=== block 1 ===
**src/rtl/booth_mult_seq.sv**
```systemverilog
// ---------------------------------------------------------------------------
// booth_mult_seq
//   Radix-2 Booth sequential multiplier. Operands are extended by one bit
//   (sign or zero according to signed_mode) so a single signed Booth pass of
//   WIDTH+1 iterations covers both signed and unsigned multiplies.
//
// Ports
//   clock        rising-edge clock
//   resetn       asynchronous active-low reset
//   start        start request, honoured only in IDLE
//   signed_mode  1 = two's complement operands, 0 = unsigned (sampled with start)
//   multiplicand M operand (sampled with start)
//   multiplier   Q operand (sampled with start)
//   busy         high while iterating (CHECK/SHIFT)
//   done         one-cycle pulse, coincident with a fresh product
//   product      registered 2*WIDTH result, held until the next done
// ---------------------------------------------------------------------------
module booth_mult_seq #(
    parameter int WIDTH = 8
) (
    input  logic               clock,
    input  logic               resetn,
    input  logic               start,
    input  logic               signed_mode,
    input  logic [WIDTH-1:0]   multiplicand,
    input  logic [WIDTH-1:0]   multiplier,
    output logic               busy,
    output logic               done,
    output logic [2*WIDTH-1:0] product
);
    localparam int XW = WIDTH + 1;
    localparam int CW = $clog2(WIDTH + 2);

    typedef enum logic [1:0] {S_IDLE, S_CHECK, S_SHIFT, S_DONE} state_t;

    state_t          r_state;
    logic [XW-1:0]   r_a;
    logic [XW-1:0]   r_q;
    logic [XW-1:0]   r_m;
    logic            r_q1;
    logic [CW-1:0]   r_count;

    logic [XW-1:0]   w_m_ext;
    logic [XW-1:0]   w_q_ext;
    logic [2*XW:0]   w_sh;

    // Extra top bit makes unsigned operands look positive to signed Booth.
    assign w_m_ext = {signed_mode & multiplicand[WIDTH-1], multiplicand};
    assign w_q_ext = {signed_mode & multiplier[WIDTH-1],   multiplier};

    // {A,Q,Q_1} shifted right arithmetically: old Q_1 falls off the bottom.
    assign w_sh = {r_a[XW-1], r_a, r_q};

    always_ff @(posedge clock or negedge resetn) begin
        if (!resetn) begin
            r_state <= S_IDLE;
            r_a     <= '0;
            r_q     <= '0;
            r_m     <= '0;
            r_q1    <= 1'b0;
            r_count <= '0;
            busy    <= 1'b0;
            done    <= 1'b0;
            product <= '0;
        end else begin
            done <= 1'b0;
            case (r_state)
                S_IDLE: begin
                    if (start) begin
                        r_a     <= '0;
                        r_m     <= w_m_ext;
                        r_q     <= w_q_ext;
                        r_q1    <= 1'b0;
                        r_count <= CW'(XW);
                        busy    <= 1'b1;
                        r_state <= S_CHECK;
                    end
                end
                S_CHECK: begin
                    case ({r_q[0], r_q1})
                        2'b10:   r_a <= r_a - r_m;
                        2'b01:   r_a <= r_a + r_m;
                        default: ;
                    endcase
                    r_state <= S_SHIFT;
                end
                S_SHIFT: begin
                    r_a     <= w_sh[2*XW:XW+1];
                    r_q     <= w_sh[XW:1];
                    r_q1    <= w_sh[0];
                    r_count <= r_count - CW'(1);
                    if (r_count == CW'(1)) begin
                        // Load the result on the edge entering DONE so product
                        // and done appear in the same cycle.
                        product <= w_sh[2*WIDTH:1];
                        done    <= 1'b1;
                        busy    <= 1'b0;
                        r_state <= S_DONE;
                    end else begin
                        r_state <= S_CHECK;
                    end
                end
                S_DONE:  r_state <= S_IDLE;
                default: r_state <= S_IDLE;
            endcase
        end
    end
endmodule

```
**config.mk**
```make
export PLATFORM = sky130hd
export DESIGN_NAME = booth_mult_seq
export DESIGN_NICKNAME = d
export VERILOG_FILES = /design/src/rtl/booth_mult_seq.sv
export SDC_FILE = /design/constraint.sdc
export NUM_CORES = 1
export LEC_CHECK = 0
export CORE_MARGIN = 10
export CORE_UTILIZATION = 38
export DETAILED_ROUTE_END_ITERATION = 10
export PLACE_DENSITY_LB_ADDON = 0.2
export RECOVER_POWER = 50
export SLEW_MARGIN = 20
export SYNTH_ARGS = -nofsm -noshare
export SYNTH_HDL_FRONTEND = slang
export SYNTH_SLANG_ARGS = --single-unit
```
**constraint.sdc**
```tcl
create_clock -name clock -period 2.7 [get_ports clock]
set_input_delay 0.27 -clock clock [delete_from_list [all_inputs] [get_ports clock]]
set_output_delay 0.27 -clock clock [all_outputs]
set_load 0.005 [all_outputs]
```
==> block_1/power_grid.png <==
Pins as bars on the die edge. Tap cells in gray.
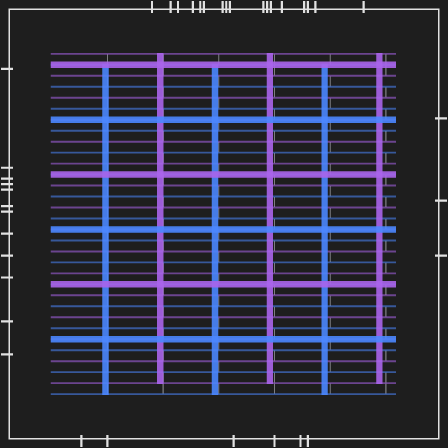
legend:
  blue:
    net: VSS
  purple:
    net: VDD
met1 rails: 32
met5 straps: 6
met4 straps: 6
tap cells: 99
signal pins: 38

==> results.cfg <==
; yosys + openroad results
[outcome]
status = finished clean

[synthesis]
ys_sh_aoi_pct = 12.7
flop_cell = dfrtp_1
top_cells_by_count = dfrtp_1 (52), mux2_2 (26), nand2_1 (23)
synthXorXnorAreaFrac_pct = 4.67

[worst_hold_path]
hold_depth = 1
holdCritStartpoint = product[11]

[floorplanning]
pin_count = 38
chip_area_sq_um = 11300

[pwr]
ir_worst_vdd_mv = 0.617
clkPwrFrac_pct = 13.0
netSwitchingPower_uw = 1750
p_per_area_nw_per_um2 = 1230
p_clk_uw = 564

[sta]
slew_headroom_pct = 15.8
hold_viol_final = 0
worstMarginPinSlew_ps = 1260
setup_viol = 0

[global_route]
use_met1_pct = 14.8

[critical_path]
crit_path_end = r_a[7]
end_kind = flop
crit_fanout = 3
critPathLaunch = r_m[1]

[clocking]
cts_setup_buffers = 0

[route]
post_drt_wl_per_cell_microns = 14.3

[finish]
syn_to_final_growth_pct = 25.3

[placement]
io_buffers = 37
==> block_1/placement_by_type.png <==
Scale bar: 20 microns.
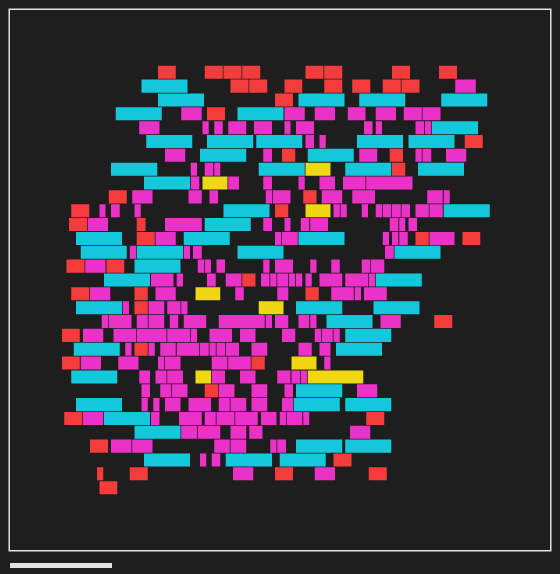
legend:
  red:
    class: other buffers and delay cells
    cells: 52
    share_of_their_area: 14%
  yellow:
    class: clock drivers and dummy loads
    cells: 8
    share_of_their_area: 3.6%
  magenta:
    class: combinational and other logic
    cells: 201
    share_of_their_area: 44%
  cyan:
    class: flops
    cells: 52
    share_of_their_area: 38%

-- per-layer routing --
metal,share of wire [%],vias up
li1,-,1020
met1,50,972
met2,45,34
met3,3.8,8
met4,1.4,0
met5,0,-
-- layout make-up --
type                            count  area, sq um
Clock buffer                        6         82.6
Clock inverter                      2         38.8
Fill cell                         700         3690
Inverter                           21         78.8
Multi-Input combinational cell    180         1430
Sequential cell                    52         1300
Tap cell                           99          124
Timing Repair Buffer               52          477
-- worst max-delay path, stage by stage (launching register included) --
cell and delay [ps]:
dfrtp_1 430, inv_1 70, ha_1 160, nor3b_2 240, nor2_1 80, xnor2_1 170, ha_1 270, a21o_1 160
a31o_2 220, a311o_1 370, xnor2_1 150, o221ai_1 110
-- layout by cell type, fill, tap and decap left out, types with 7 or more instances in the layout --
master / count
xor2_1: 7
nand2_1: 23
ha_1: 17
mux2i_1: 9
o21ai_0: 19
clkdlybuf4s50_1: 28
xnor2_1: 8
nor2_1: 11
dfrtp_1: 52
buf_4: 13
mux2_2: 26
a21oi_1: 10
dlygate4sd3_1: 9
inv_1: 21
-- state kept, by name, indices dropped and copies added, names as in the netlist --
name	flops
busy	1
r_state	2
product	16
r_a	9
r_count	4
r_q	9
r_q1	1
r_m	9
done	1

=== block 2 ===
**src/rtl/mips_pkg.sv**
```systemverilog
// Shared MIPS multicycle definitions: FSM states, opcode/funct codes, ALU operand selects.
package mips_pkg;

  localparam int unsigned STATE_W = 4;
  localparam int unsigned OP_W    = 6;
  localparam int unsigned SRC_W   = 2;
  localparam int unsigned ALUOP_W = 4;

  typedef enum logic [STATE_W-1:0] {
    FETCH    = 4'd0,
    DECODE   = 4'd1,
    MEMADR   = 4'd2,
    MEMRD    = 4'd3,
    MEMWB    = 4'd4,
    MEMWR    = 4'd5,
    RTYPE_EX = 4'd6,
    RTYPE_WB = 4'd7,
    ADDI_EX  = 4'd8,
    ADDI_WB  = 4'd9,
    BRANCH   = 4'd10,
    HALT     = 4'd11
  } state_t;

  localparam logic [OP_W-1:0] OP_RTYPE = 6'h00;
  localparam logic [OP_W-1:0] OP_ADDI  = 6'h08;
  localparam logic [OP_W-1:0] OP_LW    = 6'h23;
  localparam logic [OP_W-1:0] OP_SW    = 6'h2B;
  localparam logic [OP_W-1:0] OP_BEQ   = 6'h04;

  localparam logic [OP_W-1:0] F_ADD = 6'h20;
  localparam logic [OP_W-1:0] F_SLL = 6'h00;
  localparam logic [OP_W-1:0] F_SRL = 6'h02;

  localparam logic [SRC_W-1:0] SRCA_PC = 2'd0;
  localparam logic [SRC_W-1:0] SRCA_RS = 2'd1;
  localparam logic [SRC_W-1:0] SRCA_RT = 2'd2;

  localparam logic [SRC_W-1:0] SRCB_REG    = 2'd0;
  localparam logic [SRC_W-1:0] SRCB_FOUR   = 2'd1;
  localparam logic [SRC_W-1:0] SRCB_IMM    = 2'd2;
  localparam logic [SRC_W-1:0] SRCB_IMM_SH = 2'd3;

  localparam logic [ALUOP_W-1:0] ALU_ADD = 4'd2;

endpackage

```
**src/rtl/multicycle_control.sv**
```systemverilog
// Multicycle MIPS control FSM: sequences fetch/decode/execute/memory/writeback
// over a shared datapath, stalling on the memory ready handshake.
module multicycle_control
  import mips_pkg::*;
(
  input  logic               clk,
  input  logic               reset,
  input  logic [OP_W-1:0]    opcode,
  input  logic [OP_W-1:0]    funct,
  input  logic               zero,
  input  logic               mem_ready,
  output logic               mem_read,
  output logic               mem_write,
  output logic               iord,
  output logic               ir_write,
  output logic               pc_en,
  output logic               pc_src,
  output logic               reg_write,
  output logic               reg_dst,
  output logic               mem_to_reg,
  output logic [SRC_W-1:0]   alu_src_a,
  output logic [SRC_W-1:0]   alu_src_b,
  output logic               alu_force_add,
  output logic               instr_done,
  output logic               illegal,
  output logic [STATE_W-1:0] state
);

  state_t state_q, state_d;
  logic   is_shift;

  assign is_shift = (funct == F_SLL) || (funct == F_SRL);
  assign state    = STATE_W'(state_q);

  always_ff @(posedge clk) begin
    if (reset) state_q <= FETCH;
    else       state_q <= state_d;
  end

  // Next-state and control decode; enables are gated off while reset is high.
  always_comb begin
    state_d       = state_q;
    mem_read      = 1'b0;
    mem_write     = 1'b0;
    iord          = 1'b0;
    ir_write      = 1'b0;
    pc_en         = 1'b0;
    pc_src        = 1'b0;
    reg_write     = 1'b0;
    reg_dst       = 1'b0;
    mem_to_reg    = 1'b0;
    alu_src_a     = SRCA_PC;
    alu_src_b     = SRCB_REG;
    alu_force_add = 1'b0;
    instr_done    = 1'b0;
    illegal       = 1'b0;

    case (state_q)
      FETCH: begin
        mem_read      = 1'b1;
        alu_src_b     = SRCB_FOUR;
        alu_force_add = 1'b1;
        if (mem_ready) begin
          ir_write = 1'b1;
          pc_en    = 1'b1;
          state_d  = DECODE;
        end
      end
      DECODE: begin
        alu_src_b     = SRCB_IMM_SH;
        alu_force_add = 1'b1;
        case (opcode)
          OP_LW, OP_SW: state_d = MEMADR;
          OP_ADDI:      state_d = ADDI_EX;
          OP_BEQ:       state_d = BRANCH;
          OP_RTYPE:     state_d = (funct == F_ADD || is_shift) ? RTYPE_EX : HALT;
          default:      state_d = HALT;
        endcase
      end
      MEMADR: begin
        alu_src_a     = SRCA_RS;
        alu_src_b     = SRCB_IMM;
        alu_force_add = 1'b1;
        state_d       = (opcode == OP_SW) ? MEMWR : MEMRD;
      end
      MEMRD: begin
        mem_read = 1'b1;
        iord     = 1'b1;
        if (mem_ready) state_d = MEMWB;
      end
      MEMWB: begin
        reg_write  = 1'b1;
        mem_to_reg = 1'b1;
        instr_done = 1'b1;
        state_d    = FETCH;
      end
      MEMWR: begin
        mem_write = 1'b1;
        iord      = 1'b1;
        if (mem_ready) begin
          instr_done = 1'b1;
          state_d    = FETCH;
        end
      end
      RTYPE_EX: begin
        alu_src_a = is_shift ? SRCA_RT : SRCA_RS;
        state_d   = RTYPE_WB;
      end
      RTYPE_WB: begin
        reg_write  = 1'b1;
        reg_dst    = 1'b1;
        instr_done = 1'b1;
        state_d    = FETCH;
      end
      ADDI_EX: begin
        alu_src_a = SRCA_RS;
        alu_src_b = SRCB_IMM;
        state_d   = ADDI_WB;
      end
      ADDI_WB: begin
        reg_write  = 1'b1;
        instr_done = 1'b1;
        state_d    = FETCH;
      end
      BRANCH: begin
        alu_src_a  = SRCA_RS;
        pc_src     = 1'b1;
        pc_en      = zero;
        instr_done = 1'b1;
        state_d    = FETCH;
      end
      HALT: begin
        illegal = 1'b1;
      end
      default: begin
        state_d = HALT;
      end
    endcase

    if (reset) begin
      mem_read   = 1'b0;
      mem_write  = 1'b0;
      ir_write   = 1'b0;
      pc_en      = 1'b0;
      reg_write  = 1'b0;
      instr_done = 1'b0;
    end
  end

endmodule

```
**config.mk**
```make
export PLATFORM = sky130hd
export DESIGN_NAME = multicycle_control
export DESIGN_NICKNAME = d
export VERILOG_FILES = /design/src/rtl/mips_pkg.sv /design/src/rtl/multicycle_control.sv
export SDC_FILE = /design/constraint.sdc
export NUM_CORES = 1
export LEC_CHECK = 0
export ABC_AREA = 1
export CORE_AREA = 2 2 46 48
export DETAILED_ROUTE_END_ITERATION = 7
export DIE_AREA = 0 0 48 50
export PLACE_DENSITY = 0.74
export SYNTH_ARGS = -nofsm -noshare
export SYNTH_HDL_FRONTEND = slang
export SYNTH_SLANG_ARGS = --single-unit
```
**constraint.sdc**
```tcl
create_clock -name clk -period 1.1 [get_ports clk]
set_input_delay 0.22 -clock clk [delete_from_list [all_inputs] [get_ports clk]]
set_output_delay 0.22 -clock clk [all_outputs]
set_load 0.01 [all_outputs]
```
==> block_2/clocks.png <==
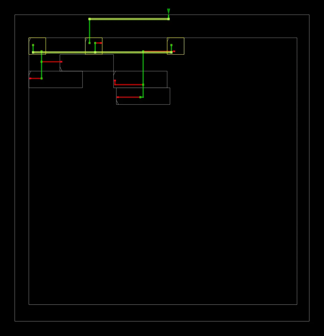
clk latency late pin: 240 ps
Sink Count: 4
clock buffers: 3

==> block_2/logic_types.png <==
Scale bar: 10 microns.
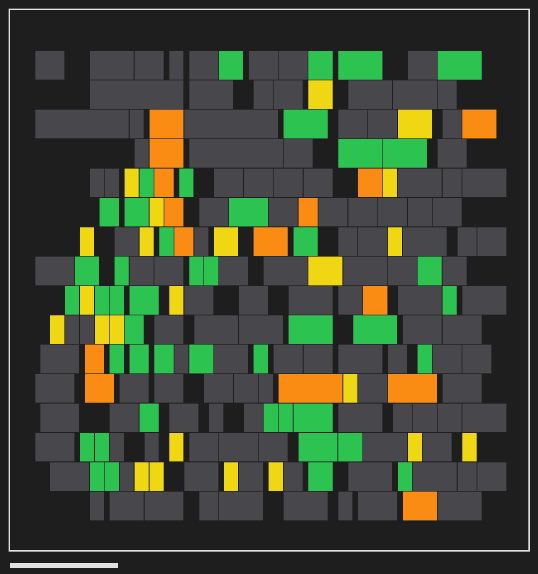
legend:
  green:
    family: NAND gates
    cells: 45
    most_used: nand2_1
  yellow:
    family: inverters
    cells: 23
    most_used: inv_1
  orange:
    family: inverting AOI/OAI gates
    cells: 15
    most_used: a21oi_2
most numerous logic cell after layout: buf_4
multi-input combinational area share: 42.0%
final cell count without fillers: 232

==> results.cfg <==
; yosys + openroad results
[outcome]
status = complete, but fails checks
violations = negative setup slack

[critical_path]
required_ps = 880
crit_fanout = 5
slowest_stage = dfxtp_4
critPathLaunch = state[0]

[pwr]
p_clk_uw = 182
p_comb_uw = 2210
power.largest_group = combinational logic

[placement]
dpl-instance-area_sq_um = 1250
routabilityCongestion = 0.958

[sta]
setup_ws_ps = -502
min_period_ps = 1600
setup_viol = 22

[finish]
n_antenna_cell = 0

[clocking]
clockBufferDepth = 2
cts_tree = done

[global_route]
grtUsageTotal_pct = 23.3
antenna_found_initial = 0

[synthesis]
logic_family = simple AND/OR/NAND/NOR gates
avgSynthCellArea_sq_um = 4.79

[worst_hold_path]
hold_depth = 8

[floorplanning]
chip_area_sq_um = 2400
area by class of cell:
type                       instances  share of cell area, %
sequential                         4                   6.23
inverter                          23                   6.64
clock buffer                       3                   1.48
tap                               27                   2.21
timing repair buffer              78                   41.4
multi-input combinational         97                   42.0
cell usage after synthesis (all sizes together):
cell type | instances | share of area (%)
a21oi | 6 | 5.0
a31oi | 2 | 2.1
buf | 1 | 1.9
clkbuf | 1 | 0.62
dfxtp | 4 | 13
inv | 23 | 14
nand2 | 35 | 23
nand3 | 8 | 6.6
nand3b | 1 | 1.2
nand4 | 1 | 1.0
nor2 | 34 | 22
nor3 | 1 | 0.83
o211ai | 1 | 1.2
o21ai | 5 | 4.1
o22ai | 1 | 1.0
or2 | 1 | 1.0
or3 | 1 | 1.0
cell usage in the layout (no fill, tap or decap), types with 2 or more instances in the layout:
cell type         n
dlygate4sd2_1     3
inv_1            11
nor2_1           16
inv_6             2
nand2_1          20
inv_2             8
buf_4            40
dfxtp_4           4
nand3_1           5
a21oi_2           4
clkbuf_4          3
buf_2            11
nor2_4           10
nor2_2            8
nand3_2           3
inv_4             2
o21ai_0           3
clkdlybuf4s15_2   2
nand2_2           8
buf_6            10
nand2_4           7
clkdlybuf4s50_1  10

=== block 3 ===
File: config.mk
export PLATFORM = sky130hd
export DESIGN_NAME = mem_port_arbiter
export DESIGN_NICKNAME = d
export VERILOG_FILES = /design/src/rtl/mips32_pkg.sv /design/src/rtl/mem_arb_pick.sv /design/src/rtl/mem_port_arbiter.sv
export SDC_FILE = /design/constraint.sdc
export NUM_CORES = 1
export LEC_CHECK = 0
export ABC_CLOCK_PERIOD_IN_PS = 1700
export CAP_MARGIN = 20
export CORE_UTILIZATION = 41
export CTS_CLUSTER_SIZE = 25
export DETAILED_ROUTE_END_ITERATION = 7
export GPL_TIMING_DRIVEN = 0
export PLACE_DENSITY = 0.81
export SLEW_MARGIN = 20
export SYNTH_ARGS = -nofsm -noshare
export SYNTH_HDL_FRONTEND = slang
export SYNTH_HIERARCHICAL = 1
export SYNTH_SLANG_ARGS = --single-unit
File: constraint.sdc
create_clock -name clock -period 1.7 [get_ports clock]
set_input_delay 0.255 -clock clock [delete_from_list [all_inputs] [get_ports clock]]
set_output_delay 0.255 -clock clock [all_outputs]
set_load 0.005 [all_outputs]
File: src/rtl/mips32_pkg.sv
// Shared types for the unified instruction/data memory port arbiter.
package mips32_pkg;

  localparam int DEF_ADDR_W = 10;
  localparam int DEF_DATA_W = 32;

  typedef enum logic [1:0] {
    ST_IDLE  = 2'd0,
    ST_ISSUE = 2'd1,
    ST_WAIT  = 2'd2,
    ST_RESP  = 2'd3
  } arb_state_e;

  typedef enum logic [1:0] {
    OWN_NONE = 2'd0,
    OWN_IF   = 2'd1,
    OWN_DM   = 2'd2
  } owner_e;

endpackage

File: src/rtl/mem_arb_pick.sv
// Combinational winner select: data first, unless a waiting fetch has been starved.
module mem_arb_pick (
  input  logic if_elig_i,
  input  logic dm_req_i,
  input  logic starve_i,
  output logic pick_if_o,
  output logic pick_dm_o
);

  // Fetch wins when alone or when the starvation limit has been reached.
  always_comb begin
    pick_if_o = 1'b0;
    pick_dm_o = 1'b0;
    if (if_elig_i && (!dm_req_i || starve_i)) begin
      pick_if_o = 1'b1;
    end else if (dm_req_i) begin
      pick_dm_o = 1'b1;
    end else begin
      pick_if_o = 1'b0;
    end
  end

endmodule

File: src/rtl/mem_port_arbiter.sv
// Shares the single-ported unified memory between the fetch and load/store ports,
// one access in flight at a time with a fixed memory read latency.
module mem_port_arbiter
  import mips32_pkg::*;
#(
  parameter int ADDR_W     = DEF_ADDR_W,
  parameter int DATA_W     = DEF_DATA_W,
  parameter int MEM_LAT    = 2,
  parameter int STARVE_MAX = 3
) (
  input  logic              clock,
  input  logic              reset_n,
  input  logic              if_req,
  input  logic [ADDR_W-1:0] if_addr,
  output logic              if_gnt,
  output logic              if_rvalid,
  output logic [DATA_W-1:0] if_rdata,
  input  logic              flush,
  input  logic              halted,
  input  logic              dm_req,
  input  logic              dm_we,
  input  logic [ADDR_W-1:0] dm_addr,
  input  logic [DATA_W-1:0] dm_wdata,
  output logic              dm_gnt,
  output logic              dm_rvalid,
  output logic [DATA_W-1:0] dm_rdata,
  output logic              mem_en,
  output logic              mem_we,
  output logic [ADDR_W-1:0] mem_addr,
  output logic [DATA_W-1:0] mem_wdata,
  input  logic [DATA_W-1:0] mem_rdata,
  output logic              busy
);

  localparam int LAT_W    = $clog2(MEM_LAT + 1);
  localparam int STREAK_W = $clog2(STARVE_MAX + 1);

  arb_state_e            state_q, state_d;
  owner_e                owner_q, owner_d;
  logic                  we_q, we_d;
  logic [ADDR_W-1:0]     addr_q, addr_d;
  logic [DATA_W-1:0]     wdata_q, wdata_d;
  logic [DATA_W-1:0]     rdata_q, rdata_d;
  logic [LAT_W-1:0]      cnt_q, cnt_d;
  logic [STREAK_W-1:0]   streak_q, streak_d;
  logic                  cancel_q, cancel_d;

  logic                  if_elig_s;
  logic                  starve_s;
  logic                  arb_en_s;
  logic                  pick_if_s;
  logic                  pick_dm_s;
  arb_state_e            win_state_s;
  owner_e                win_owner_s;
  logic                  win_we_s;
  logic [ADDR_W-1:0]     win_addr_s;
  logic [DATA_W-1:0]     win_wdata_s;
  logic                  if_cancel_s;

  assign if_elig_s = if_req & ~halted;
  assign starve_s  = (streak_q == STREAK_W'(STARVE_MAX));
  assign arb_en_s  = (state_q == ST_IDLE) || (state_q == ST_RESP);
  assign if_cancel_s = flush && (owner_q == OWN_IF);

  mem_arb_pick u_pick (
    .if_elig_i (if_elig_s),
    .dm_req_i  (dm_req),
    .starve_i  (starve_s),
    .pick_if_o (pick_if_s),
    .pick_dm_o (pick_dm_s)
  );

  // Arbitration result; fetches always carry we=0 and zero write data.
  always_comb begin
    win_state_s = ST_IDLE;
    win_owner_s = OWN_NONE;
    win_we_s    = 1'b0;
    win_addr_s  = addr_q;
    win_wdata_s = wdata_q;
    if (pick_dm_s) begin
      win_state_s = ST_ISSUE;
      win_owner_s = OWN_DM;
      win_we_s    = dm_we;
      win_addr_s  = dm_addr;
      win_wdata_s = dm_wdata;
    end else if (pick_if_s) begin
      win_state_s = ST_ISSUE;
      win_owner_s = OWN_IF;
      win_we_s    = 1'b0;
      win_addr_s  = if_addr;
      win_wdata_s = {DATA_W{1'b0}};
    end else begin
      win_state_s = ST_IDLE;
    end
  end

  // Next-state logic for the access sequencer.
  always_comb begin
    state_d  = state_q;
    owner_d  = owner_q;
    we_d     = we_q;
    addr_d   = addr_q;
    wdata_d  = wdata_q;
    rdata_d  = rdata_q;
    cnt_d    = cnt_q;
    cancel_d = cancel_q;
    case (state_q)
      ST_IDLE, ST_RESP: begin
        state_d  = win_state_s;
        owner_d  = win_owner_s;
        we_d     = win_we_s;
        addr_d   = win_addr_s;
        wdata_d  = win_wdata_s;
        cancel_d = 1'b0;
      end
      ST_ISSUE: begin
        state_d  = ST_WAIT;
        cnt_d    = LAT_W'(MEM_LAT);
        cancel_d = cancel_q | if_cancel_s;
      end
      ST_WAIT: begin
        cancel_d = cancel_q | if_cancel_s;
        if (cnt_q == LAT_W'(1)) begin
          state_d = ST_RESP;
          rdata_d = mem_rdata;
        end else begin
          cnt_d = cnt_q - LAT_W'(1);
        end
      end
      default: begin
        state_d = ST_IDLE;
        owner_d = OWN_NONE;
      end
    endcase
  end

  // Starvation streak: counts data grants that overtook a waiting fetch.
  always_comb begin
    if (!if_elig_s) begin
      streak_d = {STREAK_W{1'b0}};
    end else if (arb_en_s && pick_if_s) begin
      streak_d = {STREAK_W{1'b0}};
    end else if (arb_en_s && pick_dm_s && !starve_s) begin
      streak_d = streak_q + STREAK_W'(1);
    end else begin
      streak_d = streak_q;
    end
  end

  // State registers.
  always_ff @(posedge clock or negedge reset_n) begin
    if (!reset_n) begin
      state_q  <= ST_IDLE;
      owner_q  <= OWN_NONE;
      we_q     <= 1'b0;
      addr_q   <= {ADDR_W{1'b0}};
      wdata_q  <= {DATA_W{1'b0}};
      rdata_q  <= {DATA_W{1'b0}};
      cnt_q    <= {LAT_W{1'b0}};
      streak_q <= {STREAK_W{1'b0}};
      cancel_q <= 1'b0;
    end else begin
      state_q  <= state_d;
      owner_q  <= owner_d;
      we_q     <= we_d;
      addr_q   <= addr_d;
      wdata_q  <= wdata_d;
      rdata_q  <= rdata_d;
      cnt_q    <= cnt_d;
      streak_q <= streak_d;
      cancel_q <= cancel_d;
    end
  end

  // A flush in RESP must kill the response in that same cycle.
  assign busy      = (state_q != ST_IDLE);
  assign mem_en    = (state_q == ST_ISSUE);
  assign mem_we    = mem_en && (owner_q == OWN_DM) && we_q;
  assign mem_addr  = mem_en ? addr_q : {ADDR_W{1'b0}};
  assign mem_wdata = mem_we ? wdata_q : {DATA_W{1'b0}};
  assign if_gnt    = mem_en && (owner_q == OWN_IF);
  assign dm_gnt    = mem_en && (owner_q == OWN_DM);
  assign if_rvalid = (state_q == ST_RESP) && (owner_q == OWN_IF) && !cancel_q && !flush;
  assign if_rdata  = ((state_q == ST_RESP) && (owner_q == OWN_IF)) ? rdata_q : {DATA_W{1'b0}};
  assign dm_rvalid = (state_q == ST_RESP) && (owner_q == OWN_DM);
  assign dm_rdata  = (dm_rvalid && !we_q) ? rdata_q : {DATA_W{1'b0}};

endmodule

==> block_3/logic_types.png <==
Scale bar: 20 microns.
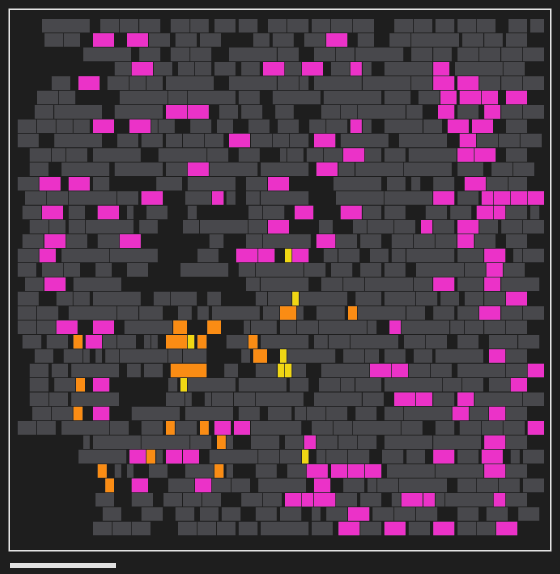
legend:
  magenta:
    family: AND and OR gates
    cells: 112
    most_used: and3_4
    where: spread over the die
  yellow:
    family: inverters
    cells: 8
    most_used: inv_1
  orange:
    family: inverting AOI/OAI gates
    cells: 19
    most_used: o21ai_1
multi-input combinational area share: 29.4%
final cell count without fillers: 766
most numerous logic cell after layout: buf_6

==> results.cfg <==
; yosys + openroad results
[finish]
inverters = 8
nClkBuffers = 9
seq_share_pct = 27.2

[sta]
setup_viol = 112
setup_ws_ps = -466
worstMarginPinSlew_ps = 660

[outcome]
violations = negative setup slack
status = complete, but fails checks

[run]
drv_cap = 0
warnings = 31

[synthesis]
syn_inst = 364
yosysMostFrequentCell = dfrtp_1
ys_sh_aoi_pct = 10.4
synthXorXnorAreaFrac_pct = 0.213
yosys_cells = 364
synthAdderAreaFrac_pct = 1.82
synthSimpleGateAreaFrac_pct = 19.9
avgSynthCellArea_sq_um = 11.3

[global_route]
grtUsageTotal_pct = 26.9

[critical_path]
worstPathCellList = buf_6, ha_4, and3b_1, and2b_4, buf_6, and2_1, buf_2
crit_path_end = dm_rdata[25]
required_ps = 1440
regToRegStartpoint = state_q[0]
critPathLaunch = state_q[1]

[floorplanning]
chip_area_sq_um = 10500

[placement]
placedCellCount = 701
[per-stage QoR]
| stage | hold slack [ps] | setup TNS, ps | area [sq um] | total power (uW) |
|---|---|---|---|---|
| 2_1_floorplan | -40.6 | 0 | 4120 | 5490 |
| 3_3_place_gp | 459 | -269840 | 6320 | 6830 |
| 3_5_place_dp | 326 | -56770 | 6340 | 7040 |
| 4_1_cts | 477 | -34570 | 7380 | 9850 |
| 5_1_grt | 485 | -44650 | 7740 | 11100 |
| 6_report | 452 | -37680 | 7740 | 10600 |
[metal layers]
layer  part of all wire [%]  global-route usage, %  up-vias
li1                       -                      -     1810
met1                     38                   30.5     1991
met2                     52                   48.8      167
met3                    7.0                   6.29       31
met4                    3.1                   10.4        0
met5                      0                      0        -
[sequential cells by signal (all words and copies together) (netlist names)]
register,cells
owner_q,2
state_q,2
addr_q,10
wdata_q,32
cancel_q,1
cnt_q,2
we_q,1
streak_q,2
rdata_q,32
[timing repair]
action	4_1_cts	5_1_grt
endpoints found under the setup margin	161	186
hold endpoints to repair	49	0
resized	663	86
cloned	7	1
pin swaps	33	7
setup buffers	34	12
hold buffers	1	0

=== block 4 ===
$ cat src/rtl/hood_runtime_monitor.sv
// rtl/hood_runtime_monitor.sv - range-hood runtime, countdown, reminder and fault status
//
// Purpose: turns the hood controller's mode outputs into display status.
//   It provides a seconds-remaining countdown for boost (L3) and self-clean,
//   a cumulative extraction run time, a cleaning-due reminder and a
//   state/level consistency fault.
//
// Ports:
//   clk_100Hz      in   1  100 Hz system tick clock
//   reset          in   1  asynchronous, active-high
//   state          in   2  hood class: 00 off, 01 standby, 10 smoking, 11 cleaning
//   smoke_lvl      in   4  0000 off, 1111 standby, 0001 L1, 0010 L2, 0100 L3, 1000 clean
//   clear_runtime  in   1  synchronous clear of run-time accumulator
//   remaining_s    out  8  seconds left in L3/clean, 0 otherwise
//   run_time_s     out 16  cumulative seconds in L1/L2/L3, saturating
//   clean_reminder out  1  high while run_time_s >= REMIND_SECONDS
//   sec_tick       out  1  one-cycle pulse per counted second
//   mode_change    out  1  one-cycle pulse on entry to a new mode
//   fault          out  1  state class disagrees with smoke_lvl class

module hood_runtime_monitor #(
  parameter int TICKS_PER_SEC  = 100,
  parameter int L3_SECONDS     = 60,
  parameter int CLEAN_SECONDS  = 180,
  parameter int REMIND_SECONDS = 36000
) (
  input  logic        clk_100Hz,
  input  logic        reset,
  input  logic [1:0]  state,
  input  logic [3:0]  smoke_lvl,
  input  logic        clear_runtime,
  output logic [7:0]  remaining_s,
  output logic [15:0] run_time_s,
  output logic        clean_reminder,
  output logic        sec_tick,
  output logic        mode_change,
  output logic        fault
);

  typedef enum logic [2:0] {M_OFF, M_STBY, M_RUN, M_L3, M_CLEAN} mode_t;

  localparam int TW = (TICKS_PER_SEC > 1) ? $clog2(TICKS_PER_SEC) : 1;
  localparam logic [TW-1:0] TICK_LAST   = TW'(TICKS_PER_SEC - 1);
  localparam logic [7:0]    L3_LOAD     = 8'(L3_SECONDS);
  localparam logic [7:0]    CLEAN_LOAD  = 8'(CLEAN_SECONDS);
  // One extra bit so a threshold above 65535 simply never asserts.
  localparam logic [16:0]   REMIND_THR  = 17'(REMIND_SECONDS);

  logic [3:0]    lvl_q;
  logic [1:0]    state_q;
  mode_t         mode;
  logic          run_sub;      // 0 = L1, 1 = L2; lets L1<->L2 count as a mode change
  logic [TW-1:0] tick_cnt;

  mode_t next_mode;
  logic  next_sub;
  logic  mode_chg;
  logic  running;
  logic  timed;
  logic  [1:0] lvl_class;

  function automatic mode_t decode_mode(input logic [3:0] lvl);
    case (lvl)
      4'b1111: decode_mode = M_STBY;
      4'b0001: decode_mode = M_RUN;
      4'b0010: decode_mode = M_RUN;
      4'b0100: decode_mode = M_L3;
      4'b1000: decode_mode = M_CLEAN;
      default: decode_mode = M_OFF;
    endcase
  endfunction

  function automatic logic [1:0] mode_class(input mode_t m);
    case (m)
      M_STBY:  mode_class = 2'b01;
      M_RUN:   mode_class = 2'b10;
      M_L3:    mode_class = 2'b10;
      M_CLEAN: mode_class = 2'b11;
      default: mode_class = 2'b00;
    endcase
  endfunction

  always_comb begin
    next_mode = decode_mode(lvl_q);
    next_sub  = (lvl_q == 4'b0010);
    lvl_class = mode_class(next_mode);
    mode_chg  = (next_mode != mode) || ((next_mode == M_RUN) && (next_sub != run_sub));
    running   = (mode == M_RUN) || (mode == M_L3) || (mode == M_CLEAN);
    timed     = (mode == M_L3) || (mode == M_CLEAN);
  end

  // Decoded from registered state only, so it is a clean one-cycle pulse.
  assign sec_tick = running && (tick_cnt == TICK_LAST);

  always_ff @(posedge clk_100Hz or posedge reset) begin
    if (reset) begin
      lvl_q          <= 4'b0000;
      state_q        <= 2'b00;
      mode           <= M_OFF;
      run_sub        <= 1'b0;
      tick_cnt       <= '0;
      remaining_s    <= 8'd0;
      run_time_s     <= 16'd0;
      clean_reminder <= 1'b0;
      mode_change    <= 1'b0;
      fault          <= 1'b0;
    end else begin
      lvl_q          <= smoke_lvl;
      state_q        <= state;
      fault          <= (lvl_class != state_q);
      clean_reminder <= ({1'b0, run_time_s} >= REMIND_THR);

      if (mode_chg) begin
        mode        <= next_mode;
        run_sub     <= next_sub;
        mode_change <= 1'b1;
        tick_cnt    <= '0;
        case (next_mode)
          M_L3:    remaining_s <= L3_LOAD;
          M_CLEAN: remaining_s <= CLEAN_LOAD;
          default: remaining_s <= 8'd0;
        endcase
      end else begin
        mode_change <= 1'b0;
        if (!running) begin
          tick_cnt <= '0;
        end else if (tick_cnt == TICK_LAST) begin
          tick_cnt <= '0;
        end else begin
          tick_cnt <= tick_cnt + 1'b1;
        end
        // Countdown stops at 0; the controller decides when the mode ends.
        if (sec_tick && timed && (remaining_s != 8'd0)) begin
          remaining_s <= remaining_s - 8'd1;
        end
      end

      // Accumulator: explicit clear wins over a finished clean, which wins over counting.
      if (clear_runtime) begin
        run_time_s <= 16'd0;
      end else if (sec_tick && (mode == M_CLEAN) && (remaining_s == 8'd1)) begin
        run_time_s <= 16'd0;
      end else if (sec_tick && ((mode == M_RUN) || (mode == M_L3)) && (run_time_s != 16'hFFFF)) begin
        run_time_s <= run_time_s + 16'd1;
      end
    end
  end

endmodule

$ cat config.mk
export PLATFORM = sky130hd
export DESIGN_NAME = hood_runtime_monitor
export DESIGN_NICKNAME = d
export VERILOG_FILES = /design/src/rtl/hood_runtime_monitor.sv
export SDC_FILE = /design/constraint.sdc
export NUM_CORES = 1
export LEC_CHECK = 0
export ABC_CLOCK_PERIOD_IN_PS = 1900
export CORE_ASPECT_RATIO = 1.1
export CORE_MARGIN = 8
export CORE_UTILIZATION = 46
export DETAILED_ROUTE_END_ITERATION = 6
export GPL_TIMING_DRIVEN = 0
export PLACE_DENSITY = 0.72
export SLEW_MARGIN = 20
export SYNTH_ARGS = -nofsm -noshare
export SYNTH_HDL_FRONTEND = slang
export SYNTH_SLANG_ARGS = --single-unit
$ cat constraint.sdc
create_clock -name clk_100Hz -period 1.9 [get_ports clk_100Hz]
set_input_delay 0.38 -clock clk_100Hz [delete_from_list [all_inputs] [get_ports clk_100Hz]]
set_output_delay 0.38 -clock clk_100Hz [all_outputs]
set_load 0.05 [all_outputs]
==> block_4/clocks.png <==
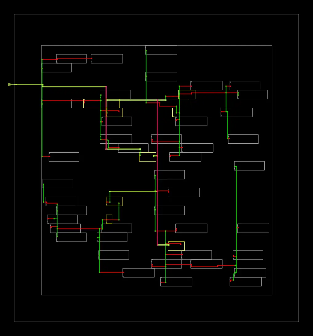
Sink Count: 44
clk latency late pin: 300 ps

==> block_4/clk_routes.png <==
Scale bar: 20 microns.
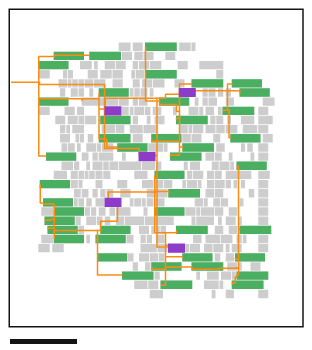
legend:
  green:
    item: flip-flops
    count: 44
  purple:
    item: clock drivers
    count: 5
  orange:
    item: clock wires
    length: 551 microns
routed clock nets: 6

==> results.cfg <==
; yosys + openroad results
[outcome]
status = complete, but fails checks
violations = negative setup slack

[route]
viasPerCell = 5.38
post_drt_wl_per_cell_microns = 13.6
routed_wl_microns = 5510

[run]
warnings = 32

[sta]
clock.fmax_ghz = 0.492
setup_ws_ps = -130
maxSlewViolCount = 0
setup_viol = 4
setup_tns_ps = -284

[pwr]
clkPwrFrac_pct = 34.7

[placement]
dpl-instance-area_sq_um = 3050

[floorplanning]
fp_util_pct = 47.3

[finish]
clock_area_share_pct = 3.24

[synthesis]
avgSynthCellArea_sq_um = 9.57
ys.flops = 44
[critical path: cells and delay by family, from the launching register on]
kind / cells / cell delay (ps)
and+or+nand+nor: 2 / 710
DFF: 1 / 450
buffers and inverters: 1 / 180
[cells in the final DEF (no fill, tap or decap), drive strengths merged, types with 2 or more instances in the layout]
cell type	netlist	routed
nor3	14	14
nand2	14	14
nand4b	3	3
xor2	14	14
dlymetal6s2s	0	2
nand3	13	13
o21ai	12	12
inv	9	9
buf	9	30
nand4	9	9
xnor2	13	13
mux2i	9	9
and3	7	7
clkdlybuf4s50	0	11
and2	4	4
and4	2	2
dlygate4sd2	0	22
nand2b	4	4
a21oi	9	9
nor4	3	3
o221ai	2	2
dfrtp	44	44
nor4b	2	2
a211oi	5	5
nor2	30	30
mux2	2	2
nor2b	3	3
or3	4	4
ha	5	5
nor3b	2	2
clkbuf	3	9
[power groups by stage]
stage / Sequential [uW] / Clock, uW / Combinational [uW]
2_1_floorplan: 1060 / 0 / 168
3_3_place_gp: 1010 / 0 / 309
3_5_place_dp: 1010 / 0 / 317
4_1_cts: 992 / 727 / 326
5_1_grt: 998 / 758 / 356
6_report: 993 / 701 / 325

=== block 5 ===
### config.mk
export PLATFORM = sky130hd
export DESIGN_NAME = ram_ctrl
export DESIGN_NICKNAME = d
export VERILOG_FILES = /design/src/rtl/ram_pkg.sv /design/src/rtl/ram_ctrl_rsp_buf.sv /design/src/rtl/ram_ctrl.sv
export SDC_FILE = /design/constraint.sdc
export NUM_CORES = 1
export LEC_CHECK = 0
export ABC_CLOCK_PERIOD_IN_PS = 1050
export CAP_MARGIN = 20
export CORE_UTILIZATION = 27
export CTS_CLUSTER_SIZE = 12
export DETAILED_ROUTE_END_ITERATION = 12
export PLACE_DENSITY = 0.72
export SYNTH_ARGS = -nofsm -noshare
export SYNTH_HDL_FRONTEND = slang
export SYNTH_SLANG_ARGS = --single-unit
### constraint.sdc
create_clock -name clk -period 1.05 [get_ports clk]
set_clock_uncertainty 0.05 [all_clocks]
set_input_delay 0.21 -clock clk [delete_from_list [all_inputs] [get_ports clk]]
set_output_delay 0.21 -clock clk [all_outputs]
set_load 0.02 [all_outputs]
### src/rtl/ram_pkg.sv
// Shared definitions for the RAM request controller: word geometry and FSM states.
package ram_pkg;

  localparam int RAM_DW = 8;
  localparam int RAM_AW = 3;

  typedef enum logic [1:0] {
    IDLE    = 2'd0,
    RD_WAIT = 2'd1,
    RSP     = 2'd2
  } ram_ctrl_state_t;

endpackage

### src/rtl/ram_ctrl_rsp_buf.sv
// Response holding register: a load fills it and raises valid; valid falls on the
// valid&ready handshake, while the held word keeps its last value.
module ram_ctrl_rsp_buf #(
  parameter int W = 8
) (
  input  logic         clk,
  input  logic         rst_n,
  input  logic         i_load,
  input  logic [W-1:0] i_data,
  input  logic         i_ready,
  output logic         o_valid,
  output logic [W-1:0] o_data
);

  logic         r_valid;
  logic [W-1:0] r_data;

  always_ff @(posedge clk or negedge rst_n) begin
    if (!rst_n) begin
      r_valid <= 1'b0;
      r_data  <= '0;
    end else if (i_load) begin
      r_valid <= 1'b1;
      r_data  <= i_data;
    end else if (r_valid && i_ready) begin
      r_valid <= 1'b0;
    end
  end

  assign o_valid = r_valid;
  assign o_data  = r_data;

endmodule

### src/rtl/ram_ctrl.sv
// Valid/ready front end for the 8-entry synchronous RAM. Define RAM_CTRL_WR_ACK_EN to
// make writes return an acknowledgement response (adds the rsp_is_wr port).
//
// Handshakes: a transfer happens on a rising edge where valid and ready are both 1;
// the source holds its payload stable while valid is 1 and ready is 0.
module ram_ctrl
  import ram_pkg::*;
#(
  parameter int DW = RAM_DW,
  parameter int AW = RAM_AW
) (
  input  logic            clk,
  input  logic            rst_n,
  input  logic            req_valid,
  output logic            req_ready,
  input  logic            req_wr,
  input  logic [AW-1:0]   req_addr,
  input  logic [DW-1:0]   req_wdata,
  output logic            rsp_valid,
  input  logic            rsp_ready,
  output logic [DW-1:0]   rsp_rdata,
  output logic            ram_en,
  output logic            ram_wr,
  output logic [AW-1:0]   ram_addr,
  output logic [DW-1:0]   ram_wdata,
  input  logic [DW-1:0]   ram_rdata,
`ifdef RAM_CTRL_WR_ACK_EN
  output logic            rsp_is_wr,
`endif
  output ram_ctrl_state_t dbg_state
);

`ifdef RAM_CTRL_WR_ACK_EN
  localparam int BW = DW + 1;
`else
  localparam int BW = DW;
`endif

  ram_ctrl_state_t r_state;
  ram_ctrl_state_t w_next;
  logic            w_accept;
  logic            w_load;
  logic [BW-1:0]   w_load_word;
  logic [BW-1:0]   w_rsp_word;

  // Ready is gated by rst_n so nothing can reach the RAM while reset is held.
  assign req_ready = rst_n && (r_state == IDLE);
  assign w_accept  = req_valid && req_ready;

  assign ram_en    = w_accept;
  assign ram_wr    = req_wr;
  assign ram_addr  = req_addr;
  assign ram_wdata = req_wdata;

  always_comb begin
    w_next      = r_state;
    w_load      = 1'b0;
    w_load_word = '0;
    case (r_state)
      IDLE: begin
        if (w_accept && !req_wr) begin
          w_next = RD_WAIT;
        end
`ifdef RAM_CTRL_WR_ACK_EN
        else if (w_accept) begin
          w_next      = RSP;
          w_load      = 1'b1;
          w_load_word = {1'b1, req_wdata};
        end
`endif
      end
      RD_WAIT: begin
        // RAM data_out is valid only this cycle; it clears at the next edge.
        w_next = RSP;
        w_load = 1'b1;
`ifdef RAM_CTRL_WR_ACK_EN
        w_load_word = {1'b0, ram_rdata};
`else
        w_load_word = ram_rdata;
`endif
      end
      RSP: begin
        if (rsp_ready) begin
          w_next = IDLE;
        end
      end
      default: w_next = IDLE;
    endcase
  end

  always_ff @(posedge clk or negedge rst_n) begin
    if (!rst_n) begin
      r_state <= IDLE;
    end else begin
      r_state <= w_next;
    end
  end

  ram_ctrl_rsp_buf #(.W(BW)) u_rsp_buf (
    .clk     (clk),
    .rst_n   (rst_n),
    .i_load  (w_load),
    .i_data  (w_load_word),
    .i_ready (rsp_ready),
    .o_valid (rsp_valid),
    .o_data  (w_rsp_word)
  );

  assign rsp_rdata = w_rsp_word[DW-1:0];
`ifdef RAM_CTRL_WR_ACK_EN
  assign rsp_is_wr = w_rsp_word[DW];
`endif

  assign dbg_state = r_state;

endmodule

==> results.cfg <==
; yosys + openroad results
[pwr]
p_per_area_nw_per_um2 = 1720
power_uw = 1550
seq_power_uw = 592

[outcome]
status = complete, but fails checks
violations = negative setup slack

[route]
routed_wl_microns = 1080
drt-initial-drc-count = 3

[clocking]
hold_buffers = 0
htree_levels = 1

[critical_path]
cp.arrival_ps = 1030
cp.depth = 2
end_kind = primary output
critPathLaunch = dbg_state[1]

[finish]
comb_area_sq_um = 214
seq_share_pct = 30.7
dominant_cells = buffers
largest_register_ffs = 8

[synthesis]
edf_count = 0
flop_cell = dfrtp_1
avgSynthCellArea_sq_um = 13.3

[floorplanning]
chip_area_sq_um = 2210
pin_count = 49

[global_route]
use_met1_pct = 13.0
gr-total-overflow = 0

[sta]
grt_setup_unrepaired = yes
slew_headroom_pct = 87.2
setup_viol = 14
setup_ws_ps = -242
## what timing repair did
item	in CTS	in global routing
gates resized	82	9
setup buffers	2	2
hold endpoints to repair	0	0
setup endpoints to repair	24	24
gates cloned	1	0
pin swaps	1	0
## metrics by stage
| stage | instances | setup WS [ps] | TNS, ps | util [%] |
|---|---|---|---|---|
| 5_1_grt | 95 | -298 | -2960 | 49.6 |
| 2_1_floorplan | 41 | -169 | -1430 | - |
| 4_1_cts | 93 | -263 | -2530 | 47.4 |
| 3_3_place_gp | 86 | -755 | -5820 | 44.5 |
| 6_report | 95 | -242 | -2320 | 49.6 |
| 3_5_place_dp | 86 | -737 | -5890 | 44.5 |
## cells in the final DEF (no fill, tap or decap), types with 2 or more instances in the layout
cell type        count
dfrtp_1              9
o21ai_2              2
buf_4               13
buf_6               12
nand2b_4             2
mux2_4               8
clkdlybuf4s50_1     10
dfrtp_2              2
dlygate4sd2_1        2
clkbuf_4             3
## logic make-up after synthesis
kind of cell | synth area share [%]
AND-OR/OR-AND | 1.83
buffers and inverters | 19.2
flip-flops | 50.3
multiplexers | 22.0
AND/OR/NAND/NOR | 6.64
==> block_5/logic_types.png <==
Scale bar: 10 microns.
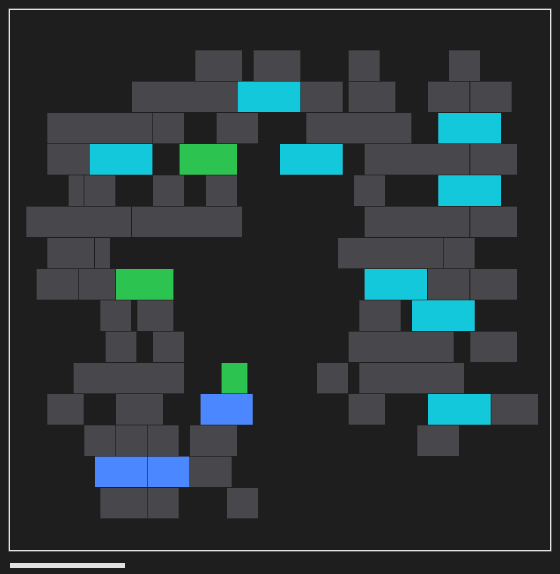
legend:
  cyan:
    family: multiplexers
    cells: 8
    most_used: mux2_4
  blue:
    family: NOR gates
    cells: 3
  green:
    family: NAND gates
    cells: 3
    most_used: nand2b_4

==> block_5/clocks.png <==
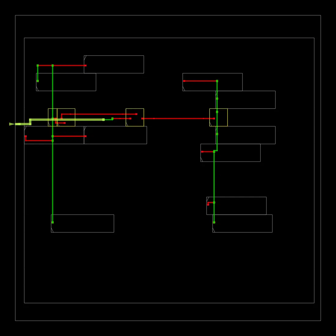
Sink Count: 11
clock buffers: 4
clk latency late pin: 260 ps
Num CTS Buffers: 3


=== block 6 ===
$ cat src/rtl/com_bus_arbiter.sv
// com_bus_arbiter: registered one-hot grants for a processor and a snoop channel.
// Define ARB_TIMEOUT_EN to force release after TIMEOUT_CYCLES of continuous hold.
module com_bus_arbiter #(
  parameter int NUM_PROC       = 8,
  parameter int NUM_SNOOP      = 4,
  parameter int TIMEOUT_CYCLES = 64
) (
  input  logic                 clk,
  input  logic                 rst_n,
  input  logic [NUM_PROC-1:0]  Com_Bus_Req_proc,
  output logic [NUM_PROC-1:0]  Com_Bus_Gnt_proc,
  input  logic [NUM_SNOOP-1:0] Com_Bus_Req_snoop,
  input  logic                 Mem_snoop_req,
  output logic [NUM_SNOOP-1:0] Com_Bus_Gnt_snoop,
  output logic                 Mem_snoop_gnt,
  output logic                 Com_Bus_Gnt_snoop_any,
  output logic                 Arb_timeout
);

  localparam int PW = $clog2(NUM_PROC);
  localparam int SW = $clog2(NUM_SNOOP);

  typedef enum logic {
    IDLE  = 1'b0,
    GRANT = 1'b1
  } state_e;

  state_e               p_st_q;
  state_e               s_st_q;
  logic [PW-1:0]        ptr_p_q;
  logic [SW-1:0]        ptr_s_q;
  logic [NUM_PROC-1:0]  gnt_p_q;
  logic [NUM_SNOOP-1:0] gnt_s_q;
  logic                 mem_gnt_q;

  logic [NUM_PROC-1:0]  pick_p;
  logic [PW-1:0]        win_p;
  logic [PW-1:0]        nxt_p;
  logic                 found_p;
  logic [NUM_SNOOP-1:0] pick_s;
  logic [SW-1:0]        win_s;
  logic [SW-1:0]        nxt_s;
  logic                 found_s;
  logic                 own_p;
  logic                 own_s;
  logic                 exp_p;
  logic                 exp_s;

  always_comb begin
    pick_p  = '0;
    win_p   = '0;
    found_p = 1'b0;
    for (int i = 0; i < NUM_PROC; i++) begin
      int s;
      s = int'(ptr_p_q) + i;
      if (s >= NUM_PROC) s = s - NUM_PROC;
      if (!found_p && Com_Bus_Req_proc[PW'(s)]) begin
        found_p = 1'b1;
        win_p   = PW'(s);
      end
    end
    if (found_p) pick_p[win_p] = 1'b1;
    nxt_p = (win_p == PW'(NUM_PROC-1)) ? '0 : win_p + 1'b1;
  end

  always_comb begin
    pick_s  = '0;
    win_s   = '0;
    found_s = 1'b0;
    for (int i = 0; i < NUM_SNOOP; i++) begin
      int s;
      s = int'(ptr_s_q) + i;
      if (s >= NUM_SNOOP) s = s - NUM_SNOOP;
      if (!found_s && Com_Bus_Req_snoop[SW'(s)]) begin
        found_s = 1'b1;
        win_s   = SW'(s);
      end
    end
    if (found_s) pick_s[win_s] = 1'b1;
    nxt_s = (win_s == SW'(NUM_SNOOP-1)) ? '0 : win_s + 1'b1;
  end

  assign own_p = |(Com_Bus_Req_proc & gnt_p_q);
  assign own_s = |(Com_Bus_Req_snoop & gnt_s_q)
               | (Mem_snoop_req & mem_gnt_q);

`ifdef ARB_TIMEOUT_EN
  localparam int CW = (TIMEOUT_CYCLES > 1) ?
                      $clog2(TIMEOUT_CYCLES) : 1;
  localparam logic [CW-1:0] LIM = CW'(TIMEOUT_CYCLES-1);

  logic [CW-1:0] cnt_p_q;
  logic [CW-1:0] cnt_s_q;
  logic [1:0]    tout_q;

  assign exp_p = (cnt_p_q == LIM);
  assign exp_s = (cnt_s_q == LIM);

  // Counters sit at zero in IDLE, so they start from zero on every new grant.
  always_ff @(posedge clk or negedge rst_n) begin
    if (!rst_n) begin
      cnt_p_q <= '0;
      cnt_s_q <= '0;
      tout_q  <= '0;
    end else begin
      cnt_p_q <= (p_st_q == GRANT) ? cnt_p_q + 1'b1 : '0;
      cnt_s_q <= (s_st_q == GRANT) ? cnt_s_q + 1'b1 : '0;
      tout_q[0] <= (p_st_q == GRANT) & own_p & exp_p;
      tout_q[1] <= (s_st_q == GRANT) & own_s & exp_s;
    end
  end

  assign Arb_timeout = |tout_q;
`else
  assign exp_p = 1'b0;
  assign exp_s = 1'b0;
  assign Arb_timeout = (TIMEOUT_CYCLES < 0);
`endif

  always_ff @(posedge clk or negedge rst_n) begin
    if (!rst_n) begin
      p_st_q  <= IDLE;
      ptr_p_q <= '0;
      gnt_p_q <= '0;
    end else begin
      unique case (p_st_q)
        IDLE: begin
          if (found_p) begin
            p_st_q  <= GRANT;
            gnt_p_q <= pick_p;
            ptr_p_q <= nxt_p;
          end
        end
        GRANT: begin
          if (!own_p || exp_p) begin
            p_st_q  <= IDLE;
            gnt_p_q <= '0;
          end
        end
      endcase
    end
  end

  // Memory only wins an empty cache field and leaves ptr_s untouched.
  always_ff @(posedge clk or negedge rst_n) begin
    if (!rst_n) begin
      s_st_q    <= IDLE;
      ptr_s_q   <= '0;
      gnt_s_q   <= '0;
      mem_gnt_q <= 1'b0;
    end else begin
      unique case (s_st_q)
        IDLE: begin
          if (found_s) begin
            s_st_q  <= GRANT;
            gnt_s_q <= pick_s;
            ptr_s_q <= nxt_s;
          end else if (Mem_snoop_req) begin
            s_st_q    <= GRANT;
            mem_gnt_q <= 1'b1;
          end
        end
        GRANT: begin
          if (!own_s || exp_s) begin
            s_st_q    <= IDLE;
            gnt_s_q   <= '0;
            mem_gnt_q <= 1'b0;
          end
        end
      endcase
    end
  end

  assign Com_Bus_Gnt_proc      = gnt_p_q;
  assign Com_Bus_Gnt_snoop     = gnt_s_q;
  assign Mem_snoop_gnt         = mem_gnt_q;
  assign Com_Bus_Gnt_snoop_any = (|gnt_s_q) | mem_gnt_q;

endmodule

$ cat config.mk
export PLATFORM = sky130hd
export DESIGN_NAME = com_bus_arbiter
export DESIGN_NICKNAME = d
export VERILOG_FILES = /design/src/rtl/com_bus_arbiter.sv
export SDC_FILE = /design/constraint.sdc
export NUM_CORES = 1
export LEC_CHECK = 0
export CAP_MARGIN = 20
export CORE_MARGIN = 3
export CORE_UTILIZATION = 45
export CTS_CLUSTER_SIZE = 10
export DETAILED_ROUTE_END_ITERATION = 10
export GPL_ROUTABILITY_DRIVEN = 0
export GPL_TIMING_DRIVEN = 0
export MAX_ROUTING_LAYER = met4
export PLACE_DENSITY = 0.65
export RECOVER_POWER = 25
export SLEW_MARGIN = 25
export SYNTH_ARGS = -nofsm -noshare
export SYNTH_HDL_FRONTEND = slang
export SYNTH_SLANG_ARGS = --single-unit
$ cat constraint.sdc
create_clock -name clk -period 10 [get_ports clk]
set_clock_uncertainty 0.15 [all_clocks]
set_input_delay 1.5 -clock clk [delete_from_list [all_inputs] [get_ports clk]]
set_output_delay 1.5 -clock clk [all_outputs]
set_load 0.01 [all_outputs]
==> block_6/placement_by_type.png <==
Scale bar: 20 microns.
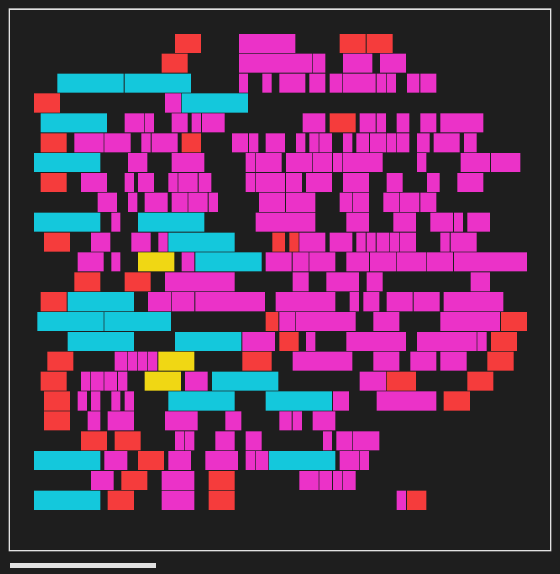
legend:
  red:
    class: other buffers and delay cells
    cells: 36
    share_of_their_area: 14%
  cyan:
    class: flops
    cells: 20
    share_of_their_area: 21%
  yellow:
    class: clock drivers
    cells: 3
    share_of_their_area: 1.7%
  magenta:
    class: combinational and other logic
    cells: 185
    share_of_their_area: 63%

==> block_6/power_grid.png <==
Pins as bars on the die edge. Tap cells in gray.
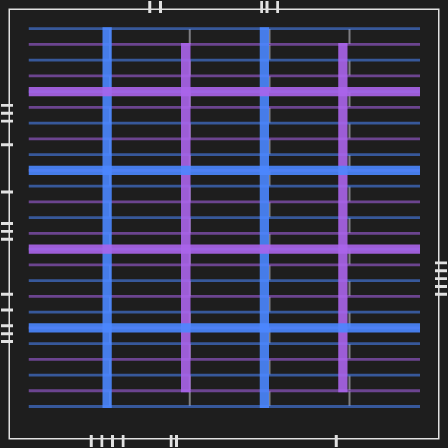
legend:
  blue:
    net: VSS
  purple:
    net: VDD
met5 straps: 4
met4 straps: 4
rows: 24

-- state kept, by name, indices dropped and copies added, names as in the netlist --
| signal | flops |
|---|---|
| ptr_s_q | 2 |
| Mem_snoop_gnt | 1 |
| Com_Bus_Gnt_snoop | 4 |
| p_st_q | 1 |
| Com_Bus_Gnt_proc | 8 |
| s_st_q | 1 |
| ptr_p_q | 3 |
-- path summary, 6_finish.rpt --
| check | end | depth (start not counted) |
|---|---|---|
| setup / recovery | ptr_p_q[2] | 10 |
| hold / removal | Com_Bus_Gnt_proc[0] | 2 |
| setup reg to reg | ptr_p_q[2] | 13 |
| hold reg to reg | Com_Bus_Gnt_proc[0] | 2 |
| max in group asynchronous | Com_Bus_Gnt_snoop[2] | 1 |
| min in group asynchronous | Com_Bus_Gnt_proc[0] | 1 |
-- metal layers --
layer	share of wire, %	track usage [%]
met2	45	33.1
met1	48	33.1
met3	6.6	3.24
met5	0	-
met4	0.94	5.23
-- metrics by stage --
stage                     setup WS, ps  instance area (sq um)  total power (uW)
after floorplan                   5980                   2080               771
after global placement            5150                   2420               950
after detailed placement          5140                   2420               953
after CTS                         5390                   2460              1010
after global routing              5160                   2460              1110
final                             5370                   2460              1010
==> results.cfg <==
; yosys + openroad results
[pwr]
pwr-share-comb_pct = 81.1
leakage_uw = 0.00104
p_comb_uw = 822

[clocking]
cts.sinks = 20

[worst_hold_path]
hp-class = flop to flop

[critical_path]
end_kind = flop
r2r_setup_slack_ps = 6040
required_ps = 10000
regToRegStartpoint = ptr_p_q[1]

[sta]
setup_tns_ps = 0
grt_setup_unrepaired = no

[outcome]
status = finished clean

[synthesis]
ys_warn_count = 0
syn_area_sq_um = 2080
synth_area_leader_cell = dfrtp_1
topCellsByArea = dfrtp_1 (24%), mux4_2 (9.8%), mux2i_1 (8.2%)

[route]
drcViolationCount = 0
viasPerCell = 6.30
vias = 1865

[finish]
nNonClkBuffers = 36
layout.nets = 268
lay_top_cells = clkdlybuf4s50_1 (27), dfrtp_1 (20), nand2_1 (18), mux2i_1 (17), nor2_1 (17)

[global_route]
first_global_vias = 1871

[floorplanning]
die_w_microns = 73.9

=== block 7 ===
==> block_7/power_grid.png <==
Pins as bars on the die edge. Tap cells in gray.
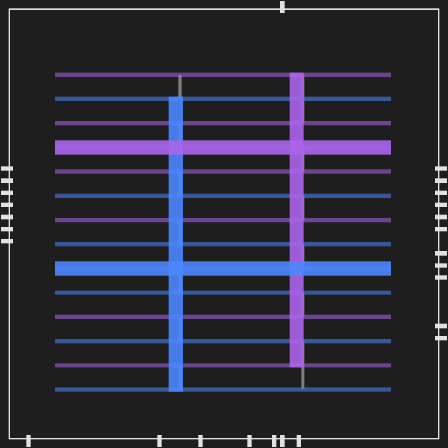
==> block_7/clocks.png <==
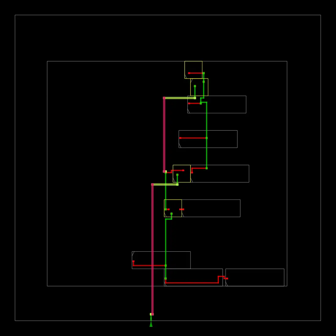
==> block_7/placement_by_type.png <==
Scale bar: 10 microns.
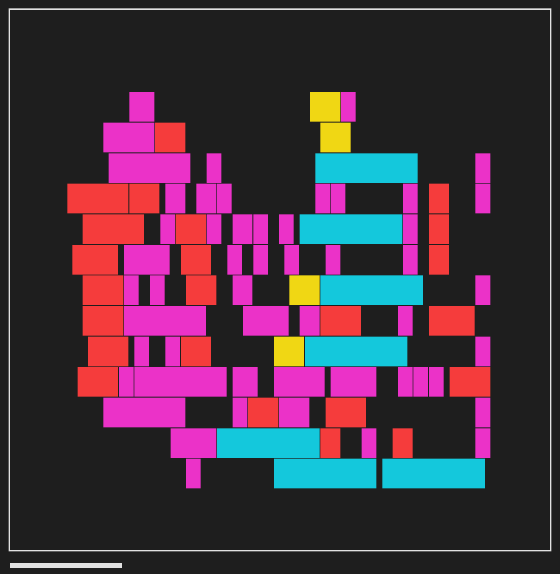
### src/rtl/mano_bus_encoder.sv
// Registered 8-to-3 common-bus source encoder with conflict detection and a latched fault state.
// Latency 1 cycle; hold freezes outputs; conflict_cnt is built only with MANO_BUS_ENC_CONFLICT_CNT_EN.
// Backpressure: none; hold stalls sampling, FAULT parks the bus until clr_err.
module mano_bus_encoder #(
  parameter int CNT_W = 8
) (
  input  logic             clk,
  input  logic             rst_n,
  input  logic [7:0]       sel_in,
  input  logic             hold,
  input  logic             clr_err,
  output logic [2:0]       bus_sel,
  output logic             bus_valid,
  output logic             conflict,
  output logic             err_sticky,
  output logic [CNT_W-1:0] conflict_cnt
);

  typedef enum logic {
    NORMAL = 1'b0,
    FAULT  = 1'b1
  } state_t;

  state_t     state, state_nxt;
  logic [2:0] bus_sel_nxt;
  logic       bus_valid_nxt;
  logic       conflict_nxt;
  logic       err_nxt;
  logic [2:0] src_count;
  logic [2:0] src_idx;

  // Bit 0 is the explicit "no source" request and never reaches any output.
  logic unused_sel0;
  assign unused_sel0 = sel_in[0];

  always_comb begin
    src_count = 3'd0;
    src_idx   = 3'd0;
    for (int i = 1; i < 8; i++) begin
      src_count = src_count + {2'b00, sel_in[i]};
      if (sel_in[i]) src_idx = 3'(i);
    end
  end

  always_ff @(posedge clk or negedge rst_n) begin
    if (!rst_n) begin
      state      <= NORMAL;
      bus_sel    <= 3'd0;
      bus_valid  <= 1'b0;
      conflict   <= 1'b0;
      err_sticky <= 1'b0;
    end else begin
      state      <= state_nxt;
      bus_sel    <= bus_sel_nxt;
      bus_valid  <= bus_valid_nxt;
      conflict   <= conflict_nxt;
      err_sticky <= err_nxt;
    end
  end

  always_comb begin
    state_nxt     = state;
    bus_sel_nxt   = bus_sel;
    bus_valid_nxt = bus_valid;
    conflict_nxt  = 1'b0;
    err_nxt       = err_sticky;
    case (state)
      NORMAL: begin
        if (clr_err) err_nxt = 1'b0;
        if (!hold) begin
          if (src_count == 3'd0) begin
            bus_sel_nxt   = 3'd0;
            bus_valid_nxt = 1'b0;
          end else if (src_count == 3'd1) begin
            bus_sel_nxt   = src_idx;
            bus_valid_nxt = 1'b1;
          end else begin
            // Park the bus instead of letting any requester win.
            bus_sel_nxt   = 3'd0;
            bus_valid_nxt = 1'b0;
            conflict_nxt  = 1'b1;
            err_nxt       = 1'b1;
            state_nxt     = FAULT;
          end
        end
      end
      FAULT: begin
        bus_sel_nxt   = 3'd0;
        bus_valid_nxt = 1'b0;
        err_nxt       = 1'b1;
        if (clr_err) begin
          state_nxt = NORMAL;
          err_nxt   = 1'b0;
        end
      end
      default: begin
        state_nxt     = NORMAL;
        bus_sel_nxt   = 3'd0;
        bus_valid_nxt = 1'b0;
      end
    endcase
  end

`ifdef MANO_BUS_ENC_CONFLICT_CNT_EN
  logic [CNT_W-1:0] cnt_q;

  always_ff @(posedge clk or negedge rst_n) begin
    if (!rst_n) begin
      cnt_q <= '0;
    end else if (conflict_nxt && (cnt_q != {CNT_W{1'b1}})) begin
      cnt_q <= cnt_q + {{(CNT_W-1){1'b0}}, 1'b1};
    end
  end

  assign conflict_cnt = cnt_q;
`else
  assign conflict_cnt = '0;
`endif

endmodule

### config.mk
export PLATFORM = sky130hd
export DESIGN_NAME = mano_bus_encoder
export DESIGN_NICKNAME = d
export VERILOG_FILES = /design/src/rtl/mano_bus_encoder.sv
export SDC_FILE = /design/constraint.sdc
export NUM_CORES = 1
export LEC_CHECK = 0
export ABC_AREA = 1
export ABC_CLOCK_PERIOD_IN_PS = 800
export CORE_MARGIN = 5
export CORE_UTILIZATION = 36
export CTS_BUF_LIST = sky130_fd_sc_hd__clkbuf_4
export DETAILED_ROUTE_END_ITERATION = 16
export HOLD_SLACK_MARGIN = 0.12
export PLACE_DENSITY = 0.76
export SLEW_MARGIN = 10
export SYNTH_ARGS = -nofsm -noshare
export SYNTH_HDL_FRONTEND = slang
export SYNTH_SLANG_ARGS = --single-unit
### constraint.sdc
create_clock -name clk -period 0.8 [get_ports clk]
set_input_delay 0.08 -clock clk [delete_from_list [all_inputs] [get_ports clk]]
set_output_delay 0.08 -clock clk [all_outputs]
set_load 0.01 [all_outputs]
==> results.cfg <==
; yosys + openroad results
[outcome]
status = complete, but fails checks
violations = negative setup slack

[synthesis]
edf_count = 0
syn_inst = 60
logic_family = simple AND/OR/NAND/NOR gates

[sta]
setup_ws_ps = -1520
min_period_ps = 2320
finalCritPeriodShare_pct = 290
setup_viol = 13

[route]
dr.pass1.iters = 2
wl_met2_microns = 476
post_drt_wl_per_cell_microns = 9.32

[finish]
layout.nets = 104

[clocking]
htree_levels = 1

[placement]
dpl-instance-area_sq_um = 722

[pwr]
power_uw = 1350
## Picture notes: block_7/power_grid.png
legend:
  blue:
    net: VSS
  purple:
    net: VDD
rows: 13
met5 straps: 2
signal pins: 26
worst-case vdd ir drop: 0.766 mV
Core ar.: 1330 sq um

## Picture notes: block_7/clocks.png
clk latency late pin: 250 ps
Post-Route Skew: 0.858 ps
Clk power: 349 uW
Num CTS Buffers: 3
clock buffers: 4

## Picture notes: block_7/placement_by_type.png
legend:
  magenta:
    class: combinational and other logic
    cells: 52
    share_of_their_area: 45%
  red:
    class: other buffers and delay cells
    cells: 23
    share_of_their_area: 27%
  yellow:
    class: clock drivers and dummy loads
    cells: 4
    share_of_their_area: 4.1%
  cyan:
    class: flops
    cells: 7
    share_of_their_area: 24%

[report_power, final]
group / switching, uW / internal (uW)
Clock: 126 / 224
Combinational: 281 / 258
Sequential: 35.3 / 428
Total: 442 / 909
[path summary, 6_finish.rpt]
kind,to,cells past startpoint,startpoint,slack [ps]
max in group asynchronous,bus_sel[0],1,rst_n,490
setup reg to reg,err_sticky,4,state,-50
hold / removal,conflict,1,rst_n,80
min in group clk,bus_sel[2],5,sel_in[4],130
hold reg to reg,bus_sel[0],2,bus_sel[0],470
setup / recovery,bus_sel[1],12,sel_in[1],-1520
[cell type report]
| cell class | count | area, sq um | share of cell area, % |
|---|---|---|---|
| multi-input combinational | 40 | 270 | 36.1 |
| timing repair buffer | 23 | 200 | 26.7 |
| sequential | 7 | 175 | 23.4 |
| inverter | 12 | 55.1 | 7.35 |
| clock buffer | 4 | 30.0 | 4.01 |
| tap | 15 | 18.8 | 2.50 |
[cell families after synthesis]
family,Yosys count
compound gates,5
buf+inv,20
simple gates,22
fa+ha+maj,5
flops,7
other cells,1
[registers in the layout, indices dropped and copies added (netlist names)]
name / count
state: 1
conflict: 1
err_sticky: 1
bus_sel: 3
bus_valid: 1

=== block 8 ===
==> block_8/placement_by_type.png <==
Scale bar: 20 microns.
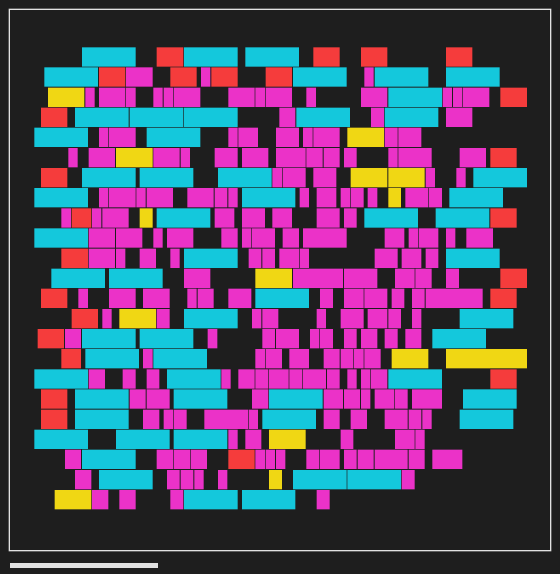
==> block_8/clocks.png <==
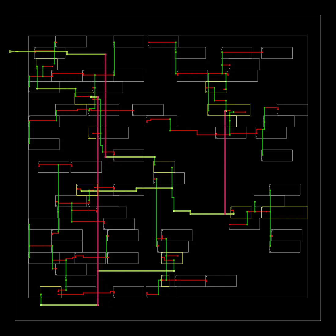
--- src/rtl/i2c_pkg.sv ---
// Shared I2C definitions: target receiver state encoding, byte width and the
// position of the R/W bit within the address byte. Also used by the initiator.
package i2c_pkg;

    localparam int unsigned I2C_BYTE_BITS = 8;
    localparam int unsigned I2C_RW_BIT    = 0;
    localparam int unsigned I2C_CNT_W     = 4;

    typedef enum logic [2:0] {
        IDLE,
        ADDR,
        ACK_A,
        REG,
        ACK_R,
        DATA,
        ACK_D,
        IGNORE
    } i2c_state_e;

endpackage

--- src/rtl/i2c_target_rx_line_filter.sv ---
// Synchroniser plus glitch filter for one open-drain bus line, with registered
// one-cycle rise/fall pulses that coincide with the new filtered level.
// Ports:
//   clock, reset  - system clock, synchronous active-low reset
//   line_in       - asynchronous bus line
//   filt          - filtered level (lags line_in by SYNC_STAGES+FILTER_LEN cycles)
//   rise, fall    - one-cycle pulses when filt changes
// SYNC_STAGES and FILTER_LEN must each be at least 2.
module i2c_line_filter #(
    parameter int unsigned SYNC_STAGES = 2,
    parameter int unsigned FILTER_LEN  = 3
) (
    input  logic clock,
    input  logic reset,
    input  logic line_in,
    output logic filt,
    output logic rise,
    output logic fall
);

    logic [SYNC_STAGES-1:0] sync;
    logic [FILTER_LEN-2:0]  hist;
    logic [FILTER_LEN-1:0]  window;
    logic                   all_one;
    logic                   all_zero;

    // Newest synchronised sample plus the previous FILTER_LEN-1 samples.
    assign window   = {hist, sync[SYNC_STAGES-1]};
    assign all_one  = &window;
    assign all_zero = ~|window;

    always_ff @(posedge clock) begin
        if (!reset) begin
            sync <= '1;
            hist <= '1;
            filt <= 1'b1;
            rise <= 1'b0;
            fall <= 1'b0;
        end else begin
            sync <= {sync[SYNC_STAGES-2:0], line_in};
            hist <= window[FILTER_LEN-2:0];
            rise <= all_one && !filt;
            fall <= all_zero && filt;
            if (all_one) begin
                filt <= 1'b1;
            end else if (all_zero) begin
                filt <= 1'b0;
            end
        end
    end

endmodule

--- src/rtl/i2c_target_rx.sv ---
// Write-only I2C target: detects START/STOP, matches the 7-bit address, ACKs,
// receives a register pointer then data bytes, emitting one write strobe per byte.
// Ports:
//   clock, reset        - system clock (>= 20x SCL), synchronous active-low reset
//   scl_in, sda_in      - asynchronous bus lines
//   sda_oe              - 1 pulls SDA low
//   wr_valid            - one-cycle strobe qualifying wr_addr/wr_data
//   wr_addr, wr_data    - register write address/data
//   busy                - addressed transfer in progress
//   rw_err              - one-cycle pulse on a read request to our address
module i2c_target_rx
    import i2c_pkg::*;
#(
    parameter logic [6:0]  TARGET_ADDR = 7'h39,
    parameter int unsigned SYNC_STAGES = 2,
    parameter int unsigned FILTER_LEN  = 3
) (
    input  logic       clock,
    input  logic       reset,
    input  logic       scl_in,
    input  logic       sda_in,
    output logic       sda_oe,
    output logic       wr_valid,
    output logic [7:0] wr_addr,
    output logic [7:0] wr_data,
    output logic       busy,
    output logic       rw_err
);

    logic scl_f, scl_rise, scl_fall;
    logic sda_f, sda_rise, sda_fall;

    i2c_state_e               state;
    logic [I2C_BYTE_BITS-1:0] sr;
    logic [I2C_BYTE_BITS-1:0] ptr;
    logic [I2C_CNT_W-1:0]     cnt;

    logic                     start_c;
    logic                     stop_c;
    logic                     last_bit_c;
    logic [I2C_BYTE_BITS-1:0] byte_c;

    i2c_line_filter #(.SYNC_STAGES(SYNC_STAGES), .FILTER_LEN(FILTER_LEN)) u_scl_filter (
        .clock   (clock),
        .reset   (reset),
        .line_in (scl_in),
        .filt    (scl_f),
        .rise    (scl_rise),
        .fall    (scl_fall)
    );

    i2c_line_filter #(.SYNC_STAGES(SYNC_STAGES), .FILTER_LEN(FILTER_LEN)) u_sda_filter (
        .clock   (clock),
        .reset   (reset),
        .line_in (sda_in),
        .filt    (sda_f),
        .rise    (sda_rise),
        .fall    (sda_fall)
    );

    assign start_c    = sda_fall && scl_f;
    assign stop_c     = sda_rise && scl_f;
    // Byte as it will look once the current SCL rising-edge bit is shifted in.
    assign byte_c     = {sr[I2C_BYTE_BITS-2:0], sda_f};
    assign last_bit_c = (cnt == I2C_CNT_W'(I2C_BYTE_BITS - 1));

    // Protocol FSM; all outputs registered. START/STOP override bit handling.
    always_ff @(posedge clock) begin
        if (!reset) begin
            state    <= IDLE;
            sr       <= '0;
            ptr      <= '0;
            cnt      <= '0;
            sda_oe   <= 1'b0;
            wr_valid <= 1'b0;
            wr_addr  <= '0;
            wr_data  <= '0;
            busy     <= 1'b0;
            rw_err   <= 1'b0;
        end else begin
            wr_valid <= 1'b0;
            rw_err   <= 1'b0;
            if (start_c) begin
                state  <= ADDR;
                cnt    <= '0;
                sda_oe <= 1'b0;
            end else if (stop_c) begin
                state  <= IDLE;
                busy   <= 1'b0;
                sda_oe <= 1'b0;
            end else begin
                case (state)
                    ADDR, REG, DATA: begin
                        if (scl_rise) begin
                            sr  <= byte_c;
                            cnt <= cnt + I2C_CNT_W'(1);
                            if (last_bit_c) begin
                                if (state == ADDR) begin
                                    if (byte_c[I2C_BYTE_BITS-1:1] != TARGET_ADDR) begin
                                        state <= IGNORE;
                                        busy  <= 1'b0;
                                    end else if (byte_c[I2C_RW_BIT]) begin
                                        state  <= IGNORE;
                                        busy   <= 1'b0;
                                        rw_err <= 1'b1;
                                    end else begin
                                        state <= ACK_A;
                                        busy  <= 1'b1;
                                    end
                                end else if (state == REG) begin
                                    ptr   <= byte_c;
                                    state <= ACK_R;
                                end else begin
                                    state <= ACK_D;
                                end
                            end
                        end
                    end
                    ACK_A, ACK_R, ACK_D: begin
                        // First SCL fall after bit 8 drives ACK, the next one releases it.
                        if (scl_fall) begin
                            if (!sda_oe) begin
                                sda_oe <= 1'b1;
                                if (state == ACK_D) begin
                                    wr_valid <= 1'b1;
                                    wr_addr  <= ptr;
                                    wr_data  <= sr;
                                    ptr      <= ptr + 8'd1;
                                end
                            end else begin
                                sda_oe <= 1'b0;
                                cnt    <= '0;
                                state  <= (state == ACK_A) ? REG : DATA;
                            end
                        end
                    end
                    IDLE, IGNORE: begin
                        sda_oe <= 1'b0;
                    end
                    default: begin
                        state  <= IDLE;
                        sda_oe <= 1'b0;
                    end
                endcase
            end
        end
    end

endmodule

--- config.mk ---
export PLATFORM = sky130hd
export DESIGN_NAME = i2c_target_rx
export DESIGN_NICKNAME = d
export VERILOG_FILES = /design/src/rtl/i2c_pkg.sv /design/src/rtl/i2c_target_rx_line_filter.sv /design/src/rtl/i2c_target_rx.sv
export SDC_FILE = /design/constraint.sdc
export NUM_CORES = 1
export LEC_CHECK = 0
export CAP_MARGIN = 20
export CORE_MARGIN = 3
export CORE_UTILIZATION = 57
export DETAILED_ROUTE_END_ITERATION = 10
export PLACE_DENSITY = 0.79
export SETUP_SLACK_MARGIN = 0.5
export SYNTH_ARGS = -nofsm -noshare
export SYNTH_HDL_FRONTEND = slang
export SYNTH_SLANG_ARGS = --single-unit
export TNS_END_PERCENT = 5
--- constraint.sdc ---
create_clock -name clock -period 4.4 [get_ports clock]
set_clock_uncertainty 0.2 [all_clocks]
set_input_delay 0.88 -clock clock [delete_from_list [all_inputs] [get_ports clock]]
set_output_delay 0.88 -clock clock [all_outputs]
set_load 0.01 [all_outputs]
==> results.cfg <==
; yosys + openroad results
[critical_path]
regToRegStartpoint = cnt[0]
r2r_setup_slack_ps = 2090

[floorplanning]
core_area_sq_um = 4170
chip_area_sq_um = 5330

[run]
warnings = 26

[route]
viasPerCell = 5.87
antenna_left = 0

[global_route]
grt-busiest-layer = met2
grt_max_degree = 22

[outcome]
status = finished clean

[synthesis]
flop_cell = dfxtp_1
edf_count = 0

[placement]
dp_slack_ps = 1600

[pwr]
power_frac_seq_pct = 52.4
p_per_area_nw_per_um2 = 339

[finish]
layout.nets = 299
final-nonclk-buf-share_pct = 8.37
final_util_pct = 70.3
comb_area_sq_um = 1280
logic_gates = 194

[sta]
maxSlewViolCount = 0
holdWs_ps = 203

[clocking]
cts-root-buf = clkbuf_8
Notes on block_8/placement_by_type.png above:
legend:
  yellow:
    class: clock drivers and dummy loads
    cells: 14
    share_of_their_area: 6.4%
  cyan:
    class: flops
    cells: 57
    share_of_their_area: 40%
  magenta:
    class: combinational and other logic
    cells: 200
    share_of_their_area: 45%
  red:
    class: other buffers and delay cells
    cells: 25
    share_of_their_area: 8.5%
Design Area, Final: 2930 sq um
fraction of area in registers: 38.9%
Std-Cell Rows: 23

Notes on block_8/clocks.png above:
Sink Count: 57
Num CTS Buffers: 9

==> worst max-delay path, stage by stage <==
cell	delay (ps)
clkdlybuf4s50_1	450
buf_4	230
inv_1	290
buf_4	300
nor2_1	180
o221a_2	200
==> how the worst max path moves through the flow <==
stage / start / to / slack [ps] / cells after the start
floorplan: reset / busy / 2420 / 4
global placement: reset / cnt[3] / 1680 / 6
detailed placement: reset / cnt[2] / 1600 / 6
CTS: reset / cnt[2] / 1950 / 6
global route: reset / cnt[2] / 1790 / 6
finish: reset / cnt[3] / 1940 / 6
==> cells in the final DEF, fill, tap and decap left out, drive strengths merged, types with 3 or more instances in the layout <==
master / count
dfxtp: 57
nor2: 35
mux2i: 24
clkdlybuf4s50: 23
nand2: 18
a21oi: 18
o21ai: 11
clkbuf: 10
nand2b: 8
nand4: 7
inv: 6
nand3: 6
and2: 5
and3: 4
nor3b: 4
o31ai: 4
o221a: 3
nand3b: 3
a211oi: 3
nor3: 3
a211o: 3
clkinv: 3
or2: 3
==> cell families after synthesis <==
group           Yosys count  share of synthesized area [%]
fa+ha+maj                 2                          0.978
mux                      24                           9.39
simple gates            108                           22.6
flops                    57                           44.6
buf+inv                  20                           5.43
compound gates           60                           17.0

=== block 9 ===
==> block_9/power_grid.png <==
Pins as bars on the die edge. Tap cells in gray.
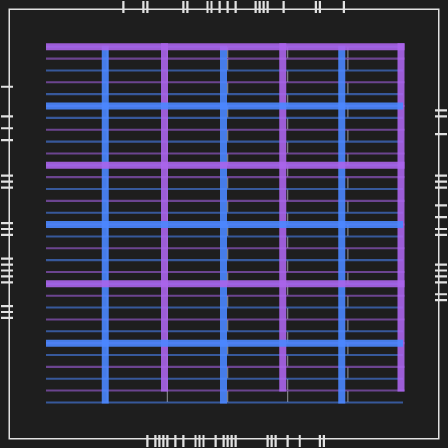
**config.mk**
```make
export PLATFORM = sky130hd
export DESIGN_NAME = hw_accel_gray2rgb_stream
export DESIGN_NICKNAME = d
export VERILOG_FILES = /design/src/rtl/hw_accel_pkg.sv /design/src/rtl/hw_accel_gray2rgb_map_1PPC.sv /design/src/rtl/hw_accel_gray2rgb_stream.sv
export SDC_FILE = /design/constraint.sdc
export NUM_CORES = 1
export LEC_CHECK = 0
export CAP_MARGIN = 40
export CORE_MARGIN = 8
export CORE_UTILIZATION = 53
export CTS_BUF_LIST = sky130_fd_sc_hd__clkbuf_8
export DETAILED_ROUTE_END_ITERATION = 8
export MAX_ROUTING_LAYER = met4
export PLACE_DENSITY = 0.81
export SYNTH_ARGS = -nofsm -noshare
export SYNTH_HDL_FRONTEND = slang
export SYNTH_SLANG_ARGS = --single-unit
export TNS_END_PERCENT = 20
```
**constraint.sdc**
```tcl
create_clock -name clk -period 2.3 [get_ports clk]
set_clock_uncertainty 0.05 [all_clocks]
set_input_delay 0.23 -clock clk [delete_from_list [all_inputs] [get_ports clk]]
set_output_delay 0.23 -clock clk [all_outputs]
set_load 0.01 [all_outputs]
```
**src/rtl/hw_accel_pkg.sv**
```systemverilog
// hw_accel shared definitions: colour mode encodings and
// the frame FSM state encoding used by the stream blocks.
package hw_accel_pkg;

    localparam logic [1:0] MODE_REPL = 2'd0;
    localparam logic [1:0] MODE_JET  = 2'd1;
    localparam logic [1:0] MODE_INV  = 2'd2;

    localparam logic [0:0] ST_IDLE   = 1'b0;
    localparam logic [0:0] ST_ACTIVE = 1'b1;

endpackage

```
**src/rtl/hw_accel_gray2rgb_map_1PPC.sv**
```systemverilog
// Combinational per-pixel gray to RGB mapper:
// replicate, inverted replicate or 4-segment jet colour.
module hw_accel_gray2rgb_map_1PPC
    import hw_accel_pkg::*;
#(
    parameter int DATA_WIDTH = 8
) (
    input  logic [DATA_WIDTH-1:0] gray,
    input  logic [1:0]            mode,
    output logic [DATA_WIDTH-1:0] r,
    output logic [DATA_WIDTH-1:0] g,
    output logic [DATA_WIDTH-1:0] b
);

    localparam logic [DATA_WIDTH-1:0] MAX = {DATA_WIDTH{1'b1}};

    logic [1:0]            seg;
    logic [DATA_WIDTH-1:0] up;

    // top two bits pick the segment, the rest ramp within it
    assign seg = gray[DATA_WIDTH-1 -: 2];
    assign up  = {gray[DATA_WIDTH-3:0], 2'b00};

    always_comb begin
        r = gray;
        g = gray;
        b = gray;
        unique case (1'b1)
            (mode == MODE_INV): begin
                r = MAX - gray;
                g = MAX - gray;
                b = MAX - gray;
            end
            (mode == MODE_JET): begin
                case (seg)
                    2'd0: begin
                        r = '0;
                        g = up;
                        b = MAX;
                    end
                    2'd1: begin
                        r = '0;
                        g = MAX;
                        b = MAX - up;
                    end
                    2'd2: begin
                        r = up;
                        g = MAX;
                        b = '0;
                    end
                    default: begin
                        r = MAX;
                        g = MAX - up;
                        b = '0;
                    end
                endcase
            end
            default: begin
                r = gray;
                g = gray;
                b = gray;
            end
        endcase
    end

endmodule

```
**src/rtl/hw_accel_gray2rgb_stream.sv**
```systemverilog
// Streaming gray to RGB expander, PPC pixels per beat,
// 2-stage valid/ready pipeline with per-frame mode lock.
module hw_accel_gray2rgb_stream
    import hw_accel_pkg::*;
#(
    parameter int DATA_WIDTH = 8,
    parameter int PPC        = 2
) (
    input  logic                      clk,
    input  logic                      rst,
    input  logic [1:0]                mode,
    input  logic                      in_valid,
    output logic                      in_ready,
    input  logic [PPC*DATA_WIDTH-1:0] in_gray,
    input  logic                      in_last,
    output logic                      out_valid,
    input  logic                      out_ready,
    output logic [PPC*DATA_WIDTH-1:0] out_red,
    output logic [PPC*DATA_WIDTH-1:0] out_green,
    output logic [PPC*DATA_WIDTH-1:0] out_blue,
    output logic                      out_last
);

    localparam int W = PPC * DATA_WIDTH;

    logic [0:0] state;
    logic [1:0] mode_q;
    logic [1:0] eff_mode;
    logic       acc;

    logic         s1_valid;
    logic         s1_last;
    logic [W-1:0] s1_gray;
    logic [1:0]   s1_mode;
    logic         s2_valid;
    logic         s2_en;

    logic [W-1:0] map_r;
    logic [W-1:0] map_g;
    logic [W-1:0] map_b;

    assign in_ready  = !s1_valid || !s2_valid || out_ready;
    assign acc       = in_valid && in_ready;
    assign s2_en     = s1_valid && (!s2_valid || out_ready);
    assign out_valid = s2_valid;

    // the first beat of a frame uses the live mode, later beats the locked one
    assign eff_mode = (state == ST_IDLE) ? mode : mode_q;

    always_ff @(posedge clk) begin
        if (rst) begin
            state  <= ST_IDLE;
            mode_q <= MODE_REPL;
        end else if (acc) begin
            if (state == ST_IDLE) begin
                mode_q <= mode;
                state  <= in_last ? ST_IDLE : ST_ACTIVE;
            end else if (in_last) begin
                state <= ST_IDLE;
            end
        end
    end

    always_ff @(posedge clk) begin
        if (rst) begin
            s1_valid <= 1'b0;
            s1_last  <= 1'b0;
            s1_gray  <= '0;
            s1_mode  <= MODE_REPL;
        end else if (acc) begin
            s1_valid <= 1'b1;
            s1_last  <= in_last;
            s1_gray  <= in_gray;
            s1_mode  <= eff_mode;
        end else if (s2_en) begin
            s1_valid <= 1'b0;
        end
    end

    for (genvar i = 0; i < PPC; i++) begin : g_px
        hw_accel_gray2rgb_map_1PPC #(
            .DATA_WIDTH(DATA_WIDTH)
        ) u_map (
            .gray(s1_gray[i*DATA_WIDTH +: DATA_WIDTH]),
            .mode(s1_mode),
            .r   (map_r[i*DATA_WIDTH +: DATA_WIDTH]),
            .g   (map_g[i*DATA_WIDTH +: DATA_WIDTH]),
            .b   (map_b[i*DATA_WIDTH +: DATA_WIDTH])
        );
    end

    always_ff @(posedge clk) begin
        if (rst) begin
            s2_valid  <= 1'b0;
            out_last  <= 1'b0;
            out_red   <= '0;
            out_green <= '0;
            out_blue  <= '0;
        end else if (s2_en) begin
            s2_valid  <= 1'b1;
            out_last  <= s1_last;
            out_red   <= map_r;
            out_green <= map_g;
            out_blue  <= map_b;
        end else if (out_ready) begin
            s2_valid <= 1'b0;
        end
    end

endmodule

```
==> results.cfg <==
; yosys + openroad results
[pwr]
p_clk_uw = 1040
clkPwrFrac_pct = 34.4

[route]
wl_met1_microns = 4030
vias = 3358
dr.pass1.iters = 5

[global_route]
grt_max_degree = 38
gr-total-overflow = 0

[placement]
routabilityCongestion = 0.909

[synthesis]
logic_family = simple AND/OR/NAND/NOR gates
ys_sh_aoi_pct = 24.2

[outcome]
status = finished clean

[finish]
nClkBuffers = 12
comb_share_pct = 43.2

[run]
warnings = 37

[critical_path]
crit_path_start_kind = flop

[floorplanning]
core_area_sq_um = 6680
Notes on block_9/power_grid.png above:
legend:
  purple:
    net: VDD
  blue:
    net: VSS
met5 straps: 6
met4 straps: 6
rows: 30
tap cells: 80
met1 rails: 31

[per-stage QoR]
| step | worst slack (ps) | hold WS (ps) | util [%] | instance area, sq um |
|---|---|---|---|---|
| after floorplan | 739 | 316 | - | 3580 |
| after detailed placement | 326 | 397 | 64.5 | 4310 |
| after CTS | 318 | 371 | 67.6 | 4520 |
| final | 293 | 379 | 67.6 | 4520 |
| after global placement | 410 | 393 | 64.2 | 4290 |
| after global routing | 192 | 394 | 67.6 | 4520 |
[cell usage in the layout (no fill, tap or decap)]
cell,n
bufinv_16,1
nor2_1,50
and2b_1,1
clkbuf_8,12
a2bb2oi_1,10
o211ai_1,4
a22oi_1,12
nand3_1,12
a21o_1,12
nand2_1,55
dfxtp_1,71
ha_1,14
nand3b_1,3
o21bai_1,12
o21a_1,14
nor3_1,28
o22ai_2,1
clkdlybuf4s50_1,73
nand2b_1,14
inv_1,10
a21oi_1,49
nor3_2,6
o21bai_2,2
nand3_2,1
o21ai_0,2
and2_4,1
buf_8,1
nor2b_1,19
buf_12,1
a211oi_1,2
buf_4,5
o22ai_1,11
clkinvlp_4,1
[worst min-delay path, cell delays in order]
cell and delay (ps):
clkdlybuf4s50_1 390, nand2_1 50, a21oi_1 50

=== block 10 ===
==> block_10/logic_types.png <==
Scale bar: 20 microns.
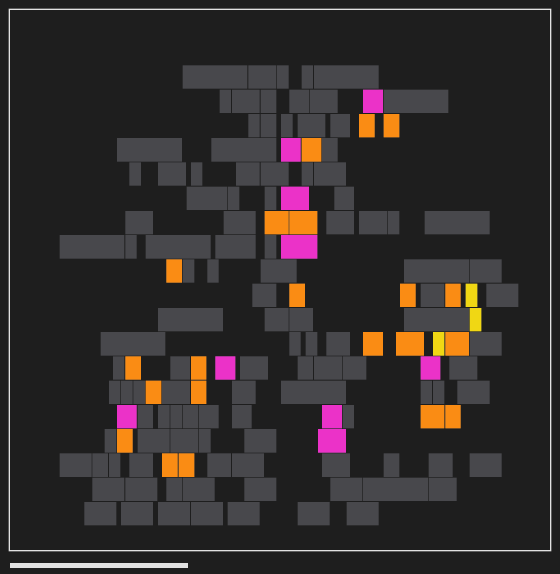
==> block_10/power_grid.png <==
Pins as bars on the die edge. Tap cells in gray.
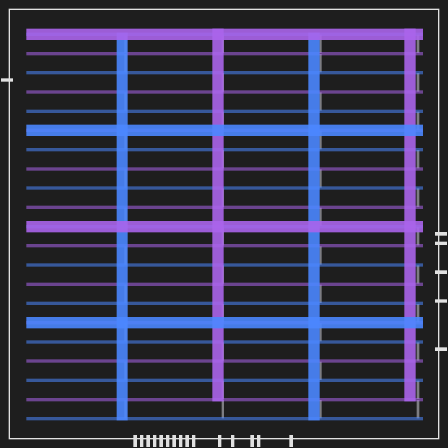
==> block_10/clk_routes.png <==
Scale bar: 20 microns.
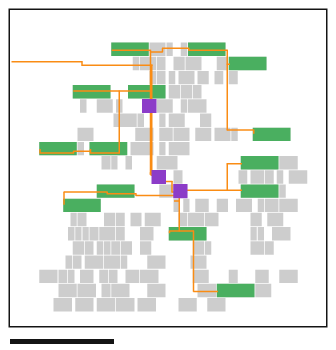
==> src/rtl/control_unit_pkg.sv <==
// Shared types and constants for the accumulator CPU sequencer.
package control_unit_pkg;

  typedef enum logic [2:0] {
    S_IDLE,
    S_FETCH,
    S_LOAD_IR,
    S_EXECUTE,
    S_WRITEBACK,
    S_HALT
  } state_t;

  localparam logic [3:0] OP_NOP  = 4'b0000;
  localparam logic [3:0] OP_LDA  = 4'b0001;
  localparam logic [3:0] OP_LDB  = 4'b0010;
  localparam logic [3:0] OP_ADD  = 4'b0011;
  localparam logic [3:0] OP_SUB  = 4'b0100;
  localparam logic [3:0] OP_AND  = 4'b0101;
  localparam logic [3:0] OP_OR   = 4'b0110;
  localparam logic [3:0] OP_JMP  = 4'b0111;
  localparam logic [3:0] OP_JLT  = 4'b1000;
  localparam logic [3:0] OP_JC   = 4'b1001;
  localparam logic [3:0] OP_HALT = 4'b1111;

  localparam logic [1:0] ALU_ADD = 2'b00;
  localparam logic [1:0] ALU_SUB = 2'b01;
  localparam logic [1:0] ALU_AND = 2'b10;
  localparam logic [1:0] ALU_OR  = 2'b11;

endpackage

==> src/rtl/cu_watchdog.sv <==
// Instruction-count watchdog: counts EXECUTE exits since the last start.
module cu_watchdog #(
  parameter int CNT_W     = 8,
  parameter int MAX_INSTR = 200
) (
  input  logic Clk,
  input  logic Reset,
  input  logic i_clear,
  input  logic i_inc,
  output logic o_expire
);

  logic [CNT_W-1:0] r_cnt;
  logic [CNT_W-1:0] w_cnt_inc;

  assign w_cnt_inc = r_cnt + 1'b1;
  assign o_expire  = i_inc && (w_cnt_inc == CNT_W'(MAX_INSTR));

  always_ff @(posedge Clk) begin
    if (Reset || i_clear) begin
      r_cnt <= '0;
    end else if (i_inc) begin
      r_cnt <= w_cnt_inc;
    end
  end

endmodule

==> src/rtl/control_unit.sv <==
// Sequencer FSM and control decode for the 8-bit accumulator datapath.
module control_unit
  import control_unit_pkg::*;
#(
  parameter int MAX_INSTR = 200,
  parameter int CNT_W     = 8
) (
  input  logic       Clk,
  input  logic       Reset,
  input  logic       Start,
  input  logic [3:0] IR_CU,
  input  logic       StopProgram,
  input  logic       cout,
  output logic       A_select,
  output logic       Aload,
  output logic       Bload,
  output logic       IRload,
  output logic       PCload,
  output logic       ANSload,
  output logic [1:0] SelectMode,
  output logic       Jump_Sel,
  output logic       Busy,
  output logic       Halted,
  output logic       Timeout
);

  state_t     r_state;
  state_t     w_next;
  logic [1:0] r_mode;
  logic       w_wd_clr;
  logic       w_wd_inc;
  logic       w_expire;
  logic       w_to_set;
  logic       w_to_clr;

  cu_watchdog #(
    .CNT_W    (CNT_W),
    .MAX_INSTR(MAX_INSTR)
  ) u_wd (
    .Clk     (Clk),
    .Reset   (Reset),
    .i_clear (w_wd_clr),
    .i_inc   (w_wd_inc),
    .o_expire(w_expire)
  );

  always_ff @(posedge Clk) begin
    if (Reset) begin
      r_state <= S_IDLE;
      r_mode  <= ALU_ADD;
      Timeout <= 1'b0;
    end else begin
      r_state <= w_next;
      if (r_state == S_EXECUTE && ANSload) begin
        r_mode <= SelectMode;
      end
      if (w_to_set) begin
        Timeout <= 1'b1;
      end else if (w_to_clr) begin
        Timeout <= 1'b0;
      end
    end
  end

  assign Busy   = (r_state == S_FETCH) || (r_state == S_LOAD_IR) ||
                  (r_state == S_EXECUTE) || (r_state == S_WRITEBACK);
  assign Halted = (r_state == S_HALT);

  always_comb begin
    w_next     = r_state;
    A_select   = 1'b0;
    Aload      = 1'b0;
    Bload      = 1'b0;
    IRload     = 1'b0;
    PCload     = 1'b0;
    ANSload    = 1'b0;
    SelectMode = ALU_ADD;
    Jump_Sel   = 1'b0;
    w_wd_clr   = 1'b0;
    w_wd_inc   = 1'b0;
    w_to_set   = 1'b0;
    w_to_clr   = 1'b0;
    case (r_state)
      S_IDLE: begin
        if (Start) begin
          w_next   = S_FETCH;
          w_wd_clr = 1'b1;
        end
      end
      S_FETCH: w_next = S_LOAD_IR;
      S_LOAD_IR: begin
        IRload = 1'b1;
        w_next = S_EXECUTE;
      end
      S_EXECUTE: begin
        w_wd_inc = 1'b1;
        w_next   = S_FETCH;
        PCload   = 1'b1;
        case (IR_CU)
          OP_LDA: begin
            A_select = 1'b1;
            Aload    = 1'b1;
          end
          OP_LDB: Bload = 1'b1;
          OP_ADD, OP_SUB, OP_AND, OP_OR: begin
            ANSload = 1'b1;
            w_next  = S_WRITEBACK;
            case (IR_CU)
              OP_SUB:  SelectMode = ALU_SUB;
              OP_AND:  SelectMode = ALU_AND;
              OP_OR:   SelectMode = ALU_OR;
              default: SelectMode = ALU_ADD;
            endcase
          end
          OP_JMP: Jump_Sel = 1'b1;
          OP_JLT: Jump_Sel = StopProgram;
          OP_JC:  Jump_Sel = cout;
          OP_HALT: begin
            PCload = 1'b0;
            w_next = S_HALT;
          end
          default: ;
        endcase
        // Expiry overrides both WRITEBACK and a normal return to FETCH
        if (w_expire) begin
          w_next   = S_HALT;
          w_to_set = 1'b1;
        end
      end
      S_WRITEBACK: begin
        Aload      = 1'b1;
        SelectMode = r_mode;
        w_next     = S_FETCH;
      end
      S_HALT: begin
        if (Start) begin
          w_next   = S_FETCH;
          w_wd_clr = 1'b1;
          w_to_clr = 1'b1;
        end
      end
      default: w_next = S_IDLE;
    endcase
  end

endmodule

==> config.mk <==
export PLATFORM = sky130hd
export DESIGN_NAME = control_unit
export DESIGN_NICKNAME = d
export VERILOG_FILES = /design/src/rtl/control_unit_pkg.sv /design/src/rtl/cu_watchdog.sv /design/src/rtl/control_unit.sv
export SDC_FILE = /design/constraint.sdc
export NUM_CORES = 1
export LEC_CHECK = 0
export CAP_MARGIN = 15
export CORE_MARGIN = 2
export CORE_UTILIZATION = 30
export CTS_BUF_LIST = sky130_fd_sc_hd__clkbuf_4
export DETAILED_ROUTE_END_ITERATION = 10
export PLACE_DENSITY = 0.49
export SKIP_LAST_GASP = 1
export SLEW_MARGIN = 20
export SYNTH_ARGS = -nofsm -noshare
export SYNTH_HDL_FRONTEND = slang
export SYNTH_SLANG_ARGS = --single-unit
==> constraint.sdc <==
create_clock -name Clk -period 3.6 [get_ports Clk]
set_clock_uncertainty 0.2 [all_clocks]
set_input_delay 0.72 -clock Clk [delete_from_list [all_inputs] [get_ports Clk]]
set_output_delay 0.72 -clock Clk [all_outputs]
set_load 0.005 [all_outputs]
==> results.cfg <==
; yosys + openroad results
[global_route]
grt_pass1_wl_microns = 3820
grt-busiest-layer = met1

[critical_path]
required_ps = 2680
crit_path_frequent_cell = clkdlybuf4s50_1
slowest_stage = clkdlybuf4s50_1
worstPathCellList = clkdlybuf4s50_1, nand2_1, xor2_1, nor3_1, clkdlybuf4s50_1
regToRegStartpoint = u_wd.r_cnt[0]

[finish]
lay_top_cells = clkdlybuf4s50_1 (20), nor2_1 (16), dfxtp_1 (14), nand2_1 (12), a21oi_1 (10)
dominant_cells = logic gates
clock_area_share_pct = 2.16

[placement]
io_buffers = 20
hpwl_microns = 1640

[route]
vias = 909
routed_wl_microns = 2220

[synthesis]
top_area_share_pct = 29.2
synthArstFlopShare_pct = 0
avgSynthCellArea_sq_um = 7.68
synthXorXnorAreaFrac_pct = 13.7

[floorplanning]
chip_area_sq_um = 3670

[outcome]
status = finished clean

[run]
drv_cap = 0

[sta]
setup_ws_ps = 222

[pwr]
ir_worst_vdd_mv = 0.106
## Picture notes: block_10/logic_types.png
legend:
  orange:
    family: inverting AOI/OAI gates
    cells: 21
    most_used: a21oi_1
  yellow:
    family: inverters
    cells: 3
    most_used: inv_1
  magenta:
    family: AND and OR gates
    cells: 9
multi-input combinational area share: 50.4%
final cell count without fillers: 188
most numerous logic cell after layout: clkdlybuf4s50_1

## Picture notes: block_10/power_grid.png
legend:
  blue:
    net: VSS
  purple:
    net: VDD
met1 rails: 21
met5 straps: 4
rows: 20
tap cells: 44
met4 straps: 4

## Picture notes: block_10/clk_routes.png
legend:
  purple:
    item: clock drivers
    count: 3
  orange:
    item: clock wires
    length: 241 microns
  green:
    item: flip-flops
    count: 14
routed clock nets: 4
clock share of power: 29.0%
Clk power: 94.3 uW
clk latency late pin: 280 ps

-- through the flow --
step / util, % / total power (uW) / hold slack [ps]
finish: 39.8 / 326 / 287
global route: 39.8 / 351 / 308
CTS: 39.8 / 331 / 287
detailed placement: 39.0 / 234 / 274
global placement: 39.0 / 235 / 271
floorplan: - / 204 / 264
-- path summary, 6_finish.rpt --
check	depth (start not counted)	slack [ps]	to
worst max-delay path	5	220	ANSload
worst min-delay path	2	290	Timeout
worst max register to register	6	1490	r_state[2]
worst min register to register	2	290	Timeout
-- layer usage --
| layer | vias up | wire [microns] |
|---|---|---|
| met3 | 2 | 117 |
| met1 | 414 | 1120 |
| met2 | 20 | 958 |
| met4 | 0 | 21 |
| li1 | 473 | - |
| met5 | - | 0 |
-- power groups by stage --
stage	logic [uW]	clock network [uW]	registers, uW
2_1_floorplan	40.7	0	164
3_5_place_dp	63.7	0	171
5_1_grt	71.3	110	169
3_3_place_gp	64.2	0	171
4_1_cts	64.2	100	167
6_report	63.7	94.3	168
-- state kept, by name, indices dropped and copies added, names as in the netlist --
name and flops:
r_mode 2, Timeout 1, r_state 3, u_wd.r_cnt 8

=== block 11 ===
==> block_11/placement_by_type.png <==
Scale bar: 100 microns.
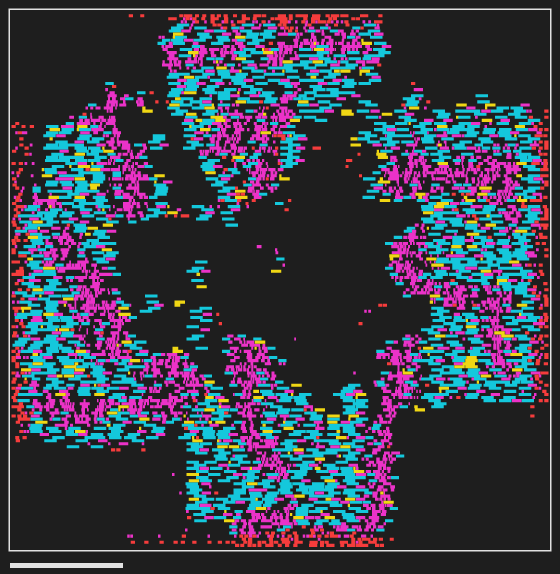
==> block_11/clk_routes.png <==
Scale bar: 100 microns.
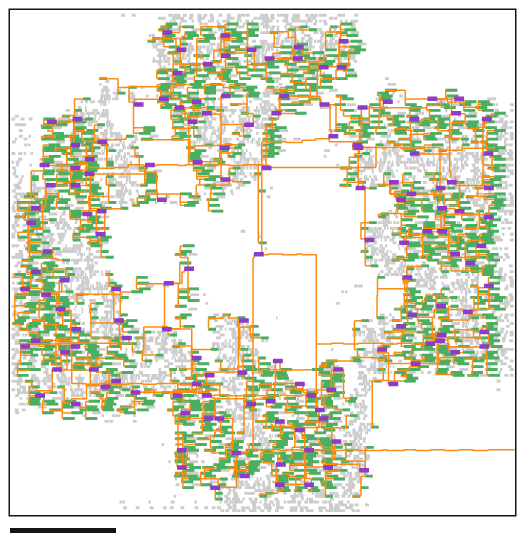
==> block_11/clocks.png <==
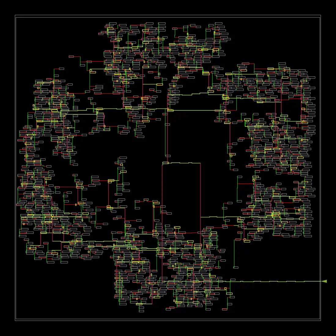
[config.mk]
export PLATFORM = sky130hd
export DESIGN_NAME = vmm_psum_collector_flat
export DESIGN_NICKNAME = d
export VERILOG_FILES = /design/src/rtl/vmm_psum_collector_pkg.sv /design/src/rtl/vmm_psum_collector_if.sv /design/src/rtl/vmm_psum_collector_psum_fifo.sv /design/src/rtl/vmm_psum_collector.sv /design/src/flat_wrapper.sv
export SDC_FILE = /design/constraint.sdc
export NUM_CORES = 2
export LEC_CHECK = 0
export CORE_UTILIZATION = 28
export DETAILED_ROUTE_END_ITERATION = 8
export SYNTH_ARGS = -nofsm -noshare
export SYNTH_HDL_FRONTEND = slang
export SYNTH_HIERARCHICAL = 1
export SYNTH_SLANG_ARGS = --single-unit
[constraint.sdc]
create_clock -name clk -period 25.6 [get_ports clk]
set_clock_uncertainty 0.2 [all_clocks]
set_input_delay 2.56 -clock clk [delete_from_list [all_inputs] [get_ports clk]]
set_output_delay 2.56 -clock clk [all_outputs]
set_load 0.01 [all_outputs]
[src/rtl/vmm_psum_collector_pkg.sv]
// ---------------------------------------------------------------------------
// vmm_psum_collector_pkg
// Shared constants, FSM encoding and per-lane arithmetic for the systolic VMM
// partial-sum collector.
//
// Default widths come from the array-wide macros `Tout, `MAX_DW2 and
// `log2_Tin. Each macro gets a fallback value if the including build has not
// set it.
//
// Build option: PSUM_SAT_EN makes lane_add() saturate. When it is undefined,
// lane_add() wraps in two's complement.
// ---------------------------------------------------------------------------
`ifndef Tout
`define Tout 8
`endif
`ifndef MAX_DW2
`define MAX_DW2 16
`endif
`ifndef log2_Tin
`define log2_Tin 3
`endif

package vmm_psum_collector_pkg;

    localparam int TOUT_DEF  = `Tout;
    localparam int IN_W_DEF  = `MAX_DW2 + `log2_Tin;
    localparam int ACC_W_DEF = 32;

    typedef enum logic {
        ST_IDLE = 1'b0,
        ST_ACC  = 1'b1
    } psum_state_e;

    // Adds two lane values that are already sign-extended to 64 bits. The
    // result is only meaningful in its low w bits (w <= 62).
    // - Saturating build: the result is clamped to the signed w-bit range.
    // - Default build: the result is folded back into w bits, which gives
    //   modulo-2^w wrap.
    function automatic logic signed [63:0] lane_add(
        input logic signed [63:0] a,
        input logic signed [63:0] b,
        input int unsigned        w
    );
        logic signed [63:0] sum;
`ifdef PSUM_SAT_EN
        logic signed [63:0] maxv;
        logic signed [63:0] minv;
`endif
        sum = a + b;
`ifdef PSUM_SAT_EN
        maxv = (64'sd1 <<< (w - 1)) - 64'sd1;
        minv = -(64'sd1 <<< (w - 1));
        if (sum > maxv) begin
            sum = maxv;
        end else if (sum < minv) begin
            sum = minv;
        end
`else
        sum = (sum <<< (64 - w)) >>> (64 - w);
`endif
        return sum;
    endfunction

endpackage

[src/rtl/vmm_psum_collector_if.sv]
// ---------------------------------------------------------------------------
// vmm_psum_collector_if
// Stream bundle around the partial-sum collector.
//   i_vld/i_first/i_last/i_dat : deskewed partial-sum vector from the array
//   o_vld/o_rdy/o_dat          : completed output vectors, valid/ready drain
// Modports:
//   master : the side that drives the array stream and the downstream ready
//   slave  : the collector itself
// ---------------------------------------------------------------------------
interface vmm_psum_collector_if
    import vmm_psum_collector_pkg::*;
#(
    parameter int TOUT  = TOUT_DEF,
    parameter int IN_W  = IN_W_DEF,
    parameter int ACC_W = ACC_W_DEF
) ();

    logic                    i_vld;
    logic                    i_first;
    logic                    i_last;
    logic [IN_W*TOUT-1:0]    i_dat;
    logic                    o_vld;
    logic                    o_rdy;
    logic [ACC_W*TOUT-1:0]   o_dat;

    modport master (
        output i_vld, i_first, i_last, i_dat, o_rdy,
        input  o_vld, o_dat
    );

    modport slave (
        input  i_vld, i_first, i_last, i_dat, o_rdy,
        output o_vld, o_dat
    );

endinterface

[src/rtl/vmm_psum_collector_psum_fifo.sv]
// ---------------------------------------------------------------------------
// vmm_psum_collector_psum_fifo
// Generic synchronous FIFO for output stages.
//   clk, rst_n   : clock and synchronous active-low reset
//   push_i       : write request. It is accepted when the FIFO is not full,
//                  or when it is full and a pop happens in the same cycle.
//   wdata_i      : write data
//   pop_i        : read request. It is ignored when the FIFO is empty.
//   rdata_o      : head entry. It reads as zero while the FIFO is empty.
//   count_next_o : occupancy after this cycle's push/pop (0..DEPTH)
//   full_o       : FIFO is full
//   empty_o      : FIFO is empty
// DEPTH must be a power of two, so the pointers wrap naturally.
// ---------------------------------------------------------------------------
module vmm_psum_collector_psum_fifo #(
    parameter int WIDTH = 32,
    parameter int DEPTH = 4
) (
    input  logic                           clk,
    input  logic                           rst_n,
    input  logic                           push_i,
    input  logic [WIDTH-1:0]               wdata_i,
    input  logic                           pop_i,
    output logic [WIDTH-1:0]               rdata_o,
    output logic [$clog2(DEPTH+1)-1:0]     count_next_o,
    output logic                           full_o,
    output logic                           empty_o
);

    localparam int PTR_W = (DEPTH > 1) ? $clog2(DEPTH) : 1;
    localparam int CNT_W = $clog2(DEPTH + 1);

    logic [WIDTH-1:0] mem_q [DEPTH];
    logic [PTR_W-1:0] wr_ptr_q;
    logic [PTR_W-1:0] rd_ptr_q;
    logic [CNT_W-1:0] count_q;
    logic [CNT_W-1:0] count_d;
    logic             push_ok;
    logic             pop_ok;

    assign full_o  = (count_q == CNT_W'(DEPTH));
    assign empty_o = (count_q == '0);
    assign pop_ok  = pop_i && !empty_o;
    assign push_ok = push_i && (!full_o || pop_ok);

    assign rdata_o      = empty_o ? '0 : mem_q[rd_ptr_q];
    assign count_next_o = count_d;

    // Occupancy bookkeeping. A push and a pop in the same cycle cancel out.
    always_comb begin
        count_d = count_q;
        if (push_ok && !pop_ok) begin
            count_d = count_q + CNT_W'(1);
        end else if (!push_ok && pop_ok) begin
            count_d = count_q - CNT_W'(1);
        end
    end

    // Pointer and occupancy registers
    always_ff @(posedge clk) begin
        if (!rst_n) begin
            wr_ptr_q <= '0;
            rd_ptr_q <= '0;
            count_q  <= '0;
        end else begin
            count_q <= count_d;
            if (push_ok) begin
                wr_ptr_q <= wr_ptr_q + PTR_W'(1);
            end
            if (pop_ok) begin
                rd_ptr_q <= rd_ptr_q + PTR_W'(1);
            end
        end
    end

    // Storage has no reset. Stale entries are hidden by the empty mask on
    // rdata_o.
    always_ff @(posedge clk) begin
        if (push_ok) begin
            mem_q[wr_ptr_q] <= wdata_i;
        end
    end

endmodule

[src/rtl/vmm_psum_collector.sv]
// ---------------------------------------------------------------------------
// vmm_psum_collector
// Consumer end of the systolic VMM array. It accumulates Tout-lane partial
// sums over successive input-channel chunks and queues each completed vector
// in an output FIFO.
//
// Ports:
//   clk, rst_n : clock and synchronous active-low reset
//   bus        : vmm_psum_collector_if.slave
//                (input i_vld/i_first/i_last/i_dat; output o_vld/o_rdy/o_dat)
//   o_afull    : registered flag, FIFO occupancy >= DEPTH-AF_MARGIN
//   o_busy     : an accumulation is open
//   o_ovf_err  : sticky flag, a completed vector was dropped on a full FIFO
//   o_seq_err  : sticky flag, first/last protocol violation
//   i_clr_err  : clears both sticky flags. An error in the same cycle wins.
//
// Build option: PSUM_SAT_EN saturates the per-lane adds. When it is
// undefined, the adds wrap.
// ---------------------------------------------------------------------------
module vmm_psum_collector
    import vmm_psum_collector_pkg::*;
#(
    parameter int TOUT      = TOUT_DEF,
    parameter int IN_W      = IN_W_DEF,
    parameter int ACC_W     = ACC_W_DEF,
    parameter int DEPTH     = 4,
    parameter int AF_MARGIN = 2
) (
    input  logic                   clk,
    input  logic                   rst_n,
    vmm_psum_collector_if.slave    bus,
    output logic                   o_afull,
    output logic                   o_busy,
    output logic                   o_ovf_err,
    output logic                   o_seq_err,
    input  logic                   i_clr_err
);

    localparam int CNT_W = $clog2(DEPTH + 1);

    psum_state_e             state_q;
    psum_state_e             state_d;
    logic signed [ACC_W-1:0] acc_q    [TOUT];
    logic signed [ACC_W-1:0] acc_d    [TOUT];
    logic signed [ACC_W-1:0] lane_res [TOUT];
    logic [ACC_W*TOUT-1:0]   push_dat;
    logic                    start;
    logic                    push;
    logic                    pop;
    logic                    seq_evt;
    logic                    ovf_evt;
    logic                    fifo_full;
    logic                    fifo_empty;
    logic [CNT_W-1:0]        count_next;
    logic                    afull_q;
    logic                    ovf_err_q;
    logic                    seq_err_q;

    // A chunk begins a fresh vector when nothing is open, or when i_first
    // forces a restart. A restart discards whatever was accumulated.
    assign start = (state_q == ST_IDLE) || bus.i_first;

    // Per-lane datapath. A load is a plain sign extension and never
    // saturates. Only a true add goes through lane_add().
    for (genvar k = 0; k < TOUT; k++) begin : g_lane
        logic signed [IN_W-1:0]  in_lane;
        logic signed [ACC_W-1:0] in_sext;

        assign in_lane     = bus.i_dat[k*IN_W +: IN_W];
        assign in_sext     = ACC_W'(in_lane);
        assign lane_res[k] = start ? in_sext
                                   : ACC_W'(lane_add(64'(acc_q[k]), 64'(in_sext), ACC_W));
        assign push_dat[k*ACC_W +: ACC_W] = lane_res[k];
    end

    // FSM next state, accumulator update and the push request.
    // Nothing changes on a cycle without i_vld.
    always_comb begin
        state_d = state_q;
        push    = 1'b0;
        seq_evt = 1'b0;
        for (int k = 0; k < TOUT; k++) begin
            acc_d[k] = acc_q[k];
        end
        if (bus.i_vld) begin
            seq_evt = ((state_q == ST_IDLE) && !bus.i_first) ||
                      ((state_q == ST_ACC) && bus.i_first);
            if (bus.i_last) begin
                push    = 1'b1;
                state_d = ST_IDLE;
                for (int k = 0; k < TOUT; k++) begin
                    acc_d[k] = '0;
                end
            end else begin
                state_d = ST_ACC;
                for (int k = 0; k < TOUT; k++) begin
                    acc_d[k] = lane_res[k];
                end
            end
        end
    end

    // State and accumulator registers
    always_ff @(posedge clk) begin
        if (!rst_n) begin
            state_q <= ST_IDLE;
            for (int k = 0; k < TOUT; k++) begin
                acc_q[k] <= '0;
            end
        end else begin
            state_q <= state_d;
            for (int k = 0; k < TOUT; k++) begin
                acc_q[k] <= acc_d[k];
            end
        end
    end

    assign pop     = !fifo_empty && bus.o_rdy;
    // A result is lost only when the FIFO is full and nothing leaves this cycle
    assign ovf_evt = push && fifo_full && !pop;

    vmm_psum_collector_psum_fifo #(
        .WIDTH (ACC_W * TOUT),
        .DEPTH (DEPTH)
    ) u_fifo (
        .clk          (clk),
        .rst_n        (rst_n),
        .push_i       (push),
        .wdata_i      (push_dat),
        .pop_i        (pop),
        .rdata_o      (bus.o_dat),
        .count_next_o (count_next),
        .full_o       (fifo_full),
        .empty_o      (fifo_empty)
    );

    // Almost-full flag and sticky errors. o_afull follows the next-state
    // occupancy, so the scheduler sees it one cycle after the push or pop
    // that caused it.
    always_ff @(posedge clk) begin
        if (!rst_n) begin
            afull_q   <= 1'b0;
            ovf_err_q <= 1'b0;
            seq_err_q <= 1'b0;
        end else begin
            afull_q <= (count_next >= CNT_W'(DEPTH - AF_MARGIN));
            if (ovf_evt) begin
                ovf_err_q <= 1'b1;
            end else if (i_clr_err) begin
                ovf_err_q <= 1'b0;
            end
            if (seq_evt) begin
                seq_err_q <= 1'b1;
            end else if (i_clr_err) begin
                seq_err_q <= 1'b0;
            end
        end
    end

    assign bus.o_vld = !fifo_empty;
    assign o_afull   = afull_q;
    assign o_busy    = (state_q == ST_ACC);
    assign o_ovf_err = ovf_err_q;
    assign o_seq_err = seq_err_q;

endmodule
[src/flat_wrapper.sv]
// flat-port wrapper written by rule: the top's interface ports become plain ports
module vmm_psum_collector_flat import vmm_psum_collector_pkg::*;
#(
    parameter int TOUT      = TOUT_DEF,
    parameter int IN_W      = IN_W_DEF,
    parameter int ACC_W     = ACC_W_DEF,
    parameter int DEPTH     = 4,
    parameter int AF_MARGIN = 2
)
  (clk, rst_n, o_afull, o_busy, o_ovf_err, o_seq_err, i_clr_err, bus_i_vld, bus_i_first, bus_i_last, bus_i_dat, bus_o_rdy, bus_o_vld, bus_o_dat);
  vmm_psum_collector_if #(.TOUT(TOUT), .IN_W(IN_W), .ACC_W(ACC_W)) bus_i ();
  input  logic clk;
  input  logic rst_n;
  output logic o_afull;
  output logic o_busy;
  output logic o_ovf_err;
  output logic o_seq_err;
  input  logic i_clr_err;
  input wire logic [$bits(bus_i.i_vld)-1:0] bus_i_vld;
  input wire logic [$bits(bus_i.i_first)-1:0] bus_i_first;
  input wire logic [$bits(bus_i.i_last)-1:0] bus_i_last;
  input wire logic [$bits(bus_i.i_dat)-1:0] bus_i_dat;
  input wire logic [$bits(bus_i.o_rdy)-1:0] bus_o_rdy;
  output wire logic [$bits(bus_i.o_vld)-1:0] bus_o_vld;
  output wire logic [$bits(bus_i.o_dat)-1:0] bus_o_dat;
  assign bus_i.i_vld = bus_i_vld;
  assign bus_i.i_first = bus_i_first;
  assign bus_i.i_last = bus_i_last;
  assign bus_i.i_dat = bus_i_dat;
  assign bus_i.o_rdy = bus_o_rdy;
  assign bus_o_vld = bus_i.o_vld;
  assign bus_o_dat = bus_i.o_dat;
  vmm_psum_collector #(.TOUT(TOUT), .IN_W(IN_W), .ACC_W(ACC_W), .DEPTH(DEPTH), .AF_MARGIN(AF_MARGIN)) u_core (.clk(clk), .rst_n(rst_n), .bus(bus_i), .o_afull(o_afull), .o_busy(o_busy), .o_ovf_err(o_ovf_err), .o_seq_err(o_seq_err), .i_clr_err(i_clr_err));
endmodule
==> results.cfg <==
; yosys + openroad results
[outcome]
status = finished clean

[worst_hold_path]
holdCritStartpoint = u_core/acc_q[0][113]
whs_endpoint = u_core/acc_q[0][113]

[floorplanning]
fp_util_pct = 28.3
core_area_sq_um = 223000
fp.dieH_microns = 477

[critical_path]
crit_path_start_kind = flop
crit_path_frequent_cell = buf_4
max_stage_delay_ps = 860
crit_fanout = 56

[route]
routed.top_layer = met5

[global_route]
use_met1_pct = 19.3
grt_max_degree = 123
grtUsageTotal_pct = 14.8

[finish]
largest_register_ffs = 1024

[placement]
dpl-instance-area_sq_um = 70200

[synthesis]
avgSynthCellArea_sq_um = 13.8

[clocking]
hold_buffers = 0
Notes on block_11/placement_by_type.png above:
legend:
  cyan:
    class: flops
    cells: 1293
    share_of_their_area: 51%
  magenta:
    class: combinational and other logic
    cells: 3043
    share_of_their_area: 36%
  red:
    class: other buffers and delay cells
    cells: 465
    share_of_their_area: 6.4%
  yellow:
    class: clock drivers and dummy loads
    cells: 275
    share_of_their_area: 6.9%

Notes on block_11/clk_routes.png above:
legend:
  orange:
    item: clock wires
    length: 17300 microns
  purple:
    item: clock drivers
    count: 147
  green:
    item: flip-flops
    count: 1293
flops lie: spread over the die
routed clock nets: 148
clock share of power: 38.8%
Clk power: 2110 uW
clk latency late pin: 800 ps

Notes on block_11/clocks.png above:
clock buffers: 197
Num CTS Buffers: 147
Sink Count: 1293

==> final cells by class <==
cell class	count	area, sq um	area share, %
diodes	3	7.51	0.00999
inverters	63	244	0.325
flip-flops and latches	1293	36100	48.1
repair buffers	465	4580	6.09
clock inverters	78	901	1.20
well taps	2975	3720	4.95
clock buffers	197	4000	5.32
multi-input cells	2980	25600	34.0
==> critical path: cells and delay by family, from the launching register on <==
kind                   cells  cell delay [ps]
muxes                      1              500
DFF                        1              830
and+or+nand+nor            1              200
buffers and inverters      3             2260
==> through the flow <==
step                      util, %  worst slack (ps)  instances  total power, uW
final                        33.7             18160       8054             5420
after global routing         33.7             17850       8051             5650
after CTS                    33.7             17920       8051             5510
after detailed placement     31.5             18080       7776             3380
after global placement       31.5             18110       7776             3360
after floorplan                 -             15610       4566             2970
==> placed cells by master, fill, tap and decap left out, types with 104 or more instances in the layout <==
cell type / n
edfxtp_1: 1024
clkdlybuf4s50_1: 418
and2_1: 278
nand2_1: 278
dfxtp_1: 267
mux4_2: 256
ha_1: 255
a21oi_1: 224
a21o_1: 177
nor2_1: 162
nor2b_1: 158
xnor2_1: 156
clkbuf_16: 147
o21ai_0: 122
a22oi_1: 106
mux2_2: 104


==> layout pictures side by side <==
Gate-type map.
(a)
Scale bar: 20 microns.
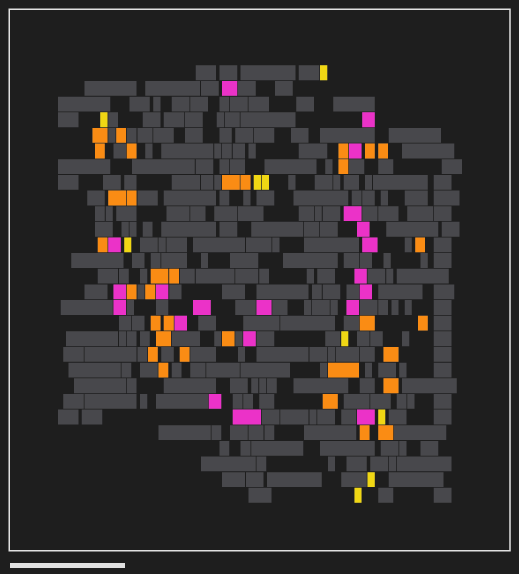
(b)
Scale bar: 20 microns.
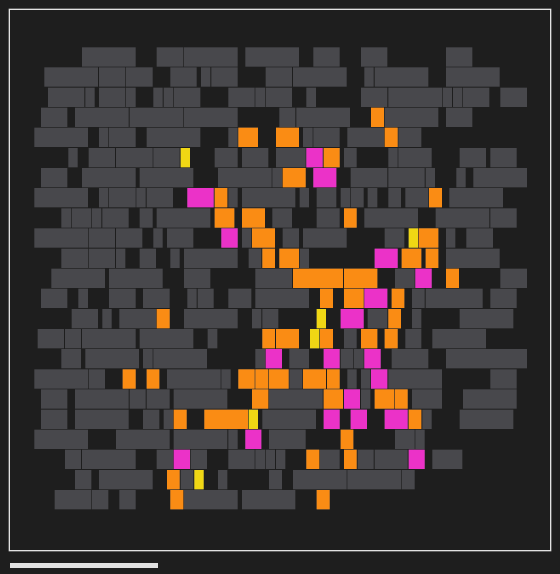
(c)
Scale bar: 20 microns.
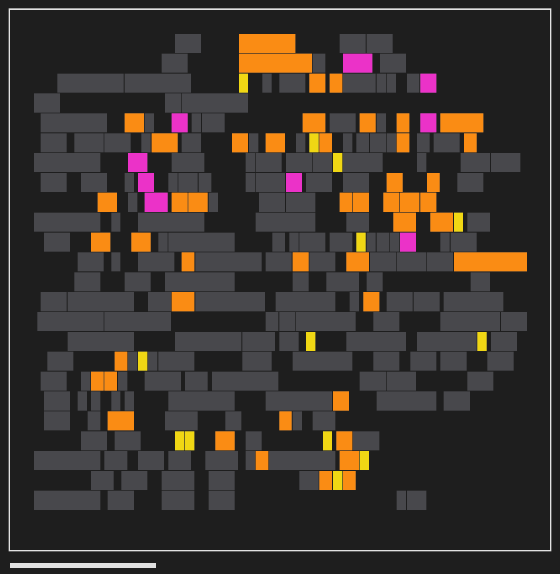
(d)
Scale bar: 10 microns.
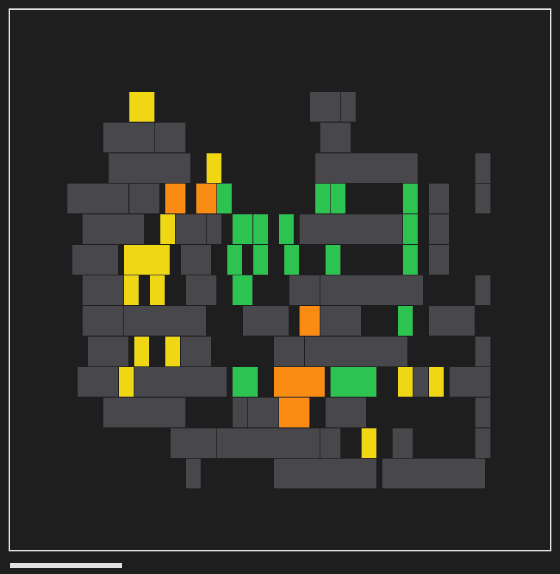
(e)
Scale bar: 20 microns.
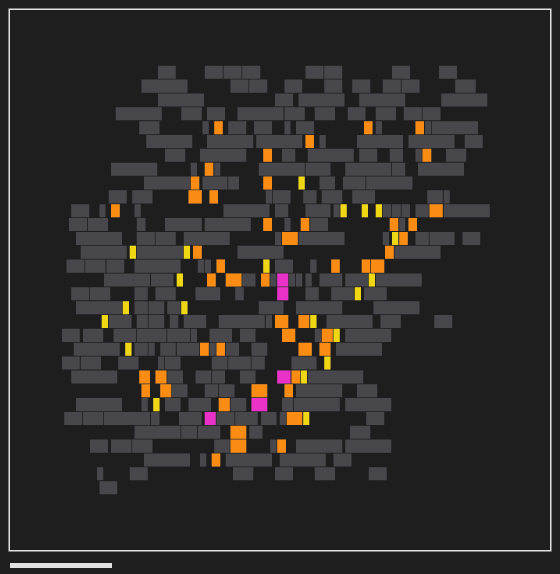
(f)
Scale bar: 20 microns.
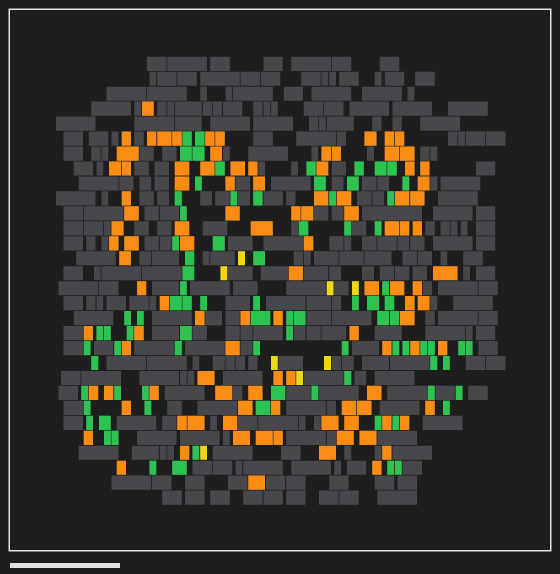
The one with the largest die is (e).
- (e) = block 1
- (f) = block 9
- (a) = block 4
- (c) = block 6
- (d) = block 7
- (b) = block 8

Key to (b):
legend:
  orange:
    family: inverting AOI/OAI gates
    cells: 50
    most_used: a21oi_1
  magenta:
    family: AND and OR gates
    cells: 19
    most_used: and2_1
  yellow:
    family: inverters
    cells: 6
    most_used: inv_1


==> layout pictures side by side <==
Placement by cell class.
Plate I
Scale bar: 20 microns.
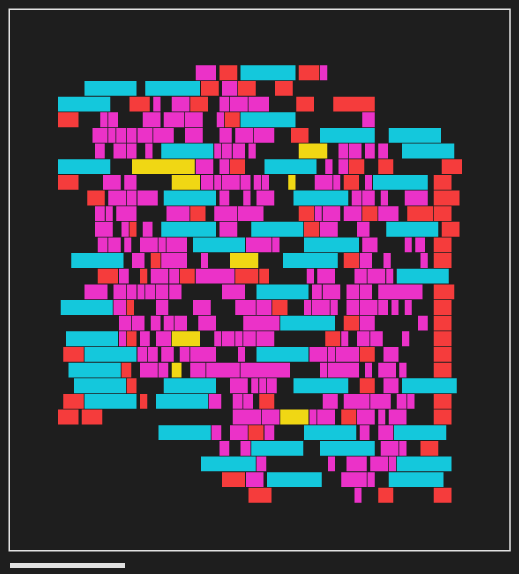
Plate II
Scale bar: 10 microns.
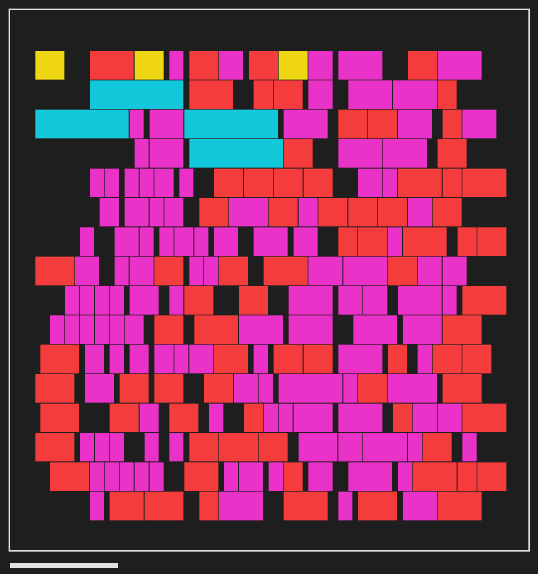
Plate III
Scale bar: 20 microns.
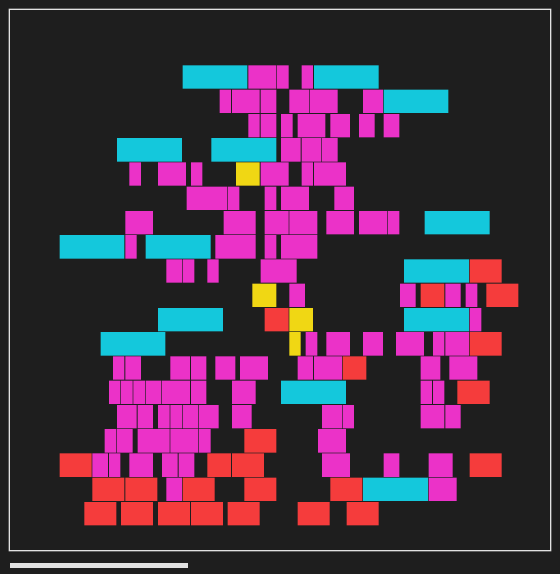
Plate IV
Scale bar: 20 microns.
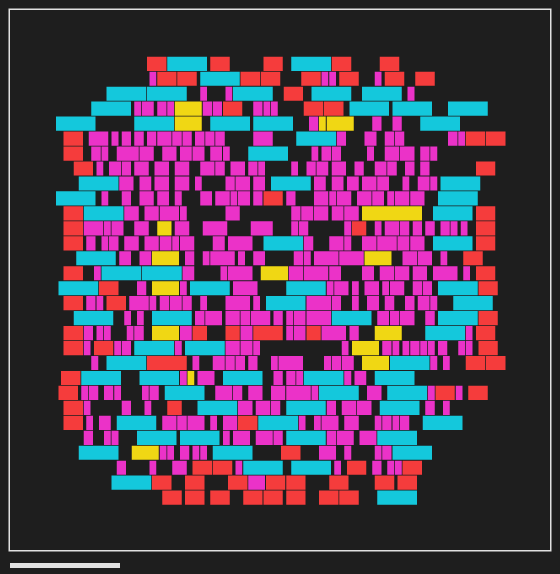
Plate V
Scale bar: 10 microns.
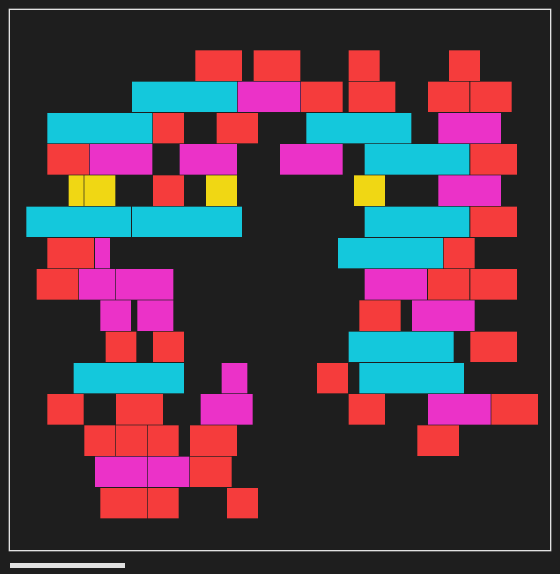
Plate VI
Scale bar: 20 microns.
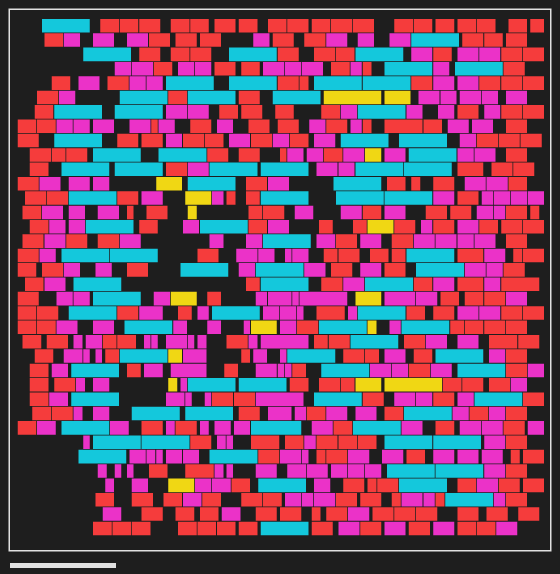
Plate III is block 10.
Plate I is block 4.
Plate VI is block 3.
Plate II is block 2.
Plate V is block 5.
Plate IV is block 9.
Of these, fewest cells: Plate V
Of these, lowest utilization: Plate III

Power is estimated from default activity; no workload was simulated.
